# uart_prog_loader

uart_prog_loader/class_map.png
Drawn at 3 px/µm.
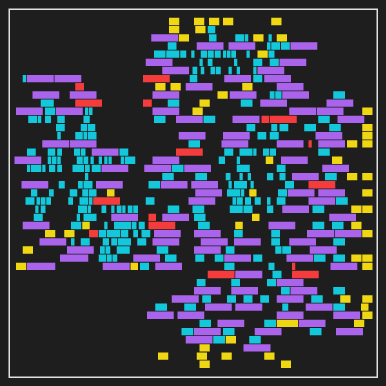
**src/rtl/uart_prog_loader.sv**
```systemverilog
// uart_prog_loader: UART-fed instruction-memory loader that holds the core in reset until the program is in.
// Optional idle-line timeout to DONE is enabled by defining LOADER_TIMEOUT_EN.
module uart_prog_loader #(
  parameter int CLKS_PER_BIT   = 16,
  parameter int ADDR_W         = 10,
  parameter int TIMEOUT_CYCLES = 65536
) (
  input  logic              clk_i,
  input  logic              rst_ni,
  input  logic              rx_i,
  output logic              prog_ready_o,
  output logic              imem_we_o,
  output logic [ADDR_W-1:0] imem_addr_o,
  output logic [31:0]       imem_wdata_o,
  output logic              load_done_o,
  output logic              core_rst_no,
  output logic              frame_err_o
);
  localparam logic [11:0] BIT_END  = 12'(CLKS_PER_BIT - 1);
  localparam logic [11:0] HALF_END = 12'(CLKS_PER_BIT / 2 - 1);
  localparam logic [31:0] SENTINEL = 32'h0000_0FFF;
  typedef enum logic [1:0] {IDLE, START, DATA, STOP} rx_state_t;
  logic [1:0]        r_rst_sync;
  logic              r_rx_meta, r_rx;
  rx_state_t         r_state;
  logic [11:0]       r_cnt;
  logic [2:0]        r_bit;
  logic [7:0]        r_shift;
  logic              r_byte_valid, r_frame_err;
  logic [31:0]       r_word, r_wdata;
  logic [1:0]        r_bcnt;
  logic              r_we, r_done, r_ready;
  logic [ADDR_W-1:0] r_addr;
  logic              w_run, w_last, w_timeout, w_done_nxt;
  logic [31:0]       w_full;
  assign w_run = r_rst_sync[1];
  always_ff @(posedge clk_i or negedge rst_ni)
    if (!rst_ni) r_rst_sync <= 2'b00;
    else r_rst_sync <= {r_rst_sync[0], 1'b1};
  always_ff @(posedge clk_i or negedge rst_ni)
    if (!rst_ni) {r_rx_meta, r_rx} <= 2'b11;
    else {r_rx_meta, r_rx} <= {rx_i, r_rx_meta};
  always_ff @(posedge clk_i or negedge rst_ni)
    if (!rst_ni) begin
      r_state      <= IDLE;
      r_cnt        <= '0;
      r_bit        <= '0;
      r_shift      <= '0;
      r_byte_valid <= 1'b0;
      r_frame_err  <= 1'b0;
    end else begin
      r_byte_valid <= 1'b0;
      if (w_run)
        case (r_state)
          IDLE: begin
            r_cnt <= '0;
            if (!r_rx) r_state <= START;
          end
          START:
            if (r_cnt == HALF_END) begin
              r_cnt   <= '0;
              r_bit   <= '0;
              r_state <= r_rx ? IDLE : DATA;
            end else r_cnt <= r_cnt + 12'd1;
          DATA:
            if (r_cnt == BIT_END) begin
              r_cnt   <= '0;
              r_shift <= {r_rx, r_shift[7:1]};
              r_bit   <= r_bit + 3'd1;
              if (r_bit == 3'd7) r_state <= STOP;
            end else r_cnt <= r_cnt + 12'd1;
          STOP:
            if (r_cnt == BIT_END) begin
              r_cnt        <= '0;
              r_state      <= IDLE;
              r_byte_valid <= r_rx;
              if (!r_rx) r_frame_err <= 1'b1;
            end else r_cnt <= r_cnt + 12'd1;
          default: r_state <= IDLE;
        endcase
    end
  // The fourth byte is still in r_shift when it is judged, so the word is formed on the fly.
  assign w_full     = {r_shift, r_word[23:0]};
  assign w_last     = r_byte_valid && r_bcnt == 2'd3 && !r_done;
  assign w_done_nxt = r_done || (w_last && w_full == SENTINEL) || (r_we && r_addr == '1) || w_timeout;
`ifdef LOADER_TIMEOUT_EN
  localparam int TW = $clog2(TIMEOUT_CYCLES + 1);
  logic [TW-1:0] r_to_cnt;
  logic          r_wrote;
  always_ff @(posedge clk_i or negedge rst_ni)
    if (!rst_ni) begin
      r_to_cnt <= '0;
      r_wrote  <= 1'b0;
    end else begin
      if (r_we) r_wrote <= 1'b1;
      if (r_state != IDLE || !r_rx) r_to_cnt <= '0;
      else if (r_to_cnt != TW'(TIMEOUT_CYCLES)) r_to_cnt <= r_to_cnt + 1'b1;
    end
  assign w_timeout = r_wrote && r_to_cnt == TW'(TIMEOUT_CYCLES);
`else
  assign w_timeout = 1'b0;
`endif
  always_ff @(posedge clk_i or negedge rst_ni)
    if (!rst_ni) begin
      r_word  <= '0;
      r_bcnt  <= '0;
      r_we    <= 1'b0;
      r_addr  <= '0;
      r_wdata <= '0;
      r_done  <= 1'b0;
      r_ready <= 1'b0;
    end else begin
      r_done  <= w_done_nxt;
      r_ready <= !w_done_nxt;
      r_we    <= w_last && w_full != SENTINEL;
      if (r_byte_valid && !r_done) begin
        r_word[{r_bcnt, 3'b000} +: 8] <= r_shift;
        r_bcnt <= r_bcnt + 2'd1;
      end
      if (w_last && w_full != SENTINEL) r_wdata <= w_full;
      if (r_we && r_addr != '1) r_addr <= r_addr + 1'b1;
    end
  assign prog_ready_o = r_ready;
  assign imem_we_o    = r_we;
  assign imem_addr_o  = r_addr;
  assign imem_wdata_o = r_wdata;
  assign load_done_o  = r_done;
  assign core_rst_no  = r_done;
  assign frame_err_o  = r_frame_err;
endmodule

```
**config.mk**
```make
export PLATFORM = sky130hd
export DESIGN_NAME = uart_prog_loader
export DESIGN_NICKNAME = d
export VERILOG_FILES = /design/src/rtl/uart_prog_loader.sv
export SDC_FILE = /design/constraint.sdc
export NUM_CORES = 1
export LEC_CHECK = 0
export ABC_AREA = 0
export CAP_MARGIN = 40
export CORE_MARGIN = 1
export CORE_UTILIZATION = 30
export CTS_CLUSTER_SIZE = 24
export DETAILED_ROUTE_END_ITERATION = 8
export HOLD_SLACK_MARGIN = 0.08
export PLACE_DENSITY = 0.51
export SLEW_MARGIN = 15
export SYNTH_ARGS = -nofsm -noshare
export SYNTH_HDL_FRONTEND = slang
export SYNTH_SLANG_ARGS = --single-unit
```
**constraint.sdc**
```tcl
create_clock -name clk_i -period 3 [get_ports clk_i]
set_input_delay 0.45 -clock clk_i [delete_from_list [all_inputs] [get_ports clk_i]]
set_output_delay 0.45 -clock clk_i [all_outputs]
set_load 0.005 [all_outputs]
```
==> impl_metrics.env <==
# source this file to load flow results
export IMPL_cts_resized=0
export IMPL_critical_path_top_delay_family="simple AND/OR/NAND/NOR gates"
export IMPL_edf_count=0
export IMPL_wl_per_cell_um=15.6
export IMPL_p_seq_uw=1500
export IMPL_first_iter_violations=114
export IMPL_flop_cell="dfrtp_1"
export IMPL_instances_no_fill=584
export IMPL_status="finished, final reports clean"
export IMPL_placed_cells=567
export IMPL_powerDensity_mw_per_mm2=530
export IMPL_largest_register_ffs=32
export IMPL_nFillCells=1390
export IMPL_wl_met1_um=4260
export IMPL_rows=43
export IMPL_relSlewSlack=0.645
export IMPL_synth_top_cell_by_area="dfrtp_1"
export IMPL_antenna_found_initial=0
export IMPL_use_met2=0.207
export IMPL_clk_latency_ns=0.35
export IMPL_cp_slowest_stage_delay_ns=0.58
export IMPL_worstPathCellList="or4_4, or3b_2, o22ai_2, o21ai_0, a22o_1"
export IMPL_maxPowerGroup="sequential cells"
Notes on uart_prog_loader/class_map.png above:
| class | color | cells |
|---|---|---|
| clock drivers and dummy loads | red | 16 |
| remaining buffers and delay cells | yellow | 58 |
| registers | purple | 102 |
| remaining logic cells | cyan | 228 |

==> layout make-up <==
type	instances	area, µm²	share of cell area
clock buffers	11	233	0.0435
flip-flops and latches	102	2550	0.478
clock inverters	5	41.3	0.00772
multi-input cells	219	1690	0.316
inverters	9	33.8	0.00632
repair buffers	58	571	0.107
well taps	180	225	0.0421
==> cell usage in the layout (no fill, tap or decap), drive strengths merged, types with 6 or more instances in the layout <==
cell type,Yosys,final
nor3,6,6
nor2,17,17
nand3,9,9
nand2,21,21
a22o,26,26
mux2,41,41
dfrtp,100,100
ha,9,9
nor4,11,11
clkbuf,9,11
clkdlybuf4s50,0,48
inv,9,11
o21ai,8,8
nand4,6,6
a21oi,7,7
buf,4,9
==> metrics by stage <==
step / setup slack (ns) / util / hold slack (ns)
6_report: 0.421 / 0.382 / 0.348
5_1_grt: 0.240 / 0.382 / 0.357
4_1_cts: 0.413 / 0.382 / 0.350
3_5_place_dp: 0.403 / 0.362 / 0.335
3_3_place_gp: 0.475 / 0.362 / 0.333
2_1_floorplan: 0.643 / - / 0.154

# pixel_fb_writer

`src/rtl/pixel_fb_writer_pkg.sv`:
```
// Shared gpu line-drawing definitions: default geometry/widths,
// writer FSM encoding and a constant shift-add multiply helper.
package pixel_fb_writer_pkg;

   localparam int GPU_WIDTH   = 13;
   localparam int GPU_FB_W    = 640;
   localparam int GPU_FB_H    = 480;
   localparam int GPU_ADDR_W  = 19;
   localparam int GPU_COLOR_W = 8;
   localparam int GPU_DEPTH   = 4;

   typedef enum logic [1:0] {
      ST_IDLE   = 2'd0,
      ST_ACTIVE = 2'd1,
      ST_DRAIN  = 2'd2,
      ST_DONE   = 2'd3
   } fb_state_e;

   // v * k for a constant k, built from shifted partial sums so
   // synthesis folds it into adders rather than a multiplier.
   function automatic logic [31:0] mul_const(
      input logic [31:0] v,
      input int          k
   );
      logic [31:0] acc;
      acc = '0;
      for (int i = 0; i < 31; i++) begin
         if (k[i]) acc = acc + (v << i);
      end
      return acc;
   endfunction

endpackage

```
`src/rtl/pix_wr_fifo.sv`:
```
// Write queue between address stage and memory port.
// Ports: clk/rst, push_i/wdata_i in, pop_i/rdata_o out (head,
// combinational), full_o/empty_o flags. Push while full is
// accepted only when a pop happens in the same cycle.
module pix_wr_fifo
   import pixel_fb_writer_pkg::*;
#(
   parameter int DEPTH = GPU_DEPTH,
   parameter int DW    = GPU_ADDR_W + GPU_COLOR_W
) (
   input  logic          clk,
   input  logic          rst,
   input  logic          push_i,
   input  logic [DW-1:0] wdata_i,
   input  logic          pop_i,
   output logic [DW-1:0] rdata_o,
   output logic          full_o,
   output logic          empty_o
);

   localparam int AW = $clog2(DEPTH);

   logic [AW:0]   wptr_q, wptr_d;
   logic [AW:0]   rptr_q, rptr_d;
   logic [DW-1:0] mem_q [DEPTH];
   logic          do_push;
   logic          do_pop;

   // Extra pointer bit distinguishes full from empty.
   assign empty_o = (wptr_q == rptr_q);
   assign full_o  = (wptr_q[AW] != rptr_q[AW]) &&
                    (wptr_q[AW-1:0] == rptr_q[AW-1:0]);

   assign do_pop  = pop_i & ~empty_o;
   assign do_push = push_i & (~full_o | do_pop);

   assign rdata_o = mem_q[rptr_q[AW-1:0]];

   always_comb begin
      wptr_d = wptr_q;
      rptr_d = rptr_q;
      if (do_push) wptr_d = wptr_q + 1'b1;
      if (do_pop)  rptr_d = rptr_q + 1'b1;
   end

   always_ff @(posedge clk or posedge rst) begin
      if (rst) begin
         wptr_q <= '0;
         rptr_q <= '0;
      end else begin
         wptr_q <= wptr_d;
         rptr_q <= rptr_d;
      end
   end

   // Storage needs no reset: pointers define validity.
   always_ff @(posedge clk) begin
      if (do_push) mem_q[wptr_q[AW-1:0]] <= wdata_i;
   end

endmodule

```
`src/rtl/pixel_fb_writer.sv`:
```
// Pixel framebuffer writer: swaps/clips line pixels, forms a
// linear address, queues writes and drives a req/gnt memory port.
// Ports: pix_* handshake in, mem_req/gnt/addr/wdata out,
// busy/done line status, clip_cnt discarded-pixel counter.
module pixel_fb_writer
   import pixel_fb_writer_pkg::*;
#(
   parameter int WIDTH   = GPU_WIDTH,
   parameter int FB_W    = GPU_FB_W,
   parameter int FB_H    = GPU_FB_H,
   parameter int ADDR_W  = GPU_ADDR_W,
   parameter int COLOR_W = GPU_COLOR_W,
   parameter int DEPTH   = GPU_DEPTH
) (
   input  logic               clk,
   input  logic               rst,
   input  logic               pix_valid,
   output logic               pix_ready,
   input  logic [WIDTH-1:0]   pix_x,
   input  logic [WIDTH-1:0]   pix_y,
   input  logic [COLOR_W-1:0] pix_color,
   input  logic               steep,
   input  logic               pix_last,
   output logic               mem_req,
   input  logic               mem_gnt,
   output logic [ADDR_W-1:0]  mem_addr,
   output logic [COLOR_W-1:0] mem_wdata,
   output logic               busy,
   output logic               done,
   output logic [15:0]        clip_cnt
);

   localparam int DW = ADDR_W + COLOR_W;

   localparam logic signed [WIDTH-1:0] FBW_S = WIDTH'(FB_W);
   localparam logic signed [WIDTH-1:0] FBH_S = WIDTH'(FB_H);

   fb_state_e state_q, state_d;

   logic               s1_valid_q, s1_valid_d;
   logic [ADDR_W-1:0]  s1_addr_q, s1_addr_d;
   logic [COLOR_W-1:0] s1_color_q, s1_color_d;
   logic [15:0]        clip_cnt_q, clip_cnt_d;

   logic signed [WIDTH-1:0] px, py;
   logic [ADDR_W-1:0]  px_u, py_u, addr_in;
   logic               clip_in;
   logic               accept;
   logic               in_line;
   logic               s1_adv;

   logic               fifo_full, fifo_empty;
   logic               fifo_pop;
   logic [DW-1:0]      fifo_rdata;

   // Coordinate swap for steep lines.
   assign px = $signed(steep ? pix_y : pix_x);
   assign py = $signed(steep ? pix_x : pix_y);

   assign clip_in = px[WIDTH-1] | py[WIDTH-1] |
                    (px >= FBW_S) | (py >= FBH_S);

   assign px_u = ADDR_W'($unsigned(px));
   assign py_u = ADDR_W'($unsigned(py));

   generate
      if (FB_W == 640) begin : g_w640
         assign addr_in = (py_u << 9) + (py_u << 7) + px_u;
      end else begin : g_wgen
         assign addr_in = ADDR_W'(mul_const(32'(py_u), FB_W))
                        + px_u;
      end
   endgenerate

   // Handshake: stage 1 frees up when empty or moving on.
   assign fifo_pop = mem_gnt & ~fifo_empty;
   assign s1_adv   = s1_valid_q & (~fifo_full | fifo_pop);
   assign in_line  = (state_q == ST_IDLE) |
                     (state_q == ST_ACTIVE);
   assign pix_ready = in_line & (~s1_valid_q | s1_adv);
   assign accept    = pix_valid & pix_ready;

   // Stage 1: clipped pixels never occupy the register.
   always_comb begin
      s1_valid_d = s1_valid_q;
      s1_addr_d  = s1_addr_q;
      s1_color_d = s1_color_q;
      if (s1_adv) s1_valid_d = 1'b0;
      if (accept) begin
         s1_valid_d = ~clip_in;
         if (!clip_in) begin
            s1_addr_d  = addr_in;
            s1_color_d = pix_color;
         end
      end
   end

   // Counter restarts with each line, including its first pixel.
   always_comb begin
      clip_cnt_d = clip_cnt_q;
      if (accept && (state_q == ST_IDLE)) clip_cnt_d = '0;
      if (accept && clip_in && (clip_cnt_d != 16'hFFFF))
         clip_cnt_d = clip_cnt_d + 16'd1;
   end

   always_ff @(posedge clk or posedge rst) begin
      if (rst) begin
         s1_valid_q <= 1'b0;
         s1_addr_q  <= '0;
         s1_color_q <= '0;
         clip_cnt_q <= '0;
      end else begin
         s1_valid_q <= s1_valid_d;
         s1_addr_q  <= s1_addr_d;
         s1_color_q <= s1_color_d;
         clip_cnt_q <= clip_cnt_d;
      end
   end

   assign clip_cnt = clip_cnt_q;

   pix_wr_fifo #(
      .DEPTH (DEPTH),
      .DW    (DW)
   ) u_fifo (
      .clk     (clk),
      .rst     (rst),
      .push_i  (s1_adv),
      .wdata_i ({s1_addr_q, s1_color_q}),
      .pop_i   (fifo_pop),
      .rdata_o (fifo_rdata),
      .full_o  (fifo_full),
      .empty_o (fifo_empty)
   );

   // Memory port mirrors the queue head, zero when idle.
   assign mem_req   = ~fifo_empty;
   assign mem_addr  = fifo_empty ? '0 : fifo_rdata[DW-1:COLOR_W];
   assign mem_wdata = fifo_empty ? '0 : fifo_rdata[COLOR_W-1:0];

   // FSM state register.
   always_ff @(posedge clk or posedge rst) begin
      if (rst) state_q <= ST_IDLE;
      else     state_q <= state_d;
   end

   // FSM next state; a one-pixel line goes straight to drain.
   always_comb begin
      state_d = state_q;
      case (state_q)
         ST_IDLE: begin
            if (accept)
               state_d = pix_last ? ST_DRAIN : ST_ACTIVE;
         end
         ST_ACTIVE: begin
            if (accept && pix_last) state_d = ST_DRAIN;
         end
         ST_DRAIN: begin
            if (!s1_valid_q && fifo_empty) state_d = ST_DONE;
         end
         ST_DONE: state_d = ST_IDLE;
         default: state_d = ST_IDLE;
      endcase
   end

   // FSM outputs.
   always_comb begin
      busy = 1'b0;
      done = 1'b0;
      case (state_q)
         ST_ACTIVE, ST_DRAIN: busy = 1'b1;
         ST_DONE:             done = 1'b1;
         default: ;
      endcase
   end

endmodule

```
`config.mk`:
```
export PLATFORM = sky130hd
export DESIGN_NAME = pixel_fb_writer
export DESIGN_NICKNAME = d
export VERILOG_FILES = /design/src/rtl/pixel_fb_writer_pkg.sv /design/src/rtl/pix_wr_fifo.sv /design/src/rtl/pixel_fb_writer.sv
export SDC_FILE = /design/constraint.sdc
export NUM_CORES = 1
export LEC_CHECK = 0
export CAP_MARGIN = 20
export CORE_ASPECT_RATIO = 1.25
export CORE_MARGIN = 5
export CORE_UTILIZATION = 38
export CTS_BUF_LIST = sky130_fd_sc_hd__clkbuf_8
export CTS_CLUSTER_DIAMETER = 200
export DETAILED_ROUTE_END_ITERATION = 8
export PLACE_DENSITY = 0.67
export SLEW_MARGIN = 20
export SYNTH_ARGS = -nofsm -noshare
export SYNTH_HDL_FRONTEND = slang
export SYNTH_SLANG_ARGS = --single-unit
```
`constraint.sdc`:
```
create_clock -name clk -period 4.85 [get_ports clk]
set_input_delay 0.97 -clock clk [delete_from_list [all_inputs] [get_ports clk]]
set_output_delay 0.97 -clock clk [all_outputs]
set_load 0.05 [all_outputs]
```
pixel_fb_writer/class_map.png
Drawn at 2 px/µm.
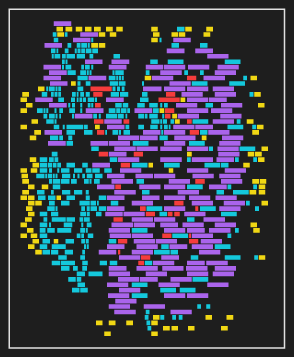
| class | color | cells |
|---|---|---|
| clock drivers and dummy loads | red | 32 |
| remaining buffers and delay cells | yellow | 98 |
| registers | purple | 160 |
| remaining logic cells | cyan | 324 |

==> impl_metrics.env <==
# source this file to load flow results
export IMPL_top_cell_area_share=0.424
export IMPL_ff2ff_path_depth=12
export IMPL_crit_path_max_fanout=12
export IMPL_status="finished, final reports clean"
export IMPL_wl_per_cell_um=17.6
export IMPL_wirelength_um=15500
export IMPL_max_cap_violations=0
export IMPL_tool_warnings=32
export IMPL_dieArea_mm2=0.0231
export IMPL_cts_made_buffers=17
export IMPL_relSlewSlack=0.384
export IMPL_coreArea_mm2=0.0200
export IMPL_totalNegativeSetupSlack_ns=0
export IMPL_antenna_left=0
export IMPL_worst_path_max_delay_cell="clkdlybuf4s50_1"
layout make-up:
class,count,share of cell area
sequential,160,0.492
multi-input combinational,308,0.319
timing repair buffer,98,0.103
tap,270,0.0366
clock buffer,17,0.0253
clock inverter,15,0.0173
inverter,16,0.00650
power breakdown:
group / internal [µW] / switching, µW / leakage [µW]
registers: 1520 / 91.4 / 0.00164
clock network: 465 / 497 / 0.000202
logic: 824 / 1250 / 0.00153
total: 2810 / 1830 / 0.00337
kinds of logic after synthesis:
kind of cell / after synthesis
compound gates: 36
buf+inv: 35
fa+ha+maj: 32
xor+xnor: 30
mux: 84
simple gates: 126
flops: 160
cell usage in the layout (no fill, tap or decap), types with 6 or more instances in the layout:
master | netlist | layout
mux4_2 | 27 | 27
nand4_1 | 6 | 6
inv_1 | 16 | 17
xnor2_1 | 23 | 23
nand3_1 | 10 | 10
ha_1 | 27 | 27
mux2_2 | 50 | 50
edfxtp_1 | 108 | 108
nor2_1 | 27 | 23
xor2_1 | 7 | 7
nand2_1 | 18 | 18
and2_1 | 32 | 32
dfrtp_1 | 52 | 51
a21oi_1 | 8 | 8
clkdlybuf4s50_1 | 0 | 86
buf_4 | 1 | 12
clkbuf_8 | 0 | 17

# l1_port_arbiter

## config.mk

```make
export PLATFORM = sky130hd
export DESIGN_NAME = l1_port_arbiter
export DESIGN_NICKNAME = d
export VERILOG_FILES = /design/src/rtl/l1_port_arbiter.sv
export SDC_FILE = /design/constraint.sdc
export NUM_CORES = 1
export LEC_CHECK = 0
export CORE_AREA = 5 5 94 96
export CTS_CLUSTER_DIAMETER = 30
export CTS_CLUSTER_SIZE = 10
export DETAILED_ROUTE_END_ITERATION = 10
export DIE_AREA = 0 0 99 101
export GPL_ROUTABILITY_DRIVEN = 0
export PLACE_DENSITY_LB_ADDON = 0.15
export SYNTH_ARGS = -nofsm -noshare
export SYNTH_HDL_FRONTEND = slang
export SYNTH_SLANG_ARGS = --single-unit
```

## constraint.sdc

```tcl
create_clock -name clk -period 2.2 [get_ports clk]
set_input_delay 0.44 -clock clk [delete_from_list [all_inputs] [get_ports clk]]
set_output_delay 0.44 -clock clk [all_outputs]
set_load 0.02 [all_outputs]
```

## src/rtl/l1_port_arbiter.sv

```systemverilog
// ----------------------------------------------------------------------------
// l1_port_arbiter
//
// Shares one synchronous L1 block-RAM port between two requesters
// (req0: core load/store, req1: debug/loader bus). At most one beat is
// issued per cycle. Normal mode is round-robin. A requester can hold the
// port across a multi-beat atomic sequence by setting its lock bit. The
// read data comes back one cycle after issue. It is steered to the
// requester that issued the beat.
//
// Ports
//   clk, reset                 single clock, synchronous active-high reset
//   reqN_valid/ready           request handshake (N = 0, 1)
//   reqN_we/lock/addr/be/wdata request fields, held stable until accepted
//   rspN_valid/rdata           response, one cycle after acceptance
//   mem_en/we/addr/be/wdata    memory port drive (same cycle as acceptance)
//   mem_rdata                  memory read data, one cycle after mem_en
// ----------------------------------------------------------------------------
module l1_port_arbiter #(
    parameter int ADDR_WIDTH = 10,
    parameter int DATA_WIDTH = 32
) (
    input  logic                    clk,
    input  logic                    reset,

    input  logic                    req0_valid,
    output logic                    req0_ready,
    input  logic                    req0_we,
    input  logic                    req0_lock,
    input  logic [ADDR_WIDTH-1:0]   req0_addr,
    input  logic [DATA_WIDTH/8-1:0] req0_be,
    input  logic [DATA_WIDTH-1:0]   req0_wdata,
    output logic                    rsp0_valid,
    output logic [DATA_WIDTH-1:0]   rsp0_rdata,

    input  logic                    req1_valid,
    output logic                    req1_ready,
    input  logic                    req1_we,
    input  logic                    req1_lock,
    input  logic [ADDR_WIDTH-1:0]   req1_addr,
    input  logic [DATA_WIDTH/8-1:0] req1_be,
    input  logic [DATA_WIDTH-1:0]   req1_wdata,
    output logic                    rsp1_valid,
    output logic [DATA_WIDTH-1:0]   rsp1_rdata,

    output logic                    mem_en,
    output logic                    mem_we,
    output logic [ADDR_WIDTH-1:0]   mem_addr,
    output logic [DATA_WIDTH/8-1:0] mem_be,
    output logic [DATA_WIDTH-1:0]   mem_wdata,
    input  logic [DATA_WIDTH-1:0]   mem_rdata
);

    typedef enum logic [1:0] {
        RR    = 2'd0,
        LOCK0 = 2'd1,
        LOCK1 = 2'd2
    } state_t;

    state_t state_q;
    logic   ptr_q;        // 0: req0 wins a tie, 1: req1 wins a tie
    logic   rsp0_pend_q;  // beat from req0 issued last cycle
    logic   rsp1_pend_q;  // beat from req1 issued last cycle
    logic   gnt0;
    logic   gnt1;

    // Grants are combinational from the valids and the arbiter state. They
    // are forced low while reset is held, so nothing reaches the memory then.
    // NOTE: every output of this block gets a default first, so no path can
    // leave a grant unassigned and infer a latch.
    always_comb begin
        gnt0 = 1'b0;
        gnt1 = 1'b0;
        if (!reset) begin
            case (state_q)
                RR: begin
                    gnt0 = req0_valid & (~req1_valid | ~ptr_q);
                    gnt1 = req1_valid & (~req0_valid |  ptr_q);
                end
                LOCK0:   gnt0 = req0_valid;
                LOCK1:   gnt1 = req1_valid;
                default: ;
            endcase
        end
    end

    assign req0_ready = gnt0;
    assign req1_ready = gnt1;

    // Memory port: mux of the granted requester. When nothing is granted the
    // fields follow req0. That is harmless because mem_en and mem_we are low.
    assign mem_en    = gnt0 | gnt1;
    assign mem_we    = (gnt0 & req0_we) | (gnt1 & req1_we);
    assign mem_addr  = gnt1 ? req1_addr  : req0_addr;
    assign mem_be    = gnt1 ? req1_be    : req0_be;
    assign mem_wdata = gnt1 ? req1_wdata : req0_wdata;

    // The response is gated by reset. A beat accepted just before reset is
    // therefore never reported, even in the cycle where reset is asserted.
    assign rsp0_valid = rsp0_pend_q & ~reset;
    assign rsp1_valid = rsp1_pend_q & ~reset;
    assign rsp0_rdata = mem_rdata;
    assign rsp1_rdata = mem_rdata;

    // NOTE: sequential state uses non-blocking assignments only. All flops
    // then update together on the edge, whatever order the statements are in.
    always_ff @(posedge clk) begin
        if (reset) begin
            state_q     <= RR;
            ptr_q       <= 1'b0;
            rsp0_pend_q <= 1'b0;
            rsp1_pend_q <= 1'b0;
        end else begin
            rsp0_pend_q <= gnt0;
            rsp1_pend_q <= gnt1;
            // The lock bit is only looked at on granted beats. Idle cycles
            // leave both the state and the pointer untouched.
            if (gnt0) begin
                ptr_q   <= 1'b1;
                state_q <= req0_lock ? LOCK0 : RR;
            end else if (gnt1) begin
                ptr_q   <= 1'b0;
                state_q <= req1_lock ? LOCK1 : RR;
            end
        end
    end

endmodule

```

==> impl_metrics.env <==
# source this file to load flow results
export IMPL_fp_dieH_um=101
export IMPL_setup_ws_ns=-0.0104
export IMPL_synth_warnings=0
export IMPL_design_portCount=248
export IMPL_finalSetupViolCount=1
export IMPL_cp_start_kind="register"
export IMPL_relSlewSlack=0.809
export IMPL_failed_checks="setup timing"
export IMPL_port_buffers=151
export IMPL_status="finished with violations"
export IMPL_synth_xor_area_share=0
export IMPL_rows=33
export IMPL_hold_path_endpoint="state_q[0]"
export IMPL_comb_area_um2=728
export IMPL_comb_power_uw=602
export IMPL_clkSinkCount=5
## Yosys cell counts
| cell type | count | area [µm²] |
|---|---|---|
| buf_6 | 3 | 33.8 |
| buf_2 | 2 | 10.0 |
| a22o_1 | 1 | 8.76 |
| nand2b_1 | 2 | 12.5 |
| nor3b_1 | 1 | 7.51 |
| o221a_2 | 1 | 11.3 |
| nand2b_4 | 1 | 13.8 |
| inv_1 | 3 | 11.3 |
| nor2_1 | 2 | 7.51 |
| buf_4 | 64 | 480 |
| mux2_2 | 28 | 315 |
| mux2_4 | 18 | 270 |
| o21ai_0 | 1 | 5.00 |
| a211oi_1 | 2 | 15.0 |
| or3_4 | 1 | 11.3 |
| a21oi_1 | 4 | 20.0 |
| nor2b_1 | 3 | 18.8 |
| dfxtp_1 | 5 | 100 |
## routing by layer
metal | wire length (µm) | vias up
met5 | 0 | -
met4 | 108 | 0
met3 | 607 | 17
met2 | 2400 | 105
met1 | 1750 | 562
li1 | - | 618
## repair_timing
action,4_1_cts,5_1_grt
cloned,1,0
pin swaps,1,1
gates resized,218,35
endpoints found under the setup margin,52,47
setup buffers,1,0
l1_port_arbiter/sizing.png
Drawn at 4 px/µm.
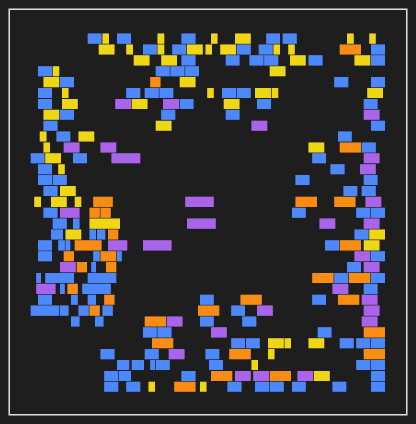
| size | color | cells | most used |
|---|---|---|---|
| x1 and smaller | blue | 125 | clkdlybuf4s50_1 |
| x2 | yellow | 54 | mux2_2 |
| x3 and x4 | orange | 31 | mux2_4 |
| x6 and larger | purple | 32 | buf_6 |


# uart_boot_loader

uart_boot_loader/congestion_map.png
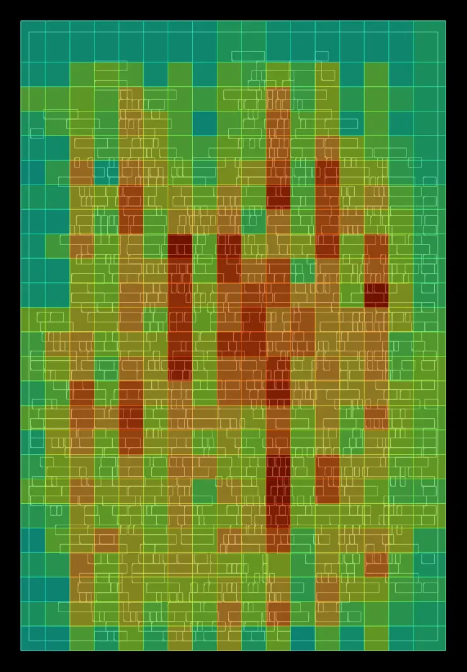
uart_boot_loader/class_map.png
Drawn at 2 px/µm.
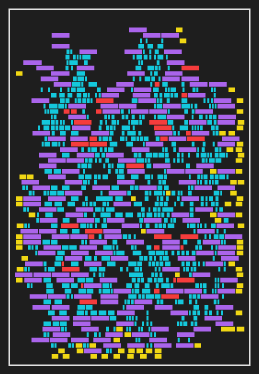
**src/rtl/uart_boot_pkg.sv**
```systemverilog
package uart_boot_pkg;

  typedef enum logic [2:0] {
    ST_IDLE,
    ST_LEN_LO,
    ST_LEN_HI,
    ST_DATA,
    ST_CSUM,
    ST_FINISH
  } loader_state_e;

  typedef enum logic [1:0] {
    RX_IDLE,
    RX_START,
    RX_DATA,
    RX_STOP
  } rx_state_e;

  localparam logic [7:0] HDR_BYTE_DEFAULT = 8'hA5;

  function automatic int unsigned bytes_per_word(input int unsigned xlen);
    return xlen / 8;
  endfunction

  // Wide enough to hold the value `cycles` itself, not just cycles-1.
  function automatic int unsigned timeout_width(input int unsigned cycles);
    return $clog2(cycles + 1);
  endfunction

endpackage

```
**src/rtl/uart_rx_core.sv**
```systemverilog
module uart_rx_core
  import uart_boot_pkg::*;
#(
  parameter int unsigned CLKS_PER_BIT = 434
) (
  input  logic       clk,
  input  logic       rst_n,
  input  logic       rx_in,
  output logic       byte_valid,
  output logic [7:0] byte_data,
  output logic       frame_err
);

  localparam int unsigned     CNT_W     = $clog2(CLKS_PER_BIT);
  localparam logic [CNT_W-1:0] HALF_LAST = CNT_W'(CLKS_PER_BIT / 2 - 1);
  localparam logic [CNT_W-1:0] BIT_LAST  = CNT_W'(CLKS_PER_BIT - 1);

  rx_state_e        state_q, state_d;
  logic             sync1_q, sync2_q, prev_q;
  logic [CNT_W-1:0] cnt_q, cnt_d;
  logic [2:0]       bit_idx_q, bit_idx_d;
  logic [7:0]       shift_q, shift_d;
  logic             valid_q, valid_d;
  logic             ferr_q, ferr_d;

  always_ff @(posedge clk or negedge rst_n) begin
    if (!rst_n) begin
      sync1_q <= 1'b1;
      sync2_q <= 1'b1;
      prev_q  <= 1'b1;
    end else begin
      sync1_q <= rx_in;
      sync2_q <= sync1_q;
      prev_q  <= sync2_q;
    end
  end

  always_comb begin
    state_d   = state_q;
    cnt_d     = cnt_q + 1'b1;
    bit_idx_d = bit_idx_q;
    shift_d   = shift_q;
    valid_d   = 1'b0;
    ferr_d    = 1'b0;
    case (state_q)
      RX_IDLE: begin
        cnt_d = '0;
        if (prev_q && !sync2_q) state_d = RX_START;
      end
      RX_START: begin
        if (cnt_q == HALF_LAST) begin
          cnt_d     = '0;
          bit_idx_d = '0;
          state_d   = sync2_q ? RX_IDLE : RX_DATA;
        end
      end
      RX_DATA: begin
        if (cnt_q == BIT_LAST) begin
          cnt_d     = '0;
          shift_d   = {sync2_q, shift_q[7:1]};
          bit_idx_d = bit_idx_q + 1'b1;
          if (bit_idx_q == 3'd7) state_d = RX_STOP;
        end
      end
      RX_STOP: begin
        if (cnt_q == BIT_LAST) begin
          cnt_d   = '0;
          state_d = RX_IDLE;
          valid_d = sync2_q;
          ferr_d  = !sync2_q;
        end
      end
      default: state_d = RX_IDLE;
    endcase
  end

  always_ff @(posedge clk or negedge rst_n) begin
    if (!rst_n) begin
      state_q   <= RX_IDLE;
      cnt_q     <= '0;
      bit_idx_q <= '0;
      shift_q   <= '0;
      valid_q   <= 1'b0;
      ferr_q    <= 1'b0;
    end else begin
      state_q   <= state_d;
      cnt_q     <= cnt_d;
      bit_idx_q <= bit_idx_d;
      shift_q   <= shift_d;
      valid_q   <= valid_d;
      ferr_q    <= ferr_d;
    end
  end

  assign byte_valid = valid_q;
  assign byte_data  = shift_q;
  assign frame_err  = ferr_q;

endmodule

```
**src/rtl/uart_boot_loader.sv**
```systemverilog
module uart_boot_loader
  import uart_boot_pkg::*;
#(
  parameter int unsigned          CLKS_PER_BIT = 434,
  parameter int unsigned          XLEN         = 32,
  parameter int unsigned          ADDR_WIDTH   = 16,
  parameter logic [ADDR_WIDTH-1:0] BASE_ADDR   = '0,
  parameter logic [7:0]           HDR_BYTE     = HDR_BYTE_DEFAULT,
  parameter int unsigned          TIMEOUT_BITS = 64
) (
  input  logic                  clk,
  input  logic                  rst_n,
  input  logic                  rx_in,
  output logic                  wr_en,
  output logic [ADDR_WIDTH-1:0] wr_addr,
  output logic [XLEN-1:0]       wr_data,
  output logic                  busy,
  output logic                  done,
  output logic                  err,
  output logic [ADDR_WIDTH-1:0] words_loaded
);

  localparam int unsigned BPW        = bytes_per_word(XLEN);
  localparam int unsigned IDX_W      = (BPW > 1) ? $clog2(BPW) : 1;
  localparam int unsigned TMO_CYCLES = TIMEOUT_BITS * CLKS_PER_BIT;
  localparam int unsigned TMO_W      = timeout_width(TMO_CYCLES);
  localparam logic [TMO_W-1:0] TMO_LAST  = TMO_W'(TMO_CYCLES - 1);
  localparam logic [IDX_W-1:0] IDX_LAST  = IDX_W'(BPW - 1);

  logic       byte_valid;
  logic [7:0] byte_data;
  logic       frame_err;

  uart_rx_core #(
    .CLKS_PER_BIT(CLKS_PER_BIT)
  ) u_rx (
    .clk       (clk),
    .rst_n     (rst_n),
    .rx_in     (rx_in),
    .byte_valid(byte_valid),
    .byte_data (byte_data),
    .frame_err (frame_err)
  );

  loader_state_e         state_q, state_d;
  logic [7:0]            len_lo_q, len_lo_d;
  logic [15:0]           words_left_q, words_left_d;
  logic [IDX_W-1:0]      byte_idx_q, byte_idx_d;
  logic [XLEN-1:0]       word_q, word_d;
  logic [7:0]            csum_q, csum_d;
  logic [ADDR_WIDTH-1:0] addr_q, addr_d;
  logic [ADDR_WIDTH-1:0] words_loaded_q, words_loaded_d;
  logic [TMO_W-1:0]      tmr_q, tmr_d;
  logic                  busy_q, busy_d;
  logic                  done_q, done_d;
  logic                  err_q, err_d;
  logic                  wr_en_q, wr_en_d;
  logic [ADDR_WIDTH-1:0] wr_addr_q, wr_addr_d;
  logic [XLEN-1:0]       wr_data_q, wr_data_d;
  logic                  in_frame;
  logic                  abort;

  always_comb begin
    in_frame       = state_q inside {ST_LEN_LO, ST_LEN_HI, ST_DATA, ST_CSUM};
    abort          = in_frame && (frame_err || (tmr_q == TMO_LAST));
    tmr_d          = (byte_valid || !in_frame) ? '0 : tmr_q + 1'b1;
    state_d        = state_q;
    len_lo_d       = len_lo_q;
    words_left_d   = words_left_q;
    byte_idx_d     = byte_idx_q;
    word_d         = word_q;
    csum_d         = csum_q;
    addr_d         = addr_q;
    words_loaded_d = words_loaded_q;
    busy_d         = busy_q;
    done_d         = done_q;
    err_d          = err_q;
    wr_en_d        = 1'b0;
    wr_addr_d      = wr_addr_q;
    wr_data_d      = wr_data_q;

    case (state_q)
      ST_IDLE: begin
        if (byte_valid && byte_data == HDR_BYTE) begin
          state_d        = ST_LEN_LO;
          busy_d         = 1'b1;
          done_d         = 1'b0;
          err_d          = 1'b0;
          words_loaded_d = '0;
          addr_d         = BASE_ADDR;
          byte_idx_d     = '0;
          csum_d         = '0;
        end
      end
      ST_LEN_LO: begin
        if (byte_valid) begin
          len_lo_d = byte_data;
          state_d  = ST_LEN_HI;
        end
      end
      ST_LEN_HI: begin
        if (byte_valid) begin
          words_left_d = {byte_data, len_lo_q};
          state_d      = ({byte_data, len_lo_q} == 16'd0) ? ST_CSUM : ST_DATA;
        end
      end
      ST_DATA: begin
        if (byte_valid) begin
          csum_d = csum_q + byte_data;
          for (int unsigned i = 0; i < BPW; i++) begin
            if (byte_idx_q == IDX_W'(i)) word_d[i*8 +: 8] = byte_data;
          end
          if (byte_idx_q == IDX_LAST) begin
            byte_idx_d     = '0;
            wr_en_d        = 1'b1;
            wr_addr_d      = addr_q;
            wr_data_d      = word_d;
            addr_d         = addr_q + 1'b1;
            words_loaded_d = words_loaded_q + 1'b1;
            words_left_d   = words_left_q - 1'b1;
            if (words_left_q == 16'd1) state_d = ST_CSUM;
          end else begin
            byte_idx_d = byte_idx_q + 1'b1;
          end
        end
      end
      ST_CSUM: begin
        if (byte_valid) begin
          state_d = ST_FINISH;
          busy_d  = 1'b0;
          if (byte_data == csum_q) done_d = 1'b1;
          else                     err_d  = 1'b1;
        end
      end
      ST_FINISH: begin
        busy_d  = 1'b0;
        state_d = ST_IDLE;
      end
      default: state_d = ST_IDLE;
    endcase

    if (abort) begin
      state_d = ST_IDLE;
      busy_d  = 1'b0;
      done_d  = 1'b0;
      err_d   = 1'b1;
      wr_en_d = 1'b0;
    end
  end

  always_ff @(posedge clk or negedge rst_n) begin
    if (!rst_n) begin
      state_q        <= ST_IDLE;
      len_lo_q       <= '0;
      words_left_q   <= '0;
      byte_idx_q     <= '0;
      word_q         <= '0;
      csum_q         <= '0;
      addr_q         <= '0;
      words_loaded_q <= '0;
      tmr_q          <= '0;
      busy_q         <= 1'b0;
      done_q         <= 1'b0;
      err_q          <= 1'b0;
      wr_en_q        <= 1'b0;
      wr_addr_q      <= '0;
      wr_data_q      <= '0;
    end else begin
      state_q        <= state_d;
      len_lo_q       <= len_lo_d;
      words_left_q   <= words_left_d;
      byte_idx_q     <= byte_idx_d;
      word_q         <= word_d;
      csum_q         <= csum_d;
      addr_q         <= addr_d;
      words_loaded_q <= words_loaded_d;
      tmr_q          <= tmr_d;
      busy_q         <= busy_d;
      done_q         <= done_d;
      err_q          <= err_d;
      wr_en_q        <= wr_en_d;
      wr_addr_q      <= wr_addr_d;
      wr_data_q      <= wr_data_d;
    end
  end

  assign wr_en        = wr_en_q;
  assign wr_addr      = wr_addr_q;
  assign wr_data      = wr_data_q;
  assign busy         = busy_q;
  assign done         = done_q;
  assign err          = err_q;
  assign words_loaded = words_loaded_q;

endmodule

```
**config.mk**
```make
export PLATFORM = sky130hd
export DESIGN_NAME = uart_boot_loader
export DESIGN_NICKNAME = d
export VERILOG_FILES = /design/src/rtl/uart_boot_pkg.sv /design/src/rtl/uart_rx_core.sv /design/src/rtl/uart_boot_loader.sv
export SDC_FILE = /design/constraint.sdc
export NUM_CORES = 1
export LEC_CHECK = 0
export ABC_CLOCK_PERIOD_IN_PS = 5500
export CORE_ASPECT_RATIO = 1.5
export CORE_MARGIN = 2
export CORE_UTILIZATION = 45
export DETAILED_ROUTE_END_ITERATION = 10
export PLACE_DENSITY = 0.69
export REMOVE_ABC_BUFFERS = 1
export SYNTH_ARGS = -nofsm -noshare
export SYNTH_HDL_FRONTEND = slang
export SYNTH_SLANG_ARGS = --single-unit
```
**constraint.sdc**
```tcl
create_clock -name clk -period 5.5 [get_ports clk]
set_input_delay 1.1 -clock clk [delete_from_list [all_inputs] [get_ports clk]]
set_output_delay 1.1 -clock clk [all_outputs]
set_load 0.005 [all_outputs]
```
==> impl_metrics.env <==
# source this file to load flow results
export IMPL_status="finished, final reports clean"
export IMPL_power_switching_uw=686
export IMPL_synthArstFlopShare=1.00
export IMPL_leakage_uw=0.00472
export IMPL_ff2ff_setup_slack_ns=2.76
export IMPL_cts_resized=0
export IMPL_nFillCells=1792
export IMPL_period_needed_ns=2.74
export IMPL_clk_latency_ns=0.43
export IMPL_drt_pre_antenna_iters=6
export IMPL_edf_count=0
export IMPL_fp_dieH_um=177
export IMPL_instances_no_fill=1222
export IMPL_totalNegativeSetupSlack_ns=0
export IMPL_finalCritPeriodShare=0.499
export IMPL_critical_path_endpoint_type="register"
export IMPL_cp_required_ns=5.79
export IMPL_syn_inst=903
export IMPL_synthDistinctLibCells=63
export IMPL_rows=63
export IMPL_hpwl_um=12700
export IMPL_mostFrequentLayoutCells="dfrtp_1, nand2_1, o21ai_0"
export IMPL_most_common_cell="dfrtp_1"
Notes on uart_boot_loader/congestion_map.png above:
total global-route track usage: 0.190
GRT met3 Usage: 0.0319
Util after Layout: 0.528
grt met2 use: 0.332

Notes on uart_boot_loader/class_map.png above:
| class | color | cells |
|---|---|---|
| registers | purple | 187 |
| clock drivers and dummy loads | red | 32 |
| remaining buffers and delay cells | yellow | 75 |
| remaining logic cells | cyan | 668 |

==> stage by stage <==
stage	setup WS, ns	total power (µW)	util
2_1_floorplan	2.64	1540	-
3_3_place_gp	2.97	1600	0.501
3_5_place_dp	2.83	1600	0.501
4_1_cts	2.81	2750	0.528
5_1_grt	2.53	2840	0.528
6_report	2.76	2720	0.528
==> layout make-up <==
class | count | area, µm² | share of cell area
clock buffer | 19 | 433 | 0.0416
multi-input combinational | 647 | 4030 | 0.387
clock inverter | 13 | 109 | 0.0105
sequential | 187 | 4680 | 0.450
timing repair buffer | 75 | 752 | 0.0723
inverter | 21 | 78.8 | 0.00757
tap | 260 | 325 | 0.0313
==> routing by layer <==
layer  global-route usage  part of all wire
met5                    0                 0
met4               0.0632             0.015
met3               0.0319             0.024
met2                0.332              0.51
met1                0.240              0.45
==> logic make-up (layout without fill, tap and decap cells) <==
logic type      Yosys count  count (layout)  share of synthesized area
mux                      66              66                     0.0789
fa+ha+maj                26              26                     0.0370
buf+inv                  69             128                     0.0333
simple gates            348             348                      0.185
compound gates          176             176                      0.115
xor+xnor                 31              31                     0.0302
flops                   187             187                      0.520

# counter_sequencer

counter_sequencer/sizing.png
Drawn at 4 px/µm.
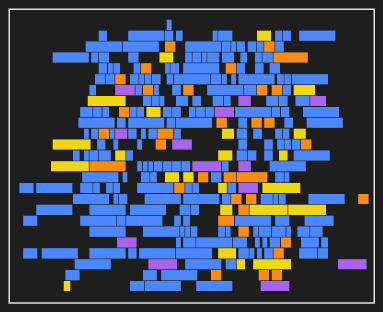
counter_sequencer/class_map.png
Drawn at 4 px/µm.
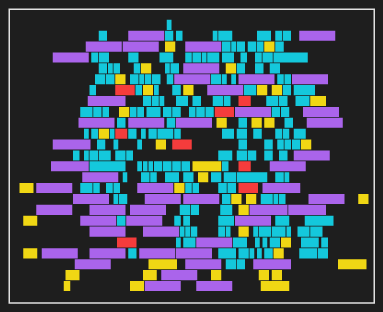
counter_sequencer/m1.png
Drawn at 4 px/µm.
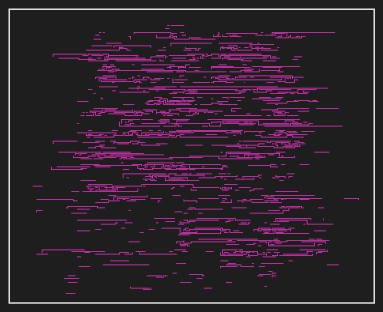
--- src/rtl/counter_sequencer.sv ---
`timescale 1ns/1ps
`default_nettype none
// ============================================================================
//  Module   : counter_sequencer
//  Brief    : Run/stop/clear sequencer and prescaled 4-bit up/down counter.
//  Revision : 1.0
// ============================================================================
module counter_sequencer #(
   parameter int PRESCALE = 50000000,
   parameter int PS_W     = 26
) (
   input  logic       clk,
   input  logic       rst,
   input  logic       start,
   input  logic       stop,
   input  logic       clear,
   input  logic       dir_up,
   input  logic       mode_wrap,
   output logic [3:0] count,
   output logic       tick,
   output logic       tc,
   output logic       running
);

   localparam logic [1:0]      c_ST_IDLE   = 2'd0;
   localparam logic [1:0]      c_ST_RUN    = 2'd1;
   localparam logic [1:0]      c_ST_PAUSED = 2'd2;
   localparam logic [1:0]      c_ST_DONE   = 2'd3;
   localparam logic [PS_W-1:0] c_PS_LAST   = PS_W'(PRESCALE - 1);
   localparam logic [PS_W-1:0] c_PS_ONE    = PS_W'(1);

   // Command vectors are ordered {clear, stop, start}; levels are {mode_wrap, dir_up}.
   logic [2:0]      cmd_s1_q;
   logic [2:0]      cmd_s2_q;
   logic [2:0]      cmd_prev_q;
   logic [2:0]      cmd_edge_q;
   logic [1:0]      lvl_s1_q;
   logic [1:0]      lvl_s2_q;

   logic [1:0]      state_q;
   logic [1:0]      state_d;
   logic [PS_W-1:0] ps_q;
   logic [PS_W-1:0] ps_d;
   logic [3:0]      count_q;
   logic [3:0]      count_d;
   logic            tick_q;
   logic            tick_d;
   logic            tc_q;
   logic            tc_d;
   logic            running_q;
   logic            running_d;

   logic            w_clr;
   logic            w_stp;
   logic            w_sta;
   logic            w_dir_up;
   logic            w_wrap;
   logic            w_ps_last;
   logic            w_step;
   logic            w_at_limit;
   logic            w_release;

   always_ff @(posedge clk or negedge rst) begin
      if (!rst) begin
         cmd_s1_q   <= '0;
         cmd_s2_q   <= '0;
         cmd_prev_q <= '0;
         cmd_edge_q <= '0;
         lvl_s1_q   <= '0;
         lvl_s2_q   <= '0;
      end else begin
         cmd_s1_q   <= {clear, stop, start};
         cmd_s2_q   <= cmd_s1_q;
         cmd_prev_q <= cmd_s2_q;
         cmd_edge_q <= cmd_s2_q & ~cmd_prev_q;
         lvl_s1_q   <= {mode_wrap, dir_up};
         lvl_s2_q   <= lvl_s1_q;
      end
   end

   // Only the highest-priority command present in a cycle is considered.
   assign w_clr      = cmd_edge_q[2];
   assign w_stp      = cmd_edge_q[1] & ~cmd_edge_q[2];
   assign w_sta      = cmd_edge_q[0] & ~cmd_edge_q[1] & ~cmd_edge_q[2];
   assign w_dir_up   = lvl_s2_q[0];
   assign w_wrap     = lvl_s2_q[1];
   assign w_ps_last  = (ps_q == c_PS_LAST);
   assign w_step     = (state_q == c_ST_RUN) & ~w_clr & ~w_stp & w_ps_last;
   assign w_at_limit = w_dir_up ? (count_q == 4'hF) : (count_q == 4'h0);
   assign w_release  = w_dir_up ? (count_q == 4'h0) : (count_q == 4'hF);

   always_ff @(posedge clk or negedge rst) begin
      if (!rst) begin
         state_q <= c_ST_IDLE;
      end else begin
         state_q <= state_d;
      end
   end

   always_comb begin
      state_d = state_q;
      if (w_clr) begin
         state_d = c_ST_IDLE;
      end else begin
         case (state_q)
            c_ST_IDLE: begin
               if (w_sta) state_d = c_ST_RUN;
            end
            c_ST_RUN: begin
               if (w_stp)                            state_d = c_ST_PAUSED;
               else if (w_step && w_at_limit && !w_wrap) state_d = c_ST_DONE;
            end
            c_ST_PAUSED: begin
               if (w_sta) state_d = c_ST_RUN;
            end
            c_ST_DONE: begin
               if (w_sta && w_release) state_d = c_ST_RUN;
            end
            default: state_d = c_ST_IDLE;
         endcase
      end
   end

   always_comb begin
      running_d = (state_d == c_ST_RUN);
      tick_d    = w_step;
      tc_d      = w_step & w_at_limit;
   end

   always_comb begin
      ps_d    = ps_q;
      count_d = count_q;
      if (w_clr) begin
         ps_d    = '0;
         count_d = 4'h0;
      end else if ((state_q == c_ST_IDLE) && w_sta) begin
         ps_d = '0;
      end else if ((state_q == c_ST_RUN) && !w_stp) begin
         ps_d = w_ps_last ? '0 : (ps_q + c_PS_ONE);
         // Modulo-16 arithmetic gives the wrap values directly; saturation just holds.
         if (w_step && !(w_at_limit && !w_wrap)) begin
            count_d = w_dir_up ? (count_q + 4'h1) : (count_q - 4'h1);
         end
      end
   end

   always_ff @(posedge clk or negedge rst) begin
      if (!rst) begin
         ps_q      <= '0;
         count_q   <= 4'h0;
         tick_q    <= 1'b0;
         tc_q      <= 1'b0;
         running_q <= 1'b0;
      end else begin
         ps_q      <= ps_d;
         count_q   <= count_d;
         tick_q    <= tick_d;
         tc_q      <= tc_d;
         running_q <= running_d;
      end
   end

   assign count   = count_q;
   assign tick    = tick_q;
   assign tc      = tc_q;
   assign running = running_q;

endmodule
`default_nettype wire
--- config.mk ---
export PLATFORM = sky130hd
export DESIGN_NAME = counter_sequencer
export DESIGN_NICKNAME = d
export VERILOG_FILES = /design/src/rtl/counter_sequencer.sv
export SDC_FILE = /design/constraint.sdc
export NUM_CORES = 1
export LEC_CHECK = 0
export CAP_MARGIN = 20
export CORE_ASPECT_RATIO = 0.8
export CORE_UTILIZATION = 40
export DETAILED_ROUTE_END_ITERATION = 12
export PLACE_DENSITY = 0.68
export SLEW_MARGIN = 0
export SYNTH_ARGS = -nofsm -noshare
export SYNTH_HDL_FRONTEND = slang
export SYNTH_SLANG_ARGS = --single-unit
--- constraint.sdc ---
create_clock -name clk -period 2 [get_ports clk]
set_clock_uncertainty 0.05 [all_clocks]
set_input_delay 0.4 -clock clk [delete_from_list [all_inputs] [get_ports clk]]
set_output_delay 0.4 -clock clk [all_outputs]
set_load 0.1 [all_outputs]
==> impl_metrics.env <==
# source this file to load flow results
export IMPL_grt_ovfl_total=0
export IMPL_ys_top_cells_by_count="dfrtp_1, a31oi_1, nand2_1"
export IMPL_top_cell_area_share=0.505
export IMPL_cts_hold_buf=1
export IMPL_port_buffers=13
export IMPL_first_iter_violations=154
export IMPL_hold_path_class="reg -> reg"
export IMPL_adder_share=0.0228
export IMPL_critical_path_startpoint="ps_q[0]"
export IMPL_cts_root_buf="clkbuf_8"
export IMPL_synth_logic_top_family="simple AND/OR/NAND/NOR gates"
export IMPL_status="finished, final reports clean"
export IMPL_worstMarginPinSlew_ns=0.848
export IMPL_power_switching_uw=568
export IMPL_regMostFlops="ps_q"
export IMPL_grtUsageTotal=0.171
export IMPL_antenna_left=0
export IMPL_cts_made_buffers=5
export IMPL_worstPathArrival_ns=2.11
Notes on counter_sequencer/sizing.png above:
| size | color | cells | most used |
|---|---|---|---|
| x2 | yellow | 23 | dfrtp_2 |
| x6 and larger | purple | 13 | clkbuf_8 |
| x3 and x4 | orange | 34 | buf_4 |
| x1 and smaller | blue | 216 | dfrtp_1 |

Notes on counter_sequencer/class_map.png above:
| class | color | cells |
|---|---|---|
| remaining buffers and delay cells | yellow | 40 |
| registers | purple | 51 |
| remaining logic cells | cyan | 187 |
| clock drivers and dummy loads | red | 8 |
Core Box Area: 0.00601 mm²
Util after Layout: 0.514
num rows: 25

Notes on counter_sequencer/m1.png above:
wire length on this layer: 2660 µm
longest straight run: 24.4 µm

cells in the final DEF (no fill, tap or decap), types with 7 or more instances in the layout:
master / netlist / routed
buf_4: 1 / 28
nand4_1: 13 / 13
dfrtp_1: 51 / 44
nand2_1: 18 / 18
dfrtp_2: 0 / 7
a21oi_1: 17 / 17
nor2_1: 12 / 11
o21ai_0: 13 / 13
nand3_1: 10 / 9
a31oi_1: 19 / 19
final timing paths:
path	endpoint	slack, ns	cells after the start
min in group asynchronous	ps_q[2]	0.50	2
setup reg to reg	ps_q[25]	0.03	5
hold / removal	lvl_s2_q[0]	0.31	0
hold reg to reg	lvl_s2_q[0]	0.31	0
setup / recovery	ps_q[25]	0.03	5
max in group asynchronous	count[3]	0.87	3
cell type report:
type	count	area, µm²	share of cell area
Multi-Input combinational cell	182	1220	0.395
Sequential cell	51	1280	0.417
Clock buffer	5	68.8	0.0223
Timing Repair Buffer	40	367	0.119
Tap cell	81	101	0.0329
Clock inverter	3	26.3	0.00852
Inverter	5	18.8	0.00609

# pc_branch_unit_flat

pc_branch_unit_flat/class_map.png
Drawn at 3 px/µm.
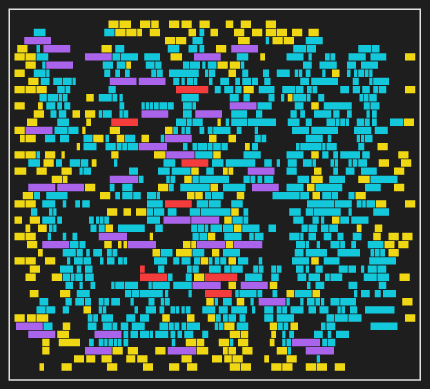
pc_branch_unit_flat/m1.png
Drawn at 3 px/µm.
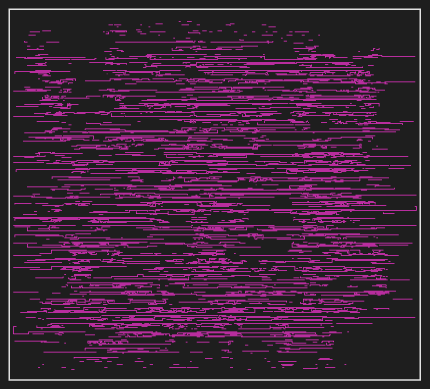
<file path="src/rtl/pc_branch_unit_pkg.sv">
// Shared definitions for the PC / branch unit: condition codes, flag bit
// positions and the run/fault state enumeration.
package pc_branch_unit_pkg;

  localparam logic [3:0] COND_EQ = 4'h0;
  localparam logic [3:0] COND_NE = 4'h1;
  localparam logic [3:0] COND_CS = 4'h2;
  localparam logic [3:0] COND_CC = 4'h3;
  localparam logic [3:0] COND_MI = 4'h4;
  localparam logic [3:0] COND_PL = 4'h5;
  localparam logic [3:0] COND_VS = 4'h6;
  localparam logic [3:0] COND_VC = 4'h7;
  localparam logic [3:0] COND_HI = 4'h8;
  localparam logic [3:0] COND_LS = 4'h9;
  localparam logic [3:0] COND_GE = 4'hA;
  localparam logic [3:0] COND_LT = 4'hB;
  localparam logic [3:0] COND_GT = 4'hC;
  localparam logic [3:0] COND_LE = 4'hD;
  localparam logic [3:0] COND_AL = 4'hE;
  localparam logic [3:0] COND_NV = 4'hF;

  localparam int N_BIT = 3;
  localparam int Z_BIT = 2;
  localparam int C_BIT = 1;
  localparam int V_BIT = 0;

  typedef enum logic {
    RUN   = 1'b0,
    FAULT = 1'b1
  } state_e;

endpackage

</file>
<file path="src/rtl/pc_branch_unit_if.sv">
// Control-word and PC/flag bundle between the control path and the PC unit.
// master = control-path side, slave = pc_branch_unit.
interface pc_branch_unit_if #(parameter int XLEN = 32);
  logic            instr_valid;
  logic            stall;
  logic [3:0]      nzcv_write;
  logic [3:0]      alu_nzcv;
  logic [3:0]      cond;
  logic            bsel;
  logic            c_branch;
  logic            r_branch;
  logic [XLEN-1:0] br_imm;
  logic [XLEN-1:0] rm_val;
  logic [XLEN-1:0] pc;
  logic [XLEN-1:0] pc_next;
  logic            taken;
  logic [3:0]      nzcv;
  logic            fault;

  modport master (
    output instr_valid, stall, nzcv_write, alu_nzcv, cond, bsel,
           c_branch, r_branch, br_imm, rm_val,
    input  pc, pc_next, taken, nzcv, fault
  );

  modport slave (
    input  instr_valid, stall, nzcv_write, alu_nzcv, cond, bsel,
           c_branch, r_branch, br_imm, rm_val,
    output pc, pc_next, taken, nzcv, fault
  );
endinterface

</file>
<file path="src/rtl/pc_branch_unit_cond_eval.sv">
// Combinational ARM condition-code evaluator: COND + NZCV -> pass.
// Kept standalone so a predicated-execution stage can reuse it.
module pc_branch_unit_cond_eval
  import pc_branch_unit_pkg::*;
(
  input  logic [3:0] cond,
  input  logic [3:0] nzcv,
  output logic       pass
);

  logic n, z, c, v;

  assign n = nzcv[N_BIT];
  assign z = nzcv[Z_BIT];
  assign c = nzcv[C_BIT];
  assign v = nzcv[V_BIT];

  // Decode the condition code against the supplied flags.
  always_comb begin
    pass = 1'b0;
    case (cond)
      COND_EQ: pass = z;
      COND_NE: pass = ~z;
      COND_CS: pass = c;
      COND_CC: pass = ~c;
      COND_MI: pass = n;
      COND_PL: pass = ~n;
      COND_VS: pass = v;
      COND_VC: pass = ~v;
      COND_HI: pass = c & ~z;
      COND_LS: pass = ~c | z;
      COND_GE: pass = (n == v);
      COND_LT: pass = (n != v);
      COND_GT: pass = ~z & (n == v);
      COND_LE: pass = z | (n != v);
      COND_AL: pass = 1'b1;
      default: pass = 1'b0;
    endcase
  end

endmodule

</file>
<file path="src/rtl/pc_branch_unit.sv">
// Architectural PC and NZCV owner for the single-cycle core. Selects the next
// PC (sequential / PC-relative / register), masks flag writes and latches a
// sticky alignment fault that freezes PC and flags until reset.
module pc_branch_unit
  import pc_branch_unit_pkg::*;
#(
  parameter int              XLEN     = 32,
  parameter logic [XLEN-1:0] RESET_PC = '0,
  parameter int              PC_INC   = 4
) (
  input logic             clk,
  input logic             rst_n,
  pc_branch_unit_if.slave bus
);

  localparam logic [XLEN-1:0] PC_STEP  = XLEN'(PC_INC);
  localparam logic [XLEN-1:0] MODE_BIT = XLEN'(1);

  state_e          state;
  logic [XLEN-1:0] pc_q;
  logic [3:0]      nzcv_q;
  logic            fault_q;

  logic            pass;
  logic            taken;
  logic [XLEN-1:0] tgt;
  logic            misaligned;
  logic            upd;
  logic [XLEN-1:0] pc_next;

  pc_branch_unit_cond_eval u_cond_eval (
    .cond (bus.cond),
    .nzcv (nzcv_q),
    .pass (pass)
  );

  // Unconditional and register branches short-circuit COND, so an undefined
  // COND on those paths never reaches taken.
  assign taken = bus.instr_valid & bus.bsel
               & (bus.r_branch | ~bus.c_branch | pass);

  // BX drops the mode bit; relative targets wrap modulo 2^XLEN.
  assign tgt = bus.r_branch ? (bus.rm_val & ~MODE_BIT)
                            : (pc_q + PC_STEP + bus.br_imm);

  // Register targets already have bit 0 cleared, so one word-alignment test
  // covers both branch kinds.
  assign misaligned = taken & (tgt[1:0] != 2'b00);

  assign upd = bus.instr_valid & ~bus.stall & (state == RUN);

  // Next-PC priority: hold, then faulting branch holds, then target, then +PC_INC.
  always_comb begin
    pc_next = pc_q + PC_STEP;
    if ((state == FAULT) || bus.stall || !bus.instr_valid) begin
      pc_next = pc_q;
    end else if (misaligned) begin
      pc_next = pc_q;
    end else if (taken) begin
      pc_next = tgt;
    end
  end

  // Run/fault FSM with PC, flag and fault registers updated together.
  always_ff @(posedge clk or negedge rst_n) begin
    if (!rst_n) begin
      state   <= RUN;
      pc_q    <= RESET_PC;
      nzcv_q  <= 4'b0000;
      fault_q <= 1'b0;
    end else if (upd) begin
      pc_q   <= pc_next;
      nzcv_q <= (nzcv_q & ~bus.nzcv_write) | (bus.alu_nzcv & bus.nzcv_write);
      if (misaligned) begin
        state   <= FAULT;
        fault_q <= 1'b1;
      end
    end
  end

  assign bus.pc      = pc_q;
  assign bus.pc_next = pc_next;
  assign bus.taken   = taken;
  assign bus.nzcv    = nzcv_q;
  assign bus.fault   = fault_q;

endmodule

</file>
<file path="src/flat_wrapper.sv">
// flat-port wrapper written by rule: the top's interface ports become plain ports
module pc_branch_unit_flat import pc_branch_unit_pkg::*;
#(
  parameter int              XLEN     = 32,
  parameter logic [XLEN-1:0] RESET_PC = '0,
  parameter int              PC_INC   = 4
)
  (clk, rst_n, bus_instr_valid, bus_stall, bus_nzcv_write, bus_alu_nzcv, bus_cond, bus_bsel, bus_c_branch, bus_r_branch, bus_br_imm, bus_rm_val, bus_pc, bus_pc_next, bus_taken, bus_nzcv, bus_fault);
  pc_branch_unit_if #(.XLEN(XLEN)) bus_i ();
  input logic clk;
  input logic rst_n;
  input wire logic [$bits(bus_i.instr_valid)-1:0] bus_instr_valid;
  input wire logic [$bits(bus_i.stall)-1:0] bus_stall;
  input wire logic [$bits(bus_i.nzcv_write)-1:0] bus_nzcv_write;
  input wire logic [$bits(bus_i.alu_nzcv)-1:0] bus_alu_nzcv;
  input wire logic [$bits(bus_i.cond)-1:0] bus_cond;
  input wire logic [$bits(bus_i.bsel)-1:0] bus_bsel;
  input wire logic [$bits(bus_i.c_branch)-1:0] bus_c_branch;
  input wire logic [$bits(bus_i.r_branch)-1:0] bus_r_branch;
  input wire logic [$bits(bus_i.br_imm)-1:0] bus_br_imm;
  input wire logic [$bits(bus_i.rm_val)-1:0] bus_rm_val;
  output wire logic [$bits(bus_i.pc)-1:0] bus_pc;
  output wire logic [$bits(bus_i.pc_next)-1:0] bus_pc_next;
  output wire logic [$bits(bus_i.taken)-1:0] bus_taken;
  output wire logic [$bits(bus_i.nzcv)-1:0] bus_nzcv;
  output wire logic [$bits(bus_i.fault)-1:0] bus_fault;
  assign bus_i.instr_valid = bus_instr_valid;
  assign bus_i.stall = bus_stall;
  assign bus_i.nzcv_write = bus_nzcv_write;
  assign bus_i.alu_nzcv = bus_alu_nzcv;
  assign bus_i.cond = bus_cond;
  assign bus_i.bsel = bus_bsel;
  assign bus_i.c_branch = bus_c_branch;
  assign bus_i.r_branch = bus_r_branch;
  assign bus_i.br_imm = bus_br_imm;
  assign bus_i.rm_val = bus_rm_val;
  assign bus_pc = bus_i.pc;
  assign bus_pc_next = bus_i.pc_next;
  assign bus_taken = bus_i.taken;
  assign bus_nzcv = bus_i.nzcv;
  assign bus_fault = bus_i.fault;
  pc_branch_unit #(.XLEN(XLEN), .RESET_PC(RESET_PC), .PC_INC(PC_INC)) u_core (.clk(clk), .rst_n(rst_n), .bus(bus_i));
endmodule
</file>
<file path="config.mk">
export PLATFORM = sky130hd
export DESIGN_NAME = pc_branch_unit_flat
export DESIGN_NICKNAME = d
export VERILOG_FILES = /design/src/rtl/pc_branch_unit_pkg.sv /design/src/rtl/pc_branch_unit_if.sv /design/src/rtl/pc_branch_unit_cond_eval.sv /design/src/rtl/pc_branch_unit.sv /design/src/flat_wrapper.sv
export SDC_FILE = /design/constraint.sdc
export NUM_CORES = 1
export LEC_CHECK = 0
export CORE_ASPECT_RATIO = 0.9
export CORE_MARGIN = 1
export CORE_UTILIZATION = 30
export CTS_CLUSTER_DIAMETER = 150
export DETAILED_ROUTE_END_ITERATION = 12
export GPL_TIMING_DRIVEN = 0
export PLACE_DENSITY_LB_ADDON = 0.05
export SYNTH_ARGS = -nofsm -noshare
export SYNTH_HDL_FRONTEND = slang
export SYNTH_SLANG_ARGS = --single-unit
export TNS_END_PERCENT = 5
</file>
<file path="constraint.sdc">
create_clock -name clk -period 4.38 [get_ports clk]
set_input_delay 0.657 -clock clk [delete_from_list [all_inputs] [get_ports clk]]
set_output_delay 0.657 -clock clk [all_outputs]
set_load 0.03 [all_outputs]
</file>
==> impl_metrics.env <==
# source this file to load flow results
export IMPL_p_int_uw=2560
export IMPL_failed_checks="setup timing"
export IMPL_finalCritPeriodShare=1.03
export IMPL_fp_dieH_um=123
export IMPL_port_buffers=149
export IMPL_ys_seq_elements=37
export IMPL_cp_slowest_stage_delay_ns=0.40
export IMPL_sh_comb_area=0.572
export IMPL_wl_per_cell_um=20.9
export IMPL_status="finished with violations"
export IMPL_htree_levels=2
export IMPL_hpwl_um=16500
export IMPL_n_all_buffers=227
export IMPL_finalSetupViolCount=14
export IMPL_cts_tree="yes"
export IMPL_clkSinkCount=37
export IMPL_syn_area_per_cell_um2=7.60
export IMPL_powerDensity_mw_per_mm2=652
export IMPL_rows=43
export IMPL_netlist_top_cells_area="dfrtp_1, ha_1, a21oi_1, xnor2_1, nand2_1"
export IMPL_largest_class="logic gates"
export IMPL_hold_worst_slack_ns=0.247
export IMPL_worstMarginPinSlew_ns=0.807
export IMPL_ir_drop_mv=0.315
export IMPL_setup_ws_ns=-0.148
export IMPL_seq_cell_share=0.117
export IMPL_design_portCount=153
export IMPL_stdcell_area_mm2=0.00804
About pc_branch_unit_flat/class_map.png:
| class | color | cells |
|---|---|---|
| remaining buffers and delay cells | yellow | 227 |
| registers | purple | 37 |
| clock drivers and dummy loads | red | 8 |
| remaining logic cells | cyan | 566 |

About pc_branch_unit_flat/m1.png:
longest straight run: 55.2 µm
wire length on this layer: 10300 µm
main direction: horizontal
final WL: 21700 µm
routed via count: 5900

==> worst max-delay path, delay by kind of cell, from the launching register on <==
family                     cells  cell delay [ns]
buffers and inverters          3             0.40
xor gates and xnor gates       2             0.37
DFF                            1             0.36
adders and majority gates      1             0.40
and+or+nand+nor                3             0.83
AOI/OAI and AO/OA              6             1.22
==> power by group through the flow <==
stage	Combinational [µW]	Clock (µW)	Sequential [µW]
2_1_floorplan	1870	0	917
4_1_cts	3500	500	725
6_report	4030	489	720
5_1_grt	4300	508	738
3_3_place_gp	3230	0	697
3_5_place_dp	3240	0	699
==> layer usage <==
layer,global-route usage,share of wire,vias to the layer above
li1,-,-,2793
met1,0.367,0.47,2881
met2,0.396,0.44,208
met3,0.0549,0.073,18
met4,0.0514,0.0096,0
met5,0,0,-
==> cells by family (layout without fill, tap and decap cells) <==
| logic type | Yosys count | after routing | synth area share |
|---|---|---|---|
| AOI/OAI and AO/OA | 217 | 217 | 0.294 |
| muxes | 13 | 13 | 0.0279 |
| buffers and inverters | 59 | 254 | 0.0502 |
| and+or+nand+nor | 220 | 220 | 0.232 |
| DFF | 37 | 37 | 0.189 |
| adders and majority gates | 41 | 41 | 0.107 |
| xor gates and xnor gates | 56 | 56 | 0.100 |

# otter_fetch_queue

otter_fetch_queue/sizing.png
Drawn at 2 px/µm.
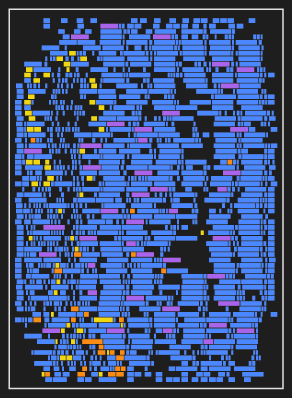
otter_fetch_queue/class_map.png
Drawn at 2 px/µm.
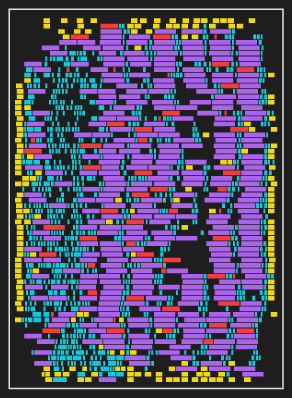
===== config.mk =====
export PLATFORM = sky130hd
export DESIGN_NAME = otter_fetch_queue
export DESIGN_NICKNAME = d
export VERILOG_FILES = /design/src/rtl/otter_fetch_pkg.sv /design/src/rtl/otter_sync_fifo.sv /design/src/rtl/otter_fetch_queue.sv
export SDC_FILE = /design/constraint.sdc
export NUM_CORES = 1
export LEC_CHECK = 0
export ABC_AREA = 1
export CORE_ASPECT_RATIO = 1.4
export CORE_MARGIN = 2
export CORE_UTILIZATION = 58
export DETAILED_ROUTE_END_ITERATION = 8
export HOLD_SLACK_MARGIN = 0.15
export PLACE_DENSITY = 0.82
export SYNTH_ARGS = -nofsm -noshare
export SYNTH_HDL_FRONTEND = slang
export SYNTH_SLANG_ARGS = --single-unit

===== constraint.sdc =====
create_clock -name CLK -period 10.5 [get_ports CLK]
set_clock_uncertainty 0.15 [all_clocks]
set_input_delay 1.575 -clock CLK [delete_from_list [all_inputs] [get_ports CLK]]
set_output_delay 1.575 -clock CLK [all_outputs]
set_load 0.005 [all_outputs]

===== src/rtl/otter_fetch_pkg.sv =====
// Shared types and defaults for the OTTER instruction-fetch front end.
package otter_fetch_pkg;

  localparam int unsigned XLEN_DEFAULT = 32;
  localparam logic [XLEN_DEFAULT-1:0] RESET_VEC_DEFAULT = 32'h0000_0000;

  // One queued fetch result: the PC it was read from and the instruction word.
  typedef struct packed {
    logic [XLEN_DEFAULT-1:0] pc;
    logic [XLEN_DEFAULT-1:0] ir;
  } fetch_entry_t;

endpackage : otter_fetch_pkg


===== src/rtl/otter_sync_fifo.sv =====
// Synchronous circular FIFO with a separately tracked occupancy count and a
// single-cycle clear that overrides push/pop.
module otter_sync_fifo #(
  parameter int unsigned WIDTH = 64,
  parameter int unsigned DEPTH = 4
) (
  input  logic                     clk,
  input  logic                     rst_n,
  input  logic                     push_i,
  input  logic [WIDTH-1:0]         data_i,
  input  logic                     pop_i,
  input  logic                     clear_i,
  output logic [WIDTH-1:0]         data_o,
  output logic [$clog2(DEPTH):0]   count_o,
  output logic                     empty_o,
  output logic                     full_o
);

  localparam int unsigned PTR_W = $clog2(DEPTH);
  localparam int unsigned CNT_W = PTR_W + 1;

  logic [WIDTH-1:0] mem_q [DEPTH];
  logic [PTR_W-1:0] wr_ptr_q, wr_ptr_d;
  logic [PTR_W-1:0] rd_ptr_q, rd_ptr_d;
  logic [CNT_W-1:0] count_q, count_d;

  // Pointer and occupancy next-state; clear wins over any push or pop.
  always_comb begin
    // NOTE: every variable gets a default first so no path leaves it unassigned and infers a latch.
    wr_ptr_d = wr_ptr_q;
    rd_ptr_d = rd_ptr_q;
    count_d  = count_q;
    if (clear_i) begin
      wr_ptr_d = '0;
      rd_ptr_d = '0;
      count_d  = '0;
    end else begin
      if (push_i) wr_ptr_d = wr_ptr_q + PTR_W'(1);
      if (pop_i)  rd_ptr_d = rd_ptr_q + PTR_W'(1);
      case ({push_i, pop_i})
        2'b10:   count_d = count_q + CNT_W'(1);
        2'b01:   count_d = count_q - CNT_W'(1);
        default: count_d = count_q;
      endcase
    end
  end

  // Pointer and count registers.
  always_ff @(posedge clk or negedge rst_n) begin
    // NOTE: state uses non-blocking assignments so every flop samples pre-edge values.
    if (!rst_n) begin
      wr_ptr_q <= '0;
      rd_ptr_q <= '0;
      count_q  <= '0;
    end else begin
      wr_ptr_q <= wr_ptr_d;
      rd_ptr_q <= rd_ptr_d;
      count_q  <= count_d;
    end
  end

  // Storage write port.
  always_ff @(posedge clk) begin
    // NOTE: storage is not reset; the count marks which slots are meaningful and callers gate the head on it.
    if (push_i && !clear_i) mem_q[wr_ptr_q] <= data_i;
  end

  assign data_o  = mem_q[rd_ptr_q];
  assign count_o = count_q;
  assign empty_o = (count_q == '0);
  assign full_o  = (count_q == CNT_W'(DEPTH));

endmodule : otter_sync_fifo


===== src/rtl/otter_fetch_queue.sv =====
// Instruction-fetch front end: PC generator, one-outstanding synchronous IMEM
// requester and a prefetch FIFO delivering {PC, IR} pairs to Decode.
module otter_fetch_queue
  import otter_fetch_pkg::*;
#(
  parameter int unsigned     XLEN      = XLEN_DEFAULT,
  parameter int unsigned     DEPTH     = 4,
  parameter logic [XLEN-1:0] RESET_VEC = RESET_VEC_DEFAULT,
  parameter int unsigned     PC_STEP   = 4
) (
  input  logic                     CLK,
  input  logic                     RST_N,
  input  logic                     REDIRECT,
  input  logic [XLEN-1:0]          REDIRECT_PC,
  output logic                     IMEM_RD,
  output logic [XLEN-1:0]          IMEM_ADDR,
  input  logic [XLEN-1:0]          IMEM_DOUT,
  output logic                     DEC_VALID,
  output logic [XLEN-1:0]          DEC_IR,
  output logic [XLEN-1:0]          DEC_PC,
  input  logic                     DEC_READY,
  output logic [$clog2(DEPTH):0]   Q_COUNT
);

  localparam int unsigned CNT_W   = $clog2(DEPTH) + 1;
  localparam int unsigned ENTRY_W = $bits(fetch_entry_t);
  localparam logic [CNT_W:0] DEPTH_W = (CNT_W + 1)'(DEPTH);

  logic [XLEN-1:0]    fetch_pc_q, fetch_pc_d;
  logic [XLEN-1:0]    req_pc_q, req_pc_d;
  logic               inflight_q, inflight_d;

  logic [CNT_W-1:0]   count;
  logic               fifo_empty, fifo_full;
  logic               pop, fifo_pop, push, issue;
  logic [CNT_W:0]     credit;
  fetch_entry_t       push_entry, head_entry;
  logic [ENTRY_W-1:0] head_raw;

  // A pop during a redirect is discarded: the clear empties the queue anyway.
  assign pop      = DEC_VALID & DEC_READY;
  assign fifo_pop = pop & ~REDIRECT;
  // A response landing in a redirect cycle belongs to the old stream.
  assign push     = inflight_q & ~REDIRECT;

  // Slots already promised (queued + in flight) minus the one leaving this
  // cycle; issuing only below DEPTH means a response always finds room.
  assign credit = {1'b0, count} + (CNT_W + 1)'(inflight_q) - (CNT_W + 1)'(pop);
  // RST_N gates the strobe so no read is requested while held in reset.
  assign issue  = RST_N & ~REDIRECT & (credit < DEPTH_W);

  // PC generator and in-flight tracking next-state.
  always_comb begin
    fetch_pc_d = fetch_pc_q;
    req_pc_d   = req_pc_q;
    inflight_d = issue;
    if (REDIRECT) begin
      fetch_pc_d = REDIRECT_PC;
    end else if (issue) begin
      fetch_pc_d = fetch_pc_q + XLEN'(PC_STEP);
      req_pc_d   = fetch_pc_q;
    end
  end

  // Fetch state registers.
  always_ff @(posedge CLK or negedge RST_N) begin
    if (!RST_N) begin
      fetch_pc_q <= RESET_VEC;
      req_pc_q   <= '0;
      inflight_q <= 1'b0;
    end else begin
      fetch_pc_q <= fetch_pc_d;
      req_pc_q   <= req_pc_d;
      inflight_q <= inflight_d;
    end
  end

  assign push_entry = '{pc: req_pc_q, ir: IMEM_DOUT};

  otter_sync_fifo #(
    .WIDTH (ENTRY_W),
    .DEPTH (DEPTH)
  ) u_fifo (
    .clk     (CLK),
    .rst_n   (RST_N),
    .push_i  (push),
    .data_i  (push_entry),
    .pop_i   (fifo_pop),
    .clear_i (REDIRECT),
    .data_o  (head_raw),
    .count_o (count),
    .empty_o (fifo_empty),
    .full_o  (fifo_full)
  );

  assign head_entry = fetch_entry_t'(head_raw);

  assign IMEM_RD   = issue;
  assign IMEM_ADDR = fetch_pc_q;
  assign DEC_VALID = ~fifo_empty;
  // Head fields are forced to zero when empty so unwritten storage never leaks out.
  assign DEC_PC    = DEC_VALID ? head_entry.pc : '0;
  assign DEC_IR    = DEC_VALID ? head_entry.ir : '0;
  assign Q_COUNT   = count;

  // The credit check must make push-into-full unreachable.
  a_no_overflow : assert property (@(posedge CLK) disable iff (!RST_N)
    !(push && fifo_full && !fifo_pop));

endmodule : otter_fetch_queue


==> impl_metrics.env <==
# source this file to load flow results
export IMPL_hold_worst_slack_ns=0.360
export IMPL_worstPathCellList="clkdlybuf4s50_1, nand2_2, inv_1, ha_1, inv_1, ha_1, nand2_1, clkinv_1, nand2_2, nand2_2, nand2_1, nand2_2, nor2_4, buf_4, clkdlybuf4s50_1"
export IMPL_fp_utilization=0.591
export IMPL_dr_wl_met2_um=15600
export IMPL_whs_path_depth=0
export IMPL_htree_levels=1
export IMPL_crit_path_max_fanout=31
export IMPL_cts_hold_buf=0
export IMPL_status="finished, final reports clean"
export IMPL_p_total_uw=3170
export IMPL_largest_class="registers"
export IMPL_synth_logic_top_family="simple AND/OR/NAND/NOR gates"
export IMPL_synth_top_cell_by_area="edfxtp_1"
export IMPL_clk_latency_ns=0.53
export IMPL_fin_nets=1568
export IMPL_synthDistinctLibCells=31
export IMPL_wl_met1_um=12000
export IMPL_worstMarginPinSlew_ns=1.07
export IMPL_nonClkBufAreaFrac=0.104
export IMPL_clkSinkCount=328
export IMPL_fmax_mhz=171
Notes on otter_fetch_queue/sizing.png above:
| size | color | cells | most used |
|---|---|---|---|
| x1 and smaller | blue | 1395 | nor2_1 |
| x3 and x4 | orange | 25 | buf_4 |
| x2 | yellow | 52 | nand3_2 |
| x6 and larger | purple | 41 | clkbuf_16 |

Notes on otter_fetch_queue/class_map.png above:
| class | color | cells |
|---|---|---|
| remaining buffers and delay cells | yellow | 181 |
| remaining logic cells | cyan | 951 |
| registers | purple | 328 |
| clock drivers and dummy loads | red | 53 |
Core Box Area: 0.0240 mm²
final instance area: 0.0170 mm²
sequential cell area share: 0.558

==> state kept, by name, summed over array words and instances (netlist names) <==
register	cells
u_fifo.mem_q	256
req_pc_q	32
inflight_q	1
IMEM_ADDR	32
u_fifo.rd_ptr_q	2
u_fifo.count_o	3
u_fifo.wr_ptr_q	2
==> metal layers <==
layer,track usage,vias up
met2,0.417,338
met5,0,-
li1,-,4833
met1,0.295,4746
met3,0.0260,74
met4,0.113,0
==> critical path: cells and delay by family <==
family | cells | cell delay, ns
buffers and inverters | 6 | 1.56
adder cells (fa/ha/maj) | 2 | 0.42
AND/OR/NAND/NOR | 7 | 0.55
==> worst max-delay path by stage <==
stage / to / slack (ns) / cells past startpoint
2_1_floorplan: u_fifo.mem_q[0][0] / 5.14 / 4
3_3_place_gp: IMEM_RD / 4.69 / 15
3_5_place_dp: IMEM_RD / 4.64 / 15
4_1_cts: IMEM_RD / 4.64 / 15
5_1_grt: IMEM_RD / 4.48 / 15
6_report: IMEM_RD / 4.65 / 15
==> power breakdown <==
part	internal [µW]	total, µW	switching, µW
Clock	648	1090	439
Sequential	1540	1660	112
Combinational	189	423	235
Total	2380	3170	786

# swap_seq_ctrl_flat

swap_seq_ctrl_flat/congestion_map.png
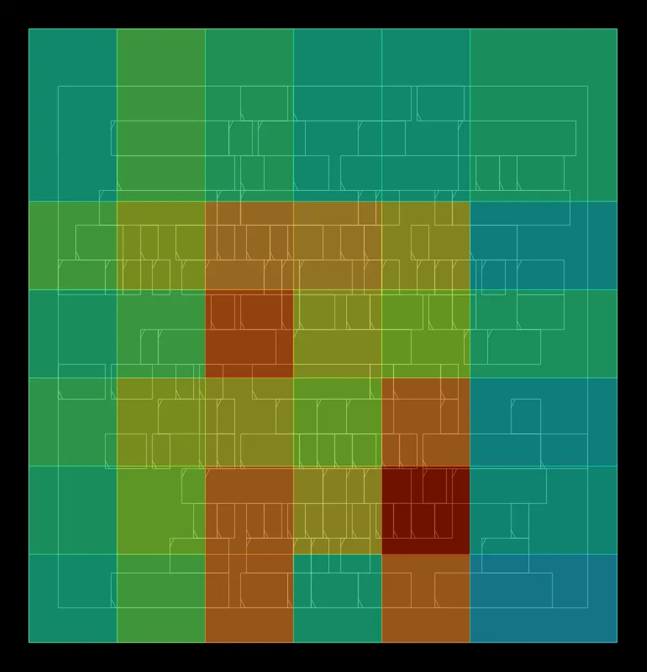
swap_seq_ctrl_flat/closeup.png
Window x 0 to 25, y 23 to 48 µm. Cells in gray, sequential cells in the stronger gray; small squares are vias.
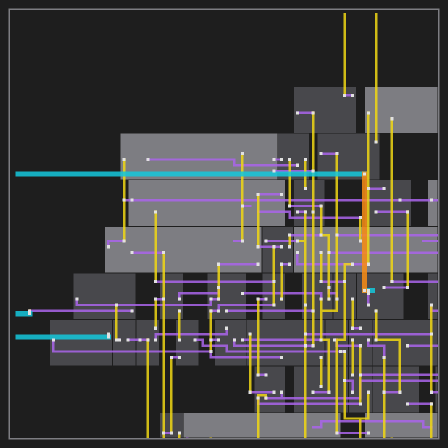
[config.mk]
export PLATFORM = sky130hd
export DESIGN_NAME = swap_seq_ctrl_flat
export DESIGN_NICKNAME = d
export VERILOG_FILES = /design/src/rtl/swap_pkg.sv /design/src/rtl/swap_seq_ctrl_if.sv /design/src/rtl/swap_pair.sv /design/src/rtl/swap_seq_ctrl.sv /design/src/flat_wrapper.sv
export SDC_FILE = /design/constraint.sdc
export NUM_CORES = 1
export LEC_CHECK = 0
export ABC_AREA = 1
export CAP_MARGIN = 20
export CORE_AREA = 2 2 44 46
export DETAILED_ROUTE_END_ITERATION = 10
export DIE_AREA = 0 0 46 48
export PLACE_DENSITY = 0.77
export SLEW_MARGIN = 20
export SYNTH_ARGS = -nofsm -noshare
export SYNTH_HDL_FRONTEND = slang
export SYNTH_SLANG_ARGS = --single-unit
[constraint.sdc]
create_clock -name clk -period 3.1 [get_ports clk]
set_clock_uncertainty 0.2 [all_clocks]
set_input_delay 0.465 -clock clk [delete_from_list [all_inputs] [get_ports clk]]
set_output_delay 0.465 -clock clk [all_outputs]
set_load 0.01 [all_outputs]
[src/rtl/swap_pkg.sv]
// Shared types and defaults for the swap sequencer: FSM state encoding and counter width.
package swap_pkg;

  localparam int CNT_W_DEF = 4;

  typedef enum logic [1:0] {
    IDLE = 2'd0,
    SWAP = 2'd1,
    DONE = 2'd2
  } state_e;

endpackage

[src/rtl/swap_seq_ctrl_if.sv]
// Command/status bundle between a requester and the swap sequencer.
interface swap_seq_ctrl_if #(
  parameter int CNT_W = swap_pkg::CNT_W_DEF
);

  logic             start_i;
  logic             abort_i;
  logic             a_i;
  logic             b_i;
  logic [CNT_W-1:0] len_i;
  logic             a_o;
  logic             b_o;
  logic             busy_o;
  logic             done_o;
  logic             aborted_o;
  logic [CNT_W-1:0] swap_cnt_o;

  modport master (
    output start_i, abort_i, a_i, b_i, len_i,
    input  a_o, b_o, busy_o, done_o, aborted_o, swap_cnt_o
  );

  modport slave (
    input  start_i, abort_i, a_i, b_i, len_i,
    output a_o, b_o, busy_o, done_o, aborted_o, swap_cnt_o
  );

endinterface

[src/rtl/swap_pair.sv]
// A/B register pair: parallel load or simultaneous exchange, load wins.
module swap_pair (
  input  logic clk,
  input  logic rst_n,
  input  logic load_en,
  input  logic swap_en,
  input  logic a_i,
  input  logic b_i,
  output logic a_o,
  output logic b_o
);

  logic a_q;
  logic b_q;

  always_ff @(posedge clk or negedge rst_n) begin
    if (!rst_n) begin
      a_q <= 1'b0;
      b_q <= 1'b0;
    end else if (load_en) begin
      a_q <= a_i;
      b_q <= b_i;
    end else if (swap_en) begin
      a_q <= b_q;
      b_q <= a_q;
    end
  end

  assign a_o = a_q;
  assign b_o = b_q;

endmodule

[src/rtl/swap_seq_ctrl.sv]
// Swap sequencer: loads A/B, exchanges them len times (abortable), then pulses done.
module swap_seq_ctrl
  import swap_pkg::*;
#(
  parameter int CNT_W = CNT_W_DEF
) (
  input logic             clk,
  input logic             rst_n,
  swap_seq_ctrl_if.slave  bus
);

  state_e           state_q;
  logic [CNT_W-1:0] rem_q;
  logic [CNT_W-1:0] cnt_q;
  logic             busy_q;
  logic             done_q;
  logic             aborted_q;

  logic load_en;
  logic swap_en;
  logic last_swap;

  // An abort coinciding with the final swap is ignored so the sequence completes normally.
  assign last_swap = (rem_q == CNT_W'(1));
  assign load_en   = (state_q == IDLE) && bus.start_i;
  assign swap_en   = (state_q == SWAP) && !(bus.abort_i && !last_swap);

  always_ff @(posedge clk or negedge rst_n) begin
    if (!rst_n) begin
      state_q   <= IDLE;
      rem_q     <= '0;
      cnt_q     <= '0;
      busy_q    <= 1'b0;
      done_q    <= 1'b0;
      aborted_q <= 1'b0;
    end else begin
      done_q <= 1'b0;
      case (state_q)
        IDLE: begin
          if (bus.start_i) begin
            rem_q     <= bus.len_i;
            cnt_q     <= '0;
            aborted_q <= 1'b0;
            busy_q    <= 1'b1;
            if (bus.len_i != '0) begin
              state_q <= SWAP;
            end else begin
              state_q <= DONE;
              done_q  <= 1'b1;
            end
          end
        end
        SWAP: begin
          if (swap_en) begin
            rem_q <= rem_q - CNT_W'(1);
            cnt_q <= cnt_q + CNT_W'(1);
            if (last_swap) begin
              state_q <= DONE;
              done_q  <= 1'b1;
            end
          end else begin
            aborted_q <= 1'b1;
            state_q   <= DONE;
            done_q    <= 1'b1;
          end
        end
        DONE: begin
          state_q <= IDLE;
          busy_q  <= 1'b0;
        end
        default: begin
          state_q <= IDLE;
          busy_q  <= 1'b0;
        end
      endcase
    end
  end

  swap_pair u_pair (
    .clk     (clk),
    .rst_n   (rst_n),
    .load_en (load_en),
    .swap_en (swap_en),
    .a_i     (bus.a_i),
    .b_i     (bus.b_i),
    .a_o     (bus.a_o),
    .b_o     (bus.b_o)
  );

  assign bus.busy_o     = busy_q;
  assign bus.done_o     = done_q;
  assign bus.aborted_o  = aborted_q;
  assign bus.swap_cnt_o = cnt_q;

endmodule

[src/flat_wrapper.sv]
// flat-port wrapper written by rule: the top's interface ports become plain ports
module swap_seq_ctrl_flat import swap_pkg::*;
#(
  parameter int CNT_W = CNT_W_DEF
)
  (clk, rst_n, bus_start_i, bus_abort_i, bus_a_i, bus_b_i, bus_len_i, bus_a_o, bus_b_o, bus_busy_o, bus_done_o, bus_aborted_o, bus_swap_cnt_o);
  swap_seq_ctrl_if #(.CNT_W(CNT_W)) bus_i ();
  input logic clk;
  input logic rst_n;
  input wire logic [$bits(bus_i.start_i)-1:0] bus_start_i;
  input wire logic [$bits(bus_i.abort_i)-1:0] bus_abort_i;
  input wire logic [$bits(bus_i.a_i)-1:0] bus_a_i;
  input wire logic [$bits(bus_i.b_i)-1:0] bus_b_i;
  input wire logic [$bits(bus_i.len_i)-1:0] bus_len_i;
  output wire logic [$bits(bus_i.a_o)-1:0] bus_a_o;
  output wire logic [$bits(bus_i.b_o)-1:0] bus_b_o;
  output wire logic [$bits(bus_i.busy_o)-1:0] bus_busy_o;
  output wire logic [$bits(bus_i.done_o)-1:0] bus_done_o;
  output wire logic [$bits(bus_i.aborted_o)-1:0] bus_aborted_o;
  output wire logic [$bits(bus_i.swap_cnt_o)-1:0] bus_swap_cnt_o;
  assign bus_i.start_i = bus_start_i;
  assign bus_i.abort_i = bus_abort_i;
  assign bus_i.a_i = bus_a_i;
  assign bus_i.b_i = bus_b_i;
  assign bus_i.len_i = bus_len_i;
  assign bus_a_o = bus_i.a_o;
  assign bus_b_o = bus_i.b_o;
  assign bus_busy_o = bus_i.busy_o;
  assign bus_done_o = bus_i.done_o;
  assign bus_aborted_o = bus_i.aborted_o;
  assign bus_swap_cnt_o = bus_i.swap_cnt_o;
  swap_seq_ctrl #(.CNT_W(CNT_W)) u_core (.clk(clk), .rst_n(rst_n), .bus(bus_i));
endmodule
==> impl_metrics.env <==
# source this file to load flow results
export IMPL_status="finished, final reports clean"
export IMPL_port_buffers=18
export IMPL_hold_path_class="reg -> reg"
export IMPL_ff2ff_path_depth=8
export IMPL_synth_xor_area_share=0.0100
export IMPL_stdcell_area_mm2=0.00107
export IMPL_drt_vias_per_instance=5.18
export IMPL_timing_rr_start="u_core.rem_q[1]"
export IMPL_ir_drop_mv=0.418
export IMPL_synthDistinctLibCells=17
export IMPL_remaining_drc_errors=0
export IMPL_p_seq_frac=0.366
export IMPL_p_clk_uw=112
export IMPL_ys_sh_aoi=0.0860
export IMPL_nFillCells=150
export IMPL_design_portCount=19
export IMPL_worstPathArrival_ns=1.28
About swap_seq_ctrl_flat/congestion_map.png:
met1 GRT Util: 0.221
Util after Layout: 0.634
grt met2 use: 0.297
WL per Instance: 12.0 µm
GRT met3 Usage: 0.0340

About swap_seq_ctrl_flat/closeup.png:
| layer | color |
|---|---|
| M4 | orange |
| M3 | cyan |
| M1 | purple |
| M2 | yellow |
sequential cells in the window: 5
cells with their middle in the window: 32
netlist names of flops here include: u_core.bus.swap_cnt_o (4), u_core.bus.aborted_o (1)
most frequent: nand2_1 (6), nand3_1 (5), dfrtp_1 (5)

==> layout make-up <==
cell class / instances / area [µm²] / share of cell area
Clock buffer: 3 / 22.5 / 0.0210
Sequential cell: 15 / 375 / 0.350
Timing Repair Buffer: 18 / 180 / 0.168
Tap cell: 17 / 21.3 / 0.0199
Multi-Input combinational cell: 74 / 422 / 0.394
Inverter: 12 / 45.0 / 0.0421
Clock inverter: 1 / 5.00 / 0.00467
==> layout by cell type (no fill, tap or decap) <==
cell             instances
clkbuf_4                 3
clkdlybuf4s50_1         18
clkinv_2                 1
dfrtp_1                 15
ha_1                     3
inv_1                   12
nand2_1                 26
nand2_2                  2
nand2_4                  4
nand3_1                 16
nand3_2                  1
nand4_1                  1
nor2_1                   6
nor2_2                   1
nor2_8                   1
o21ai_0                  8
o21ai_2                  4
xnor2_1                  1
==> layer usage <==
layer / wire length, µm / up-vias / GRT usage
met5: 0 / - / 0
met4: 21 / 0 / 0.0800
met3: 71 / 4 / 0.0340
met2: 804 / 16 / 0.297
met1: 779 / 332 / 0.221
li1: - / 373 / -

# lu_result_stage

lu_result_stage/congestion_map.png
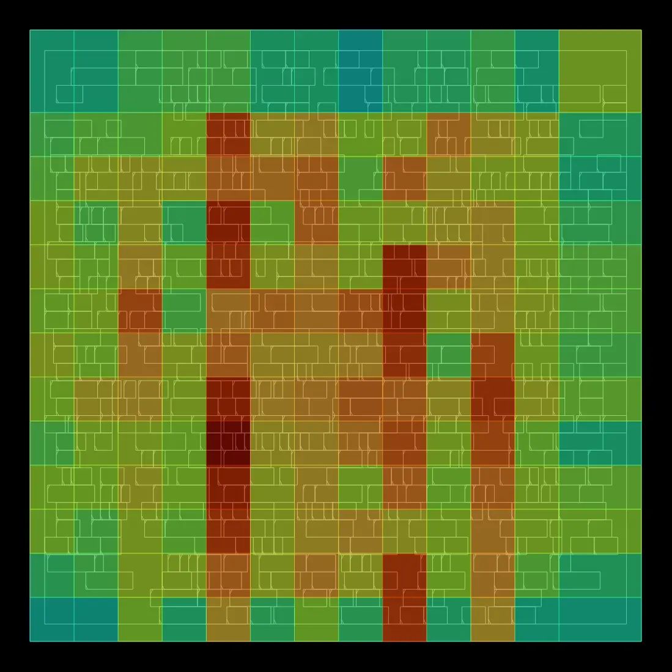
lu_result_stage/sizing.png
Drawn at 4 px/µm.
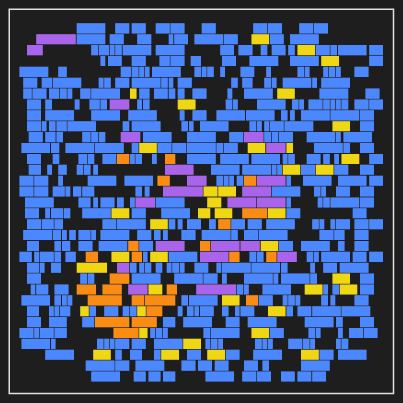
lu_result_stage/class_map.png
Drawn at 4 px/µm.
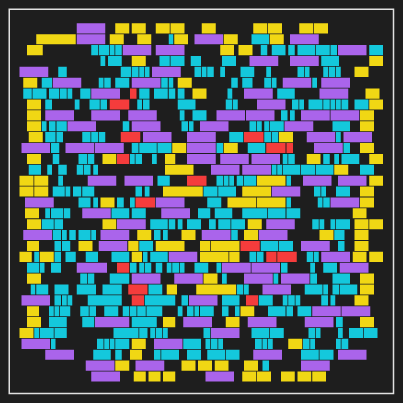
`src/rtl/lu_result_stage.sv`:
```
// ---------------------------------------------------------------------------
// lu_result_stage
//
// Registered output stage that sits directly behind the 32-bit bitwise logic
// unit. Each accepted lu result is captured together with its destination
// register index and handed to the register-file write port through a
// valid/ready handshake. A two-entry skid buffer (head + skid) absorbs
// write-port stalls so that no result is ever lost. Writes that target
// register 0 are consumed but squashed: they never enter the buffer and are
// never counted.
//
// Parameters
//   DW     datapath width (lu out[31:0])
//   AW     register index width
//   CNT_W  width of the retired-result counter (wraps modulo 2^CNT_W)
//
// Ports
//   clk       in   1      rising-edge clock
//   rst       in   1      synchronous reset, active-high
//   in_valid  in   1      lu result on in_data is valid
//   in_ready  out  1      stage can accept (transfer on in_valid & in_ready)
//   in_data   in   DW     lu result
//   in_rd     in   AW     destination register index
//   in_sel    in   4      lu operation select, carried for trace/flags
//   wb_valid  out  1      register-file write request
//   wb_ready  in   1      register file accepts (transfer on wb_valid & wb_ready)
//   wb_addr   out  AW     write index (head entry)
//   wb_data   out  DW     write data  (head entry)
//   retired   out  CNT_W  number of results delivered on the wb port
//
// Optional feature (macro LU_RESULT_FLAGS_EN)
//   When defined, three extra outputs describe the head entry:
//     wb_zero  out 1  head data == 0
//     wb_ones  out 1  head data is all ones
//     wb_sel   out 4  head entry's in_sel
//   Flags are computed at capture time, stored per entry and follow the head.
//   When undefined, these ports and their storage are absent and in_sel is
//   ignored.
// ---------------------------------------------------------------------------
module lu_result_stage #(
  parameter int DW    = 32,
  parameter int AW    = 5,
  parameter int CNT_W = 16
) (
  input  logic             clk,
  input  logic             rst,
  input  logic             in_valid,
  output logic             in_ready,
  input  logic [DW-1:0]    in_data,
  input  logic [AW-1:0]    in_rd,
  input  logic [3:0]       in_sel,
  output logic             wb_valid,
  input  logic             wb_ready,
  output logic [AW-1:0]    wb_addr,
  output logic [DW-1:0]    wb_data,
  output logic [CNT_W-1:0] retired
`ifdef LU_RESULT_FLAGS_EN
  ,
  output logic             wb_zero,
  output logic             wb_ones,
  output logic [3:0]       wb_sel
`endif
);

  // Buffer occupancy. EMPTY: nothing held; ONE: head valid; FULL: head and
  // skid both valid.
  typedef enum logic [1:0] {
    S_EMPTY = 2'd0,
    S_ONE   = 2'd1,
    S_FULL  = 2'd2
  } state_t;

  state_t           r_state;
  state_t           w_state_nxt;

  logic [AW-1:0]    r_head_addr;
  logic [DW-1:0]    r_head_data;
  logic [AW-1:0]    r_skid_addr;
  logic [DW-1:0]    r_skid_data;
  logic [CNT_W-1:0] r_retired;

  logic             w_push;
  logic             w_pop;
  logic             w_load_head;      // capture input into head
  logic             w_head_from_skid; // promote skid entry to head
  logic             w_load_skid;      // capture input into skid

`ifdef LU_RESULT_FLAGS_EN
  logic             r_head_zero;
  logic             r_head_ones;
  logic [3:0]       r_head_sel;
  logic             r_skid_zero;
  logic             r_skid_ones;
  logic [3:0]       r_skid_sel;
  logic             w_in_zero;
  logic             w_in_ones;
`else
  logic             w_unused_sel;
`endif

  // in_ready depends only on registered state (and reset), so there is no
  // combinational path from wb_ready back to the producer.
  assign in_ready = (r_state != S_FULL) & ~rst;

  // wb_valid is masked during reset so no write transfer can occur in the
  // reset cycle, even when the buffer still holds entries.
  assign wb_valid = (r_state != S_EMPTY) & ~rst;
  assign wb_addr  = r_head_addr;
  assign wb_data  = r_head_data;
  assign retired  = r_retired;

  // Register-0 writes are accepted (handshake honoured) but never buffered.
  assign w_push = in_valid & in_ready & (in_rd != '0);
  assign w_pop  = wb_valid & wb_ready;

  // Next-state and buffer steering.
  always_comb begin
    w_state_nxt      = r_state;
    w_load_head      = 1'b0;
    w_head_from_skid = 1'b0;
    w_load_skid      = 1'b0;
    unique case (r_state)
      S_EMPTY: begin
        if (w_push) begin
          w_state_nxt = S_ONE;
          w_load_head = 1'b1;
        end
      end
      S_ONE: begin
        if (w_push && w_pop) begin
          // Head leaves this cycle, so the new entry goes straight to head.
          w_load_head = 1'b1;
        end else if (w_push) begin
          w_state_nxt = S_FULL;
          w_load_skid = 1'b1;
        end else if (w_pop) begin
          w_state_nxt = S_EMPTY;
        end
      end
      S_FULL: begin
        // in_ready is low here, so only a pop can happen.
        if (w_pop) begin
          w_state_nxt      = S_ONE;
          w_head_from_skid = 1'b1;
        end
      end
      default: begin
        w_state_nxt = S_EMPTY;
      end
    endcase
  end

  always_ff @(posedge clk) begin
    if (rst) begin
      r_state <= S_EMPTY;
    end else begin
      r_state <= w_state_nxt;
    end
  end

  // Head and skid storage. The head only changes on a load, so wb_addr and
  // wb_data hold steady while the write port stalls.
  always_ff @(posedge clk) begin
    if (rst) begin
      r_head_addr <= '0;
      r_head_data <= '0;
      r_skid_addr <= '0;
      r_skid_data <= '0;
    end else begin
      if (w_load_head) begin
        r_head_addr <= in_rd;
        r_head_data <= in_data;
      end else if (w_head_from_skid) begin
        r_head_addr <= r_skid_addr;
        r_head_data <= r_skid_data;
      end
      if (w_load_skid) begin
        r_skid_addr <= in_rd;
        r_skid_data <= in_data;
      end
    end
  end

  always_ff @(posedge clk) begin
    if (rst) begin
      r_retired <= '0;
    end else if (w_pop) begin
      r_retired <= r_retired + CNT_W'(1);
    end
  end

`ifdef LU_RESULT_FLAGS_EN
  assign w_in_zero = (in_data == '0);
  assign w_in_ones = (in_data == '1);

  always_ff @(posedge clk) begin
    if (rst) begin
      r_head_zero <= 1'b0;
      r_head_ones <= 1'b0;
      r_head_sel  <= '0;
      r_skid_zero <= 1'b0;
      r_skid_ones <= 1'b0;
      r_skid_sel  <= '0;
    end else begin
      if (w_load_head) begin
        r_head_zero <= w_in_zero;
        r_head_ones <= w_in_ones;
        r_head_sel  <= in_sel;
      end else if (w_head_from_skid) begin
        r_head_zero <= r_skid_zero;
        r_head_ones <= r_skid_ones;
        r_head_sel  <= r_skid_sel;
      end
      if (w_load_skid) begin
        r_skid_zero <= w_in_zero;
        r_skid_ones <= w_in_ones;
        r_skid_sel  <= in_sel;
      end
    end
  end

  assign wb_zero = r_head_zero;
  assign wb_ones = r_head_ones;
  assign wb_sel  = r_head_sel;
`else
  // Trace select has no consumer without the flag outputs.
  assign w_unused_sel = ^in_sel;
`endif

endmodule

```
`config.mk`:
```
export PLATFORM = sky130hd
export DESIGN_NAME = lu_result_stage
export DESIGN_NICKNAME = d
export VERILOG_FILES = /design/src/rtl/lu_result_stage.sv
export SDC_FILE = /design/constraint.sdc
export NUM_CORES = 1
export LEC_CHECK = 0
export CAP_MARGIN = 20
export CORE_MARGIN = 2
export CORE_UTILIZATION = 49
export DETAILED_ROUTE_END_ITERATION = 8
export GPL_TIMING_DRIVEN = 0
export PLACE_DENSITY_LB_ADDON = 0.12
export REMOVE_ABC_BUFFERS = 1
export SLEW_MARGIN = 25
export SYNTH_ARGS = -nofsm -noshare
export SYNTH_HDL_FRONTEND = slang
export SYNTH_SLANG_ARGS = --single-unit
```
`constraint.sdc`:
```
create_clock -name clk -period 1.92 [get_ports clk]
set_input_delay 0.384 -clock clk [delete_from_list [all_inputs] [get_ports clk]]
set_output_delay 0.384 -clock clk [all_outputs]
set_load 0.02 [all_outputs]
```
==> impl_metrics.env <==
# source this file to load flow results
export IMPL_comb_power_share=0.178
export IMPL_fp_dieH_um=95.7
export IMPL_synth_warnings=0
export IMPL_cts_made_buffers=9
export IMPL_hold_path_endpoint="retired[12]"
export IMPL_hold_violations=0
export IMPL_ff2ff_path_depth=5
export IMPL_mux_area_frac=0.0971
export IMPL_hold_worst_slack_ns=0.268
export IMPL_clk_path_buf_depth=2
export IMPL_synthArstFlopShare=0
export IMPL_yosys_stat_cells=441
export IMPL_setup_ws_ns=0.0372
export IMPL_drv_slew=0
export IMPL_status="finished, final reports clean"
export IMPL_syn_inst=441
export IMPL_antenna_found_initial=0
export IMPL_post_dp_cell_area_mm2=0.00505
export IMPL_ir_drop_mv=0.316
export IMPL_nFillCells=661
export IMPL_synth_top_cell_by_area="dfxtp_1"
export IMPL_inv_count=3
export IMPL_remaining_drc_errors=0
export IMPL_hp_start="rst"
export IMPL_yosys_area_mm2=0.00412
export IMPL_seq_cell_share=0.334
export IMPL_worstMarginPinSlew_ns=0.645
Notes on lu_result_stage/congestion_map.png above:
busiest grt layer: met2
total global-route track usage: 0.250
WL per Instance: 17.4 µm
met1 GRT Util: 0.329

Notes on lu_result_stage/sizing.png above:
| size | color | cells | most used |
|---|---|---|---|
| x6 and larger | purple | 22 | clkbuf_8 |
| x3 and x4 | orange | 24 | buf_4 |
| x2 | yellow | 40 | a211oi_2 |
| x1 and smaller | blue | 452 | dfxtp_1 |

Notes on lu_result_stage/class_map.png above:
| class | color | cells |
|---|---|---|
| remaining buffers and delay cells | yellow | 112 |
| clock drivers and dummy loads | red | 16 |
| registers | purple | 92 |
| remaining logic cells | cyan | 318 |

[synthesized netlist by cell type, drive strengths merged, types with 2 or more instances]
cell,instances
dfxtp,92
nand2,78
a21oi,46
nor3,41
mux2i,40
a211oi,37
buf,22
clkbuf,15
nor2,14
o21ai,5
xor2,5
nand3,4
or2,4
or3,4
inv,3
nand4,3
o31ai,3
or4,3
xnor2,3
and4,2
nand2b,2
nor2b,2
o211a,2
o211ai,2
[worst max-delay path: stages]
cell             delay [ns]
clkdlybuf4s50_1        0.54
nor2_2                 0.10
a211o_4                0.41
or2_4                  0.32
buf_12                 0.16
a211oi_1               0.22
[per-layer routing]
metal,vias up,routed length (µm),global-route usage
met5,-,0,0
met4,0,134,0.0702
met3,15,628,0.0540
met2,96,5370,0.415
met1,1697,5050,0.329
li1,1753,-,-
[cells in the final DEF (no fill, tap or decap), drive strengths merged, types with 8 or more instances in the layout]
cell type,n
dlygate4sd2,8
a211oi,37
nor2,14
mux2i,40
clkbuf,9
buf,18
clkdlybuf4s50,86
dfxtp,92
nand2,78
nor3,41
a21oi,46
[registers in the layout, summed over array words and instances, names as in the netlist]
register / cells
r_skid_addr: 5
r_skid_data: 32
r_state: 2
retired: 16
wb_addr: 5
wb_data: 32

# pb_sample_fetcher

pb_sample_fetcher/closeup.png
Window x 12 to 37, y 40 to 65 µm. Cells in gray, sequential cells in the stronger gray; small squares are vias.
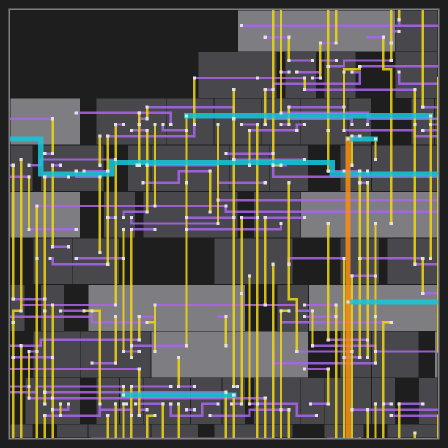
pb_sample_fetcher/class_map.png
Drawn at 4 px/µm.
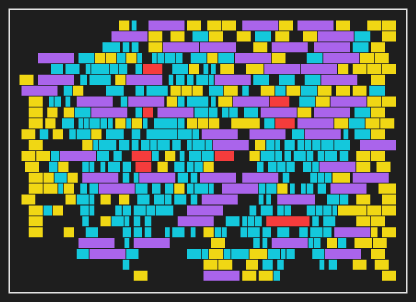
**src/rtl/pb_sample_fetcher.sv**
```systemverilog
// pb_sample_fetcher
//   Playback sample fetch engine. A go pulse latches a start address and a
//   sample count. After that, each sample_tick issues one read to a
//   synchronous sample RAM. The returned sample is offered to the DAC
//   serialiser over a valid/ready handshake. Status bits busy, done and
//   overrun are provided for the CPU.
// Ports
//   clk, reset_n        clock; asynchronous active-low reset
//   pb_adr, pb_len      job start address / sample count (sampled at go)
//   go                  1-cycle job start pulse
//   sample_tick         1-cycle sample-rate strobe
//   mem_addr, mem_rd    RAM read address / 1-cycle read strobe
//   mem_rdata           RAM data, valid RD_LATENCY cycles after mem_rd
//   sample_out/valid    sample to DAC, held until sample_ready
//   sample_ready        DAC accepts sample
//   busy, done, overrun status (done and overrun are sticky until next go)
// RD_LATENCY must lie in 1..3.
module pb_sample_fetcher #(
    parameter int ADDR_W     = 15,
    parameter int DATA_W     = 16,
    parameter int RD_LATENCY = 1
) (
    input  logic              clk,
    input  logic              reset_n,
    input  logic [ADDR_W-1:0] pb_adr,
    input  logic [ADDR_W-1:0] pb_len,
    input  logic              go,
    input  logic              sample_tick,
    output logic [ADDR_W-1:0] mem_addr,
    output logic              mem_rd,
    input  logic [DATA_W-1:0] mem_rdata,
    output logic [DATA_W-1:0] sample_out,
    output logic              sample_valid,
    input  logic              sample_ready,
    output logic              busy,
    output logic              done,
    output logic              overrun
);

    localparam int LAT_W = $clog2(RD_LATENCY + 1);

    typedef enum logic [1:0] {IDLE, WAIT_TICK, READ, HOLD} state_t;

    state_t            state;
    logic [ADDR_W-1:0] cur_addr;
    logic [ADDR_W-1:0] remaining;
    logic [LAT_W-1:0]  lat_cnt;

    assign mem_addr = cur_addr;

    always_ff @(posedge clk or negedge reset_n) begin
        if (!reset_n) begin
            state        <= IDLE;
            cur_addr     <= '0;
            remaining    <= '0;
            lat_cnt      <= '0;
            mem_rd       <= 1'b0;
            sample_out   <= '0;
            sample_valid <= 1'b0;
            busy         <= 1'b0;
            done         <= 1'b0;
            overrun      <= 1'b0;
        end else begin
            case (state)
                IDLE: begin
                    // A tick that coincides with go is ignored here, so it
                    // can never be counted as an overrun.
                    if (go) begin
                        cur_addr  <= pb_adr;
                        remaining <= pb_len;
                        overrun   <= 1'b0;
                        if (pb_len == '0) begin
                            done <= 1'b1;
                        end else begin
                            done  <= 1'b0;
                            busy  <= 1'b1;
                            state <= WAIT_TICK;
                        end
                    end
                end
                WAIT_TICK: begin
                    if (sample_tick) begin
                        mem_rd  <= 1'b1;
                        lat_cnt <= '0;
                        state   <= READ;
                    end
                end
                READ: begin
                    // lat_cnt counts the edges since the one that sampled
                    // mem_rd. Data is captured on the edge where the count
                    // equals RD_LATENCY.
                    mem_rd <= 1'b0;
                    if (sample_tick)
                        overrun <= 1'b1;
                    if (lat_cnt == LAT_W'(RD_LATENCY)) begin
                        sample_out   <= mem_rdata;
                        sample_valid <= 1'b1;
                        lat_cnt      <= '0;
                        state        <= HOLD;
                    end else begin
                        lat_cnt <= lat_cnt + LAT_W'(1);
                    end
                end
                HOLD: begin
                    // A tick is dropped even in the handshake cycle, because
                    // WAIT_TICK is only reached on the following cycle.
                    if (sample_tick)
                        overrun <= 1'b1;
                    if (sample_valid && sample_ready) begin
                        sample_valid <= 1'b0;
                        cur_addr     <= cur_addr + ADDR_W'(1);
                        remaining    <= remaining - ADDR_W'(1);
                        if (remaining == ADDR_W'(1)) begin
                            busy  <= 1'b0;
                            done  <= 1'b1;
                            state <= IDLE;
                        end else begin
                            state <= WAIT_TICK;
                        end
                    end
                end
                default: state <= IDLE;
            endcase
        end
    end

endmodule
```
**config.mk**
```make
export PLATFORM = sky130hd
export DESIGN_NAME = pb_sample_fetcher
export DESIGN_NICKNAME = d
export VERILOG_FILES = /design/src/rtl/pb_sample_fetcher.sv
export SDC_FILE = /design/constraint.sdc
export NUM_CORES = 1
export LEC_CHECK = 0
export CORE_ASPECT_RATIO = 0.7
export CORE_MARGIN = 2
export CORE_UTILIZATION = 48
export DETAILED_ROUTE_END_ITERATION = 10
export PLACE_DENSITY = 0.85
export REMOVE_ABC_BUFFERS = 1
export SLEW_MARGIN = 10
export SYNTH_ARGS = -nofsm -noshare
export SYNTH_HDL_FRONTEND = slang
export SYNTH_SLANG_ARGS = --single-unit
export TNS_END_PERCENT = 10
```
**constraint.sdc**
```tcl
create_clock -name clk -period 2.2 [get_ports clk]
set_clock_uncertainty 0.2 [all_clocks]
set_input_delay 0.55 -clock clk [delete_from_list [all_inputs] [get_ports clk]]
set_output_delay 0.55 -clock clk [all_outputs]
set_load 0.02 [all_outputs]
```
==> impl_metrics.env <==
# source this file to load flow results
export IMPL_vias=3033
export IMPL_ir_drop_mv=0.705
export IMPL_first_iter_violations=189
export IMPL_status="finished, final reports clean"
export IMPL_rsz0062_at_grt="true"
export IMPL_design_portCount=87
export IMPL_nFillCells=462
export IMPL_cp_slowest_stage_delay_ns=0.64
export IMPL_yosys_area_mm2=0.00303
export IMPL_antenna_left=0
export IMPL_synthArstFlopShare=1.00
export IMPL_cp_required_ns=1.45
export IMPL_comb_area_mm2=0.00158
export IMPL_clockBufferCount=5
export IMPL_cts_resized=2
export IMPL_cts_tree="yes"
export IMPL_synthDistinctLibCells=49
export IMPL_placed_cells=498
export IMPL_coreArea_mm2=0.00616
export IMPL_ff2ff_path_depth=6
export IMPL_place_ws_ns=-0.263
export IMPL_powerDensity_mw_per_mm2=1520
export IMPL_grtUsageTotal=0.250
export IMPL_grt_pass1_vias=2912
export IMPL_syn_inst=310
## Picture notes: pb_sample_fetcher/closeup.png
| layer | color |
|---|---|
| M3 | cyan |
| M2 | yellow |
| M1 | purple |
| M4 | orange |
cells with their middle in the window: 48
sequential cells in the window: 5
netlist names of flops here include: remaining (2)
most frequent: buf_4 (8), dfrtp_1 (5)

## Picture notes: pb_sample_fetcher/class_map.png
| class | color | cells |
|---|---|---|
| clock drivers and dummy loads | red | 8 |
| registers | purple | 54 |
| remaining logic cells | cyan | 235 |
| remaining buffers and delay cells | yellow | 132 |
final instance area: 0.00442 mm²
num rows: 24
Util after Layout: 0.717
sequential cell area share: 0.306

==> cells in the final DEF, fill, tap and decap left out, types with 2 or more instances in the layout <==
cell type         n
or4_1             3
nor2b_1           6
o22ai_1          14
o21ai_0          14
nand4_1          10
ha_1              6
buf_12            2
o31ai_1           2
dfrtp_1          53
clkdlybuf4s50_1  79
and2_1            2
buf_4            43
nor4_1            8
a2bb2oi_1        15
dlymetal6s2s_1    5
mux2_2           18
a311oi_1          2
nor2_1           12
mux2i_1           5
a21oi_1          33
nand2_1          26
ha_2              2
nand2b_1          2
nand3_1          15
nor4b_1           2
a41oi_1           2
nand4b_1          2
clkinvlp_4        2
a22oi_1           2
and4_1            4
nor3_1            2
inv_1             5
clkbuf_8          5
==> worst min-delay path by stage <==
| stage | end | cells past startpoint |
|---|---|---|
| floorplan | busy | 0 |
| global placement | sample_out[0] | 1 |
| detailed placement | busy | 2 |
| CTS | sample_out[3] | 1 |
| global route | sample_out[9] | 1 |
| finish | sample_out[3] | 1 |
==> report_power, final <==
group	total [µW]	switching (µW)	leakage, µW	internal [µW]
sequential	2040	528	0.000619	1510
clock	714	367	0.0000563	347
combinational	3970	2010	0.00114	1960
total	6720	2910	0.00181	3820

# bit_reverse_reorder

### config.mk
export PLATFORM = sky130hd
export DESIGN_NAME = bit_reverse_reorder
export DESIGN_NICKNAME = d
export VERILOG_FILES = /design/src/rtl/bit_reverse_reorder.sv
export SDC_FILE = /design/constraint.sdc
export NUM_CORES = 1
export LEC_CHECK = 0
export CAP_MARGIN = 20
export CORE_MARGIN = 2
export CORE_UTILIZATION = 55
export DETAILED_ROUTE_END_ITERATION = 12
export PLACE_DENSITY = 0.72
export SKIP_LAST_GASP = 1
export SLEW_MARGIN = 20
export SYNTH_ARGS = -nofsm -noshare
export SYNTH_HDL_FRONTEND = slang
export SYNTH_SLANG_ARGS = --single-unit
export TNS_END_PERCENT = 50
### constraint.sdc
create_clock -name clk -period 2.4 [get_ports clk]
set_input_delay 0.6 -clock clk [delete_from_list [all_inputs] [get_ports clk]]
set_output_delay 0.6 -clock clk [all_outputs]
set_load 0.01 [all_outputs]
### src/rtl/bit_reverse_reorder.sv
// Ping-pong reorder buffer: accepts FFT samples in bit-reversed order and emits each frame in natural order.
// Latency: first natural-order word appears one enabled edge after the last sample of a frame is captured.
// No backpressure: input rate never exceeds output rate. en=0 freezes everything. Optional d_sof via REORDER_SOF_EN.
module bit_reverse_reorder #(
   parameter int vector_size = 16,
   parameter int log2_n      = 3
) (
   input  logic                   clk,
   input  logic                   reset,
   input  logic                   en,
   input  logic                   in_valid,
   input  logic [vector_size-1:0] d_in,
   output logic [vector_size-1:0] d_out,
   output logic                   d_valid
`ifdef REORDER_SOF_EN
   ,
   output logic                   d_sof
`endif
);

   localparam int N = 1 << log2_n;
   localparam logic [log2_n-1:0] last_idx = '1;
   localparam logic [log2_n-1:0] one_idx  = log2_n'(1);

   // Two banks of N words; contents need no reset because full[] gates every read.
   logic [vector_size-1:0] mem [2][N];

   logic [log2_n-1:0] wcnt;
   logic [log2_n-1:0] rcnt;
   logic              wbank;
   logic              rbank;
   logic [1:0]        full;
   logic [1:0]        full_nxt;

   logic wr_fire;
   logic wr_last;
   logic rd_fire;
   logic rd_last;

   // Reverse the log2_n index bits so bit-reversed input lands at its natural slot.
   function automatic logic [log2_n-1:0] bitrev(input logic [log2_n-1:0] j);
      logic [log2_n-1:0] r;
      for (int b = 0; b < log2_n; b++) begin
         r[b] = j[log2_n-1-b];
      end
      return r;
   endfunction

   assign wr_fire = en & in_valid;
   assign wr_last = wr_fire & (wcnt == last_idx);
   assign rd_fire = en & full[rbank];
   assign rd_last = rd_fire & (rcnt == last_idx);

   // Bank-full flags: writer completion and reader completion hit different bits, so both apply.
   always_comb begin
      full_nxt = full;
      if (wr_last) begin
         full_nxt[wbank] = 1'b1;
      end
      if (rd_last) begin
         full_nxt[rbank] = 1'b0;
      end
   end

   // Sample storage: scatter each input to its bit-reversed address in the write bank.
   always_ff @(posedge clk) begin
      if (wr_fire) begin
         mem[wbank][bitrev(wcnt)] <= d_in;
      end
   end

   // Write/read counters, bank pointers, full flags and registered output.
   always_ff @(posedge clk) begin
      if (reset) begin
         wcnt    <= '0;
         wbank   <= 1'b0;
         rcnt    <= '0;
         rbank   <= 1'b0;
         full    <= 2'b00;
         d_out   <= '0;
         d_valid <= 1'b0;
      end else if (en) begin
         full <= full_nxt;
         if (in_valid) begin
            wcnt <= wcnt + one_idx;
            if (wcnt == last_idx) begin
               wbank <= ~wbank;
            end
         end
         if (full[rbank]) begin
            d_out   <= mem[rbank][rcnt];
            d_valid <= 1'b1;
            rcnt    <= rcnt + one_idx;
            if (rcnt == last_idx) begin
               rbank <= ~rbank;
            end
         end else begin
            d_valid <= 1'b0;
         end
      end
   end

`ifdef REORDER_SOF_EN
   // Start-of-frame marker accompanies the read of natural index 0.
   always_ff @(posedge clk) begin
      if (reset) begin
         d_sof <= 1'b0;
      end else if (en) begin
         d_sof <= full[rbank] & (rcnt == '0);
      end
   end
`endif

endmodule

bit_reverse_reorder/class_map.png
Drawn at 2 px/µm.
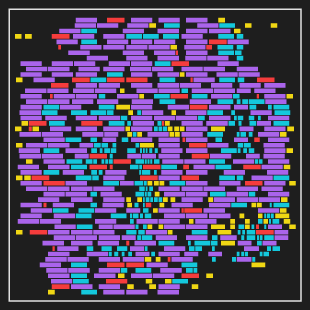
| class | color | cells |
|---|---|---|
| clock drivers and dummy loads | red | 52 |
| remaining logic cells | cyan | 218 |
| registers | purple | 284 |
| remaining buffers and delay cells | yellow | 84 |
final instance area: 0.0129 mm²
num rows: 51

bit_reverse_reorder/sizing.png
Drawn at 2 px/µm.
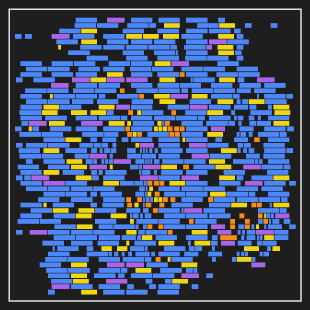
| size | color | cells | most used |
|---|---|---|---|
| x6 and larger | purple | 42 | clkbuf_16 |
| x3 and x4 | orange | 44 | buf_4 |
| x1 and smaller | blue | 456 | edfxtp_1 |
| x2 | yellow | 96 | mux4_2 |
non-clock buffer count: 84
Final WS setup: 0.310 ns
area delta synth->final: 18.2%

[area by class of cell]
type                       instances  area, µm²  area share
timing repair buffer              84        821      0.0634
clock inverter                    21        215      0.0166
inverter                           5       18.8     0.00145
multi-input combinational        213       2570       0.199
sequential                       284       8250       0.638
clock buffer                      31        733      0.0566
tap                              265        332      0.0256
[metal layers]
layer | routed length, µm | vias to the layer above | part of all wire
li1 | - | 2363 | -
met1 | 9750 | 2825 | 0.42
met2 | 11700 | 204 | 0.51
met3 | 1170 | 26 | 0.051
met4 | 469 | 0 | 0.020
met5 | 0 | - | 0
[cell families (layout without fill, tap and decap cells)]
family	after synthesis	after routing	synth area share
AOI/OAI and AO/OA	46	46	0.0294
xor gates and xnor gates	2	2	0.00160
adders and majority gates	8	8	0.00914
buffers and inverters	35	141	0.0156
DFF	284	284	0.753
muxes	99	99	0.164
and+or+nand+nor	58	58	0.0275
[stage by stage]
step,instance area (µm²),setup WS (ns)
global route,12900,0.272
detailed placement,12000,-0.0265
finish,12900,0.310
global placement,12000,0.0450
CTS,12900,0.287
floorplan,11000,0.137
==> impl_metrics.env <==
# source this file to load flow results
export IMPL_status="finished, final reports clean"
export IMPL_cts_tree="yes"
export IMPL_ys_seq_elements=284
export IMPL_synth_warnings=0
export IMPL_most_common_cell="edfxtp_1"
export IMPL_hold_violations=0
export IMPL_gp_congestion=0.823
export IMPL_syn_area_per_cell_um2=20.6
export IMPL_grt_use_met1=0.314
export IMPL_top_usage_layer="met2"
export IMPL_powerDensity_mw_per_mm2=780
export IMPL_crit_path_max_fanout=2
export IMPL_synthDistinctLibCells=33
export IMPL_cts_hold_buf=0
export IMPL_p_seq_uw=5430
export IMPL_cts_made_buffers=28
export IMPL_flop_cell="edfxtp_1"
export IMPL_antenna_left=0
export IMPL_crit_type="reg -> out"
export IMPL_top_cell_area_share=0.702
export IMPL_dieWidth_um=145
export IMPL_hold_worst_slack_ns=0.523


## Gallery

Congestion heat map.
Plate I
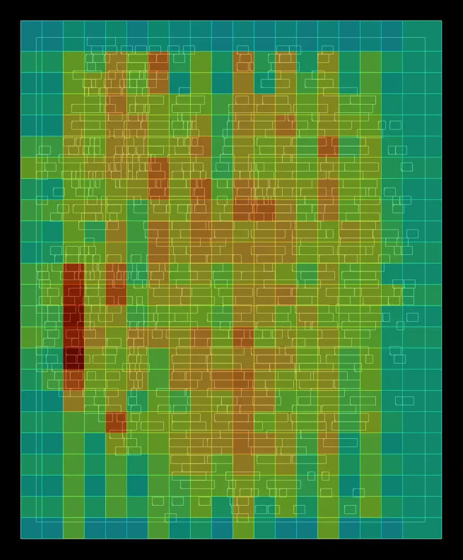
Plate II
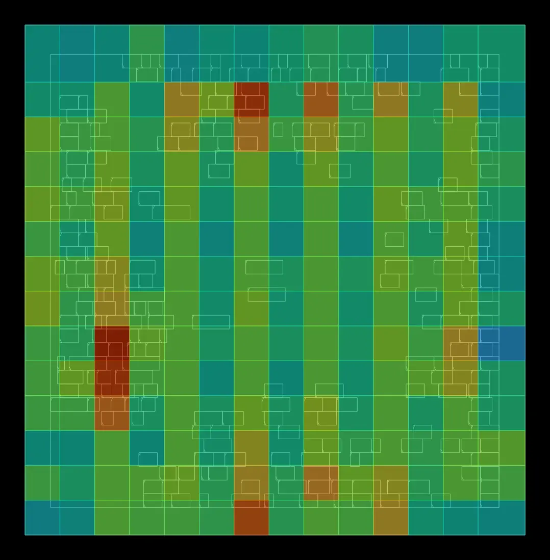
Plate III
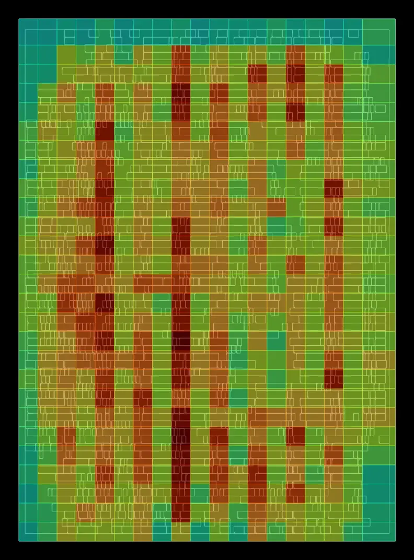
Plate IV
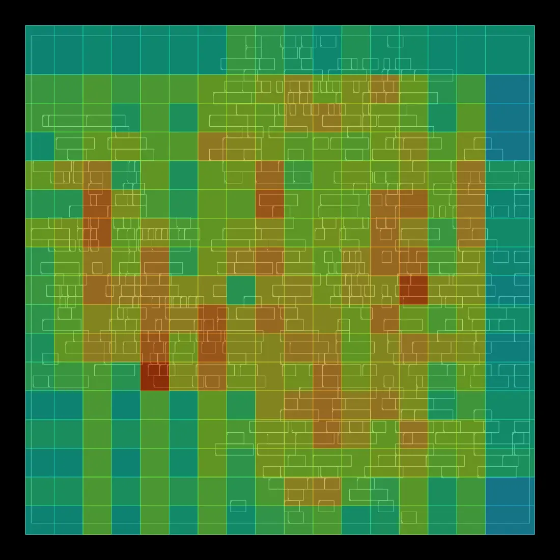
Plate V
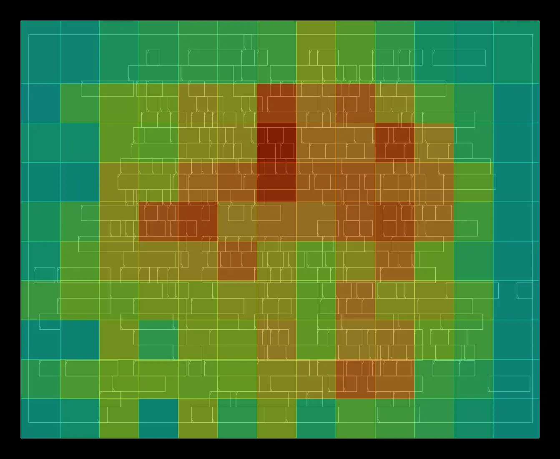
Plate VI
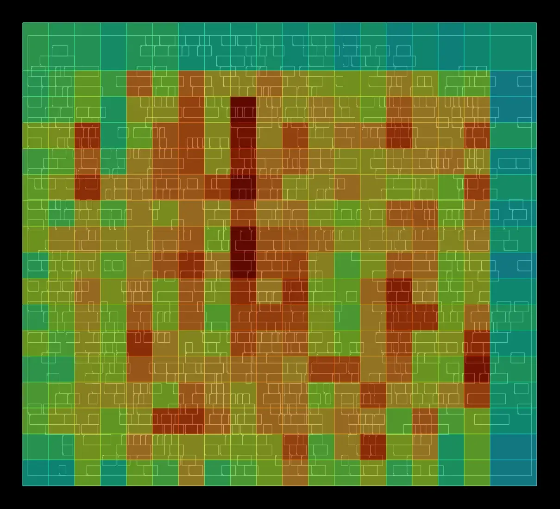
Plate I -> pixel_fb_writer
Plate II -> l1_port_arbiter
Plate III -> otter_fetch_queue
Plate V -> counter_sequencer
Plate IV -> uart_prog_loader
Plate VI -> pc_branch_unit_flat
Of these, lowest utilization: Plate II


==> gallery <==
Signal wires on met1.
(a)
Drawn at 4 px/µm.
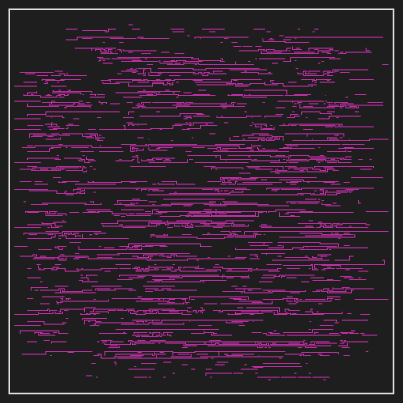
(b)
Drawn at 3 px/µm.
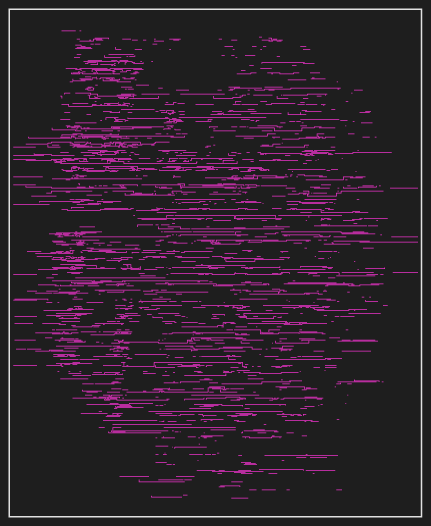
(c)
Drawn at 3 px/µm.
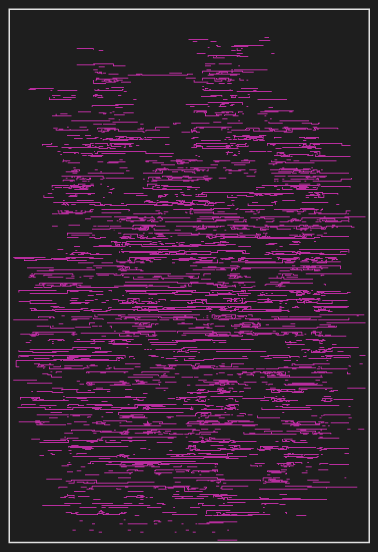
(d)
Drawn at 4 px/µm.
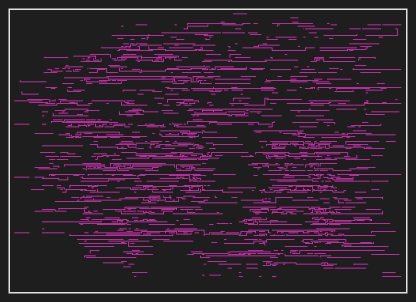
(e)
Drawn at 2 px/µm.
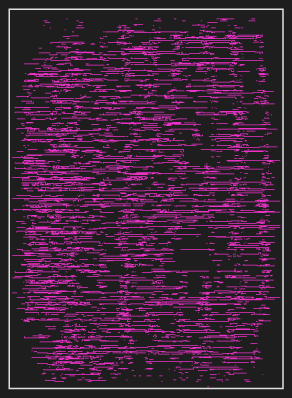
(f)
Drawn at 10 px/µm.
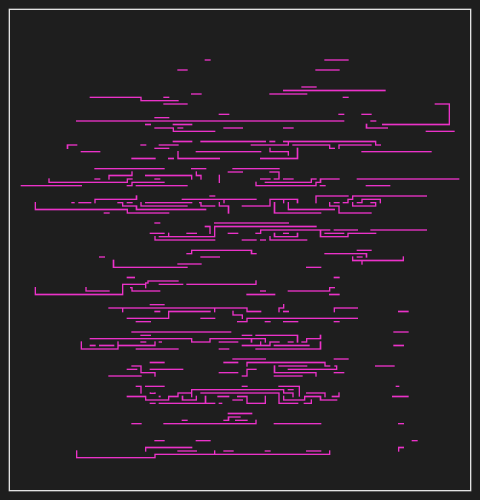
(b) comes from pixel_fb_writer.
(a) comes from lu_result_stage.
(e) comes from otter_fetch_queue.
(f) comes from swap_seq_ctrl_flat.
(d) comes from pb_sample_fetcher.
(c) comes from uart_boot_loader.
The one with the smallest die is (f).

Key to (e):
share of all routed wire: 39%
main direction: horizontal
wire length on this layer: 12000 µm

No activity file was given, so power comes from the tool's default toggle rates.
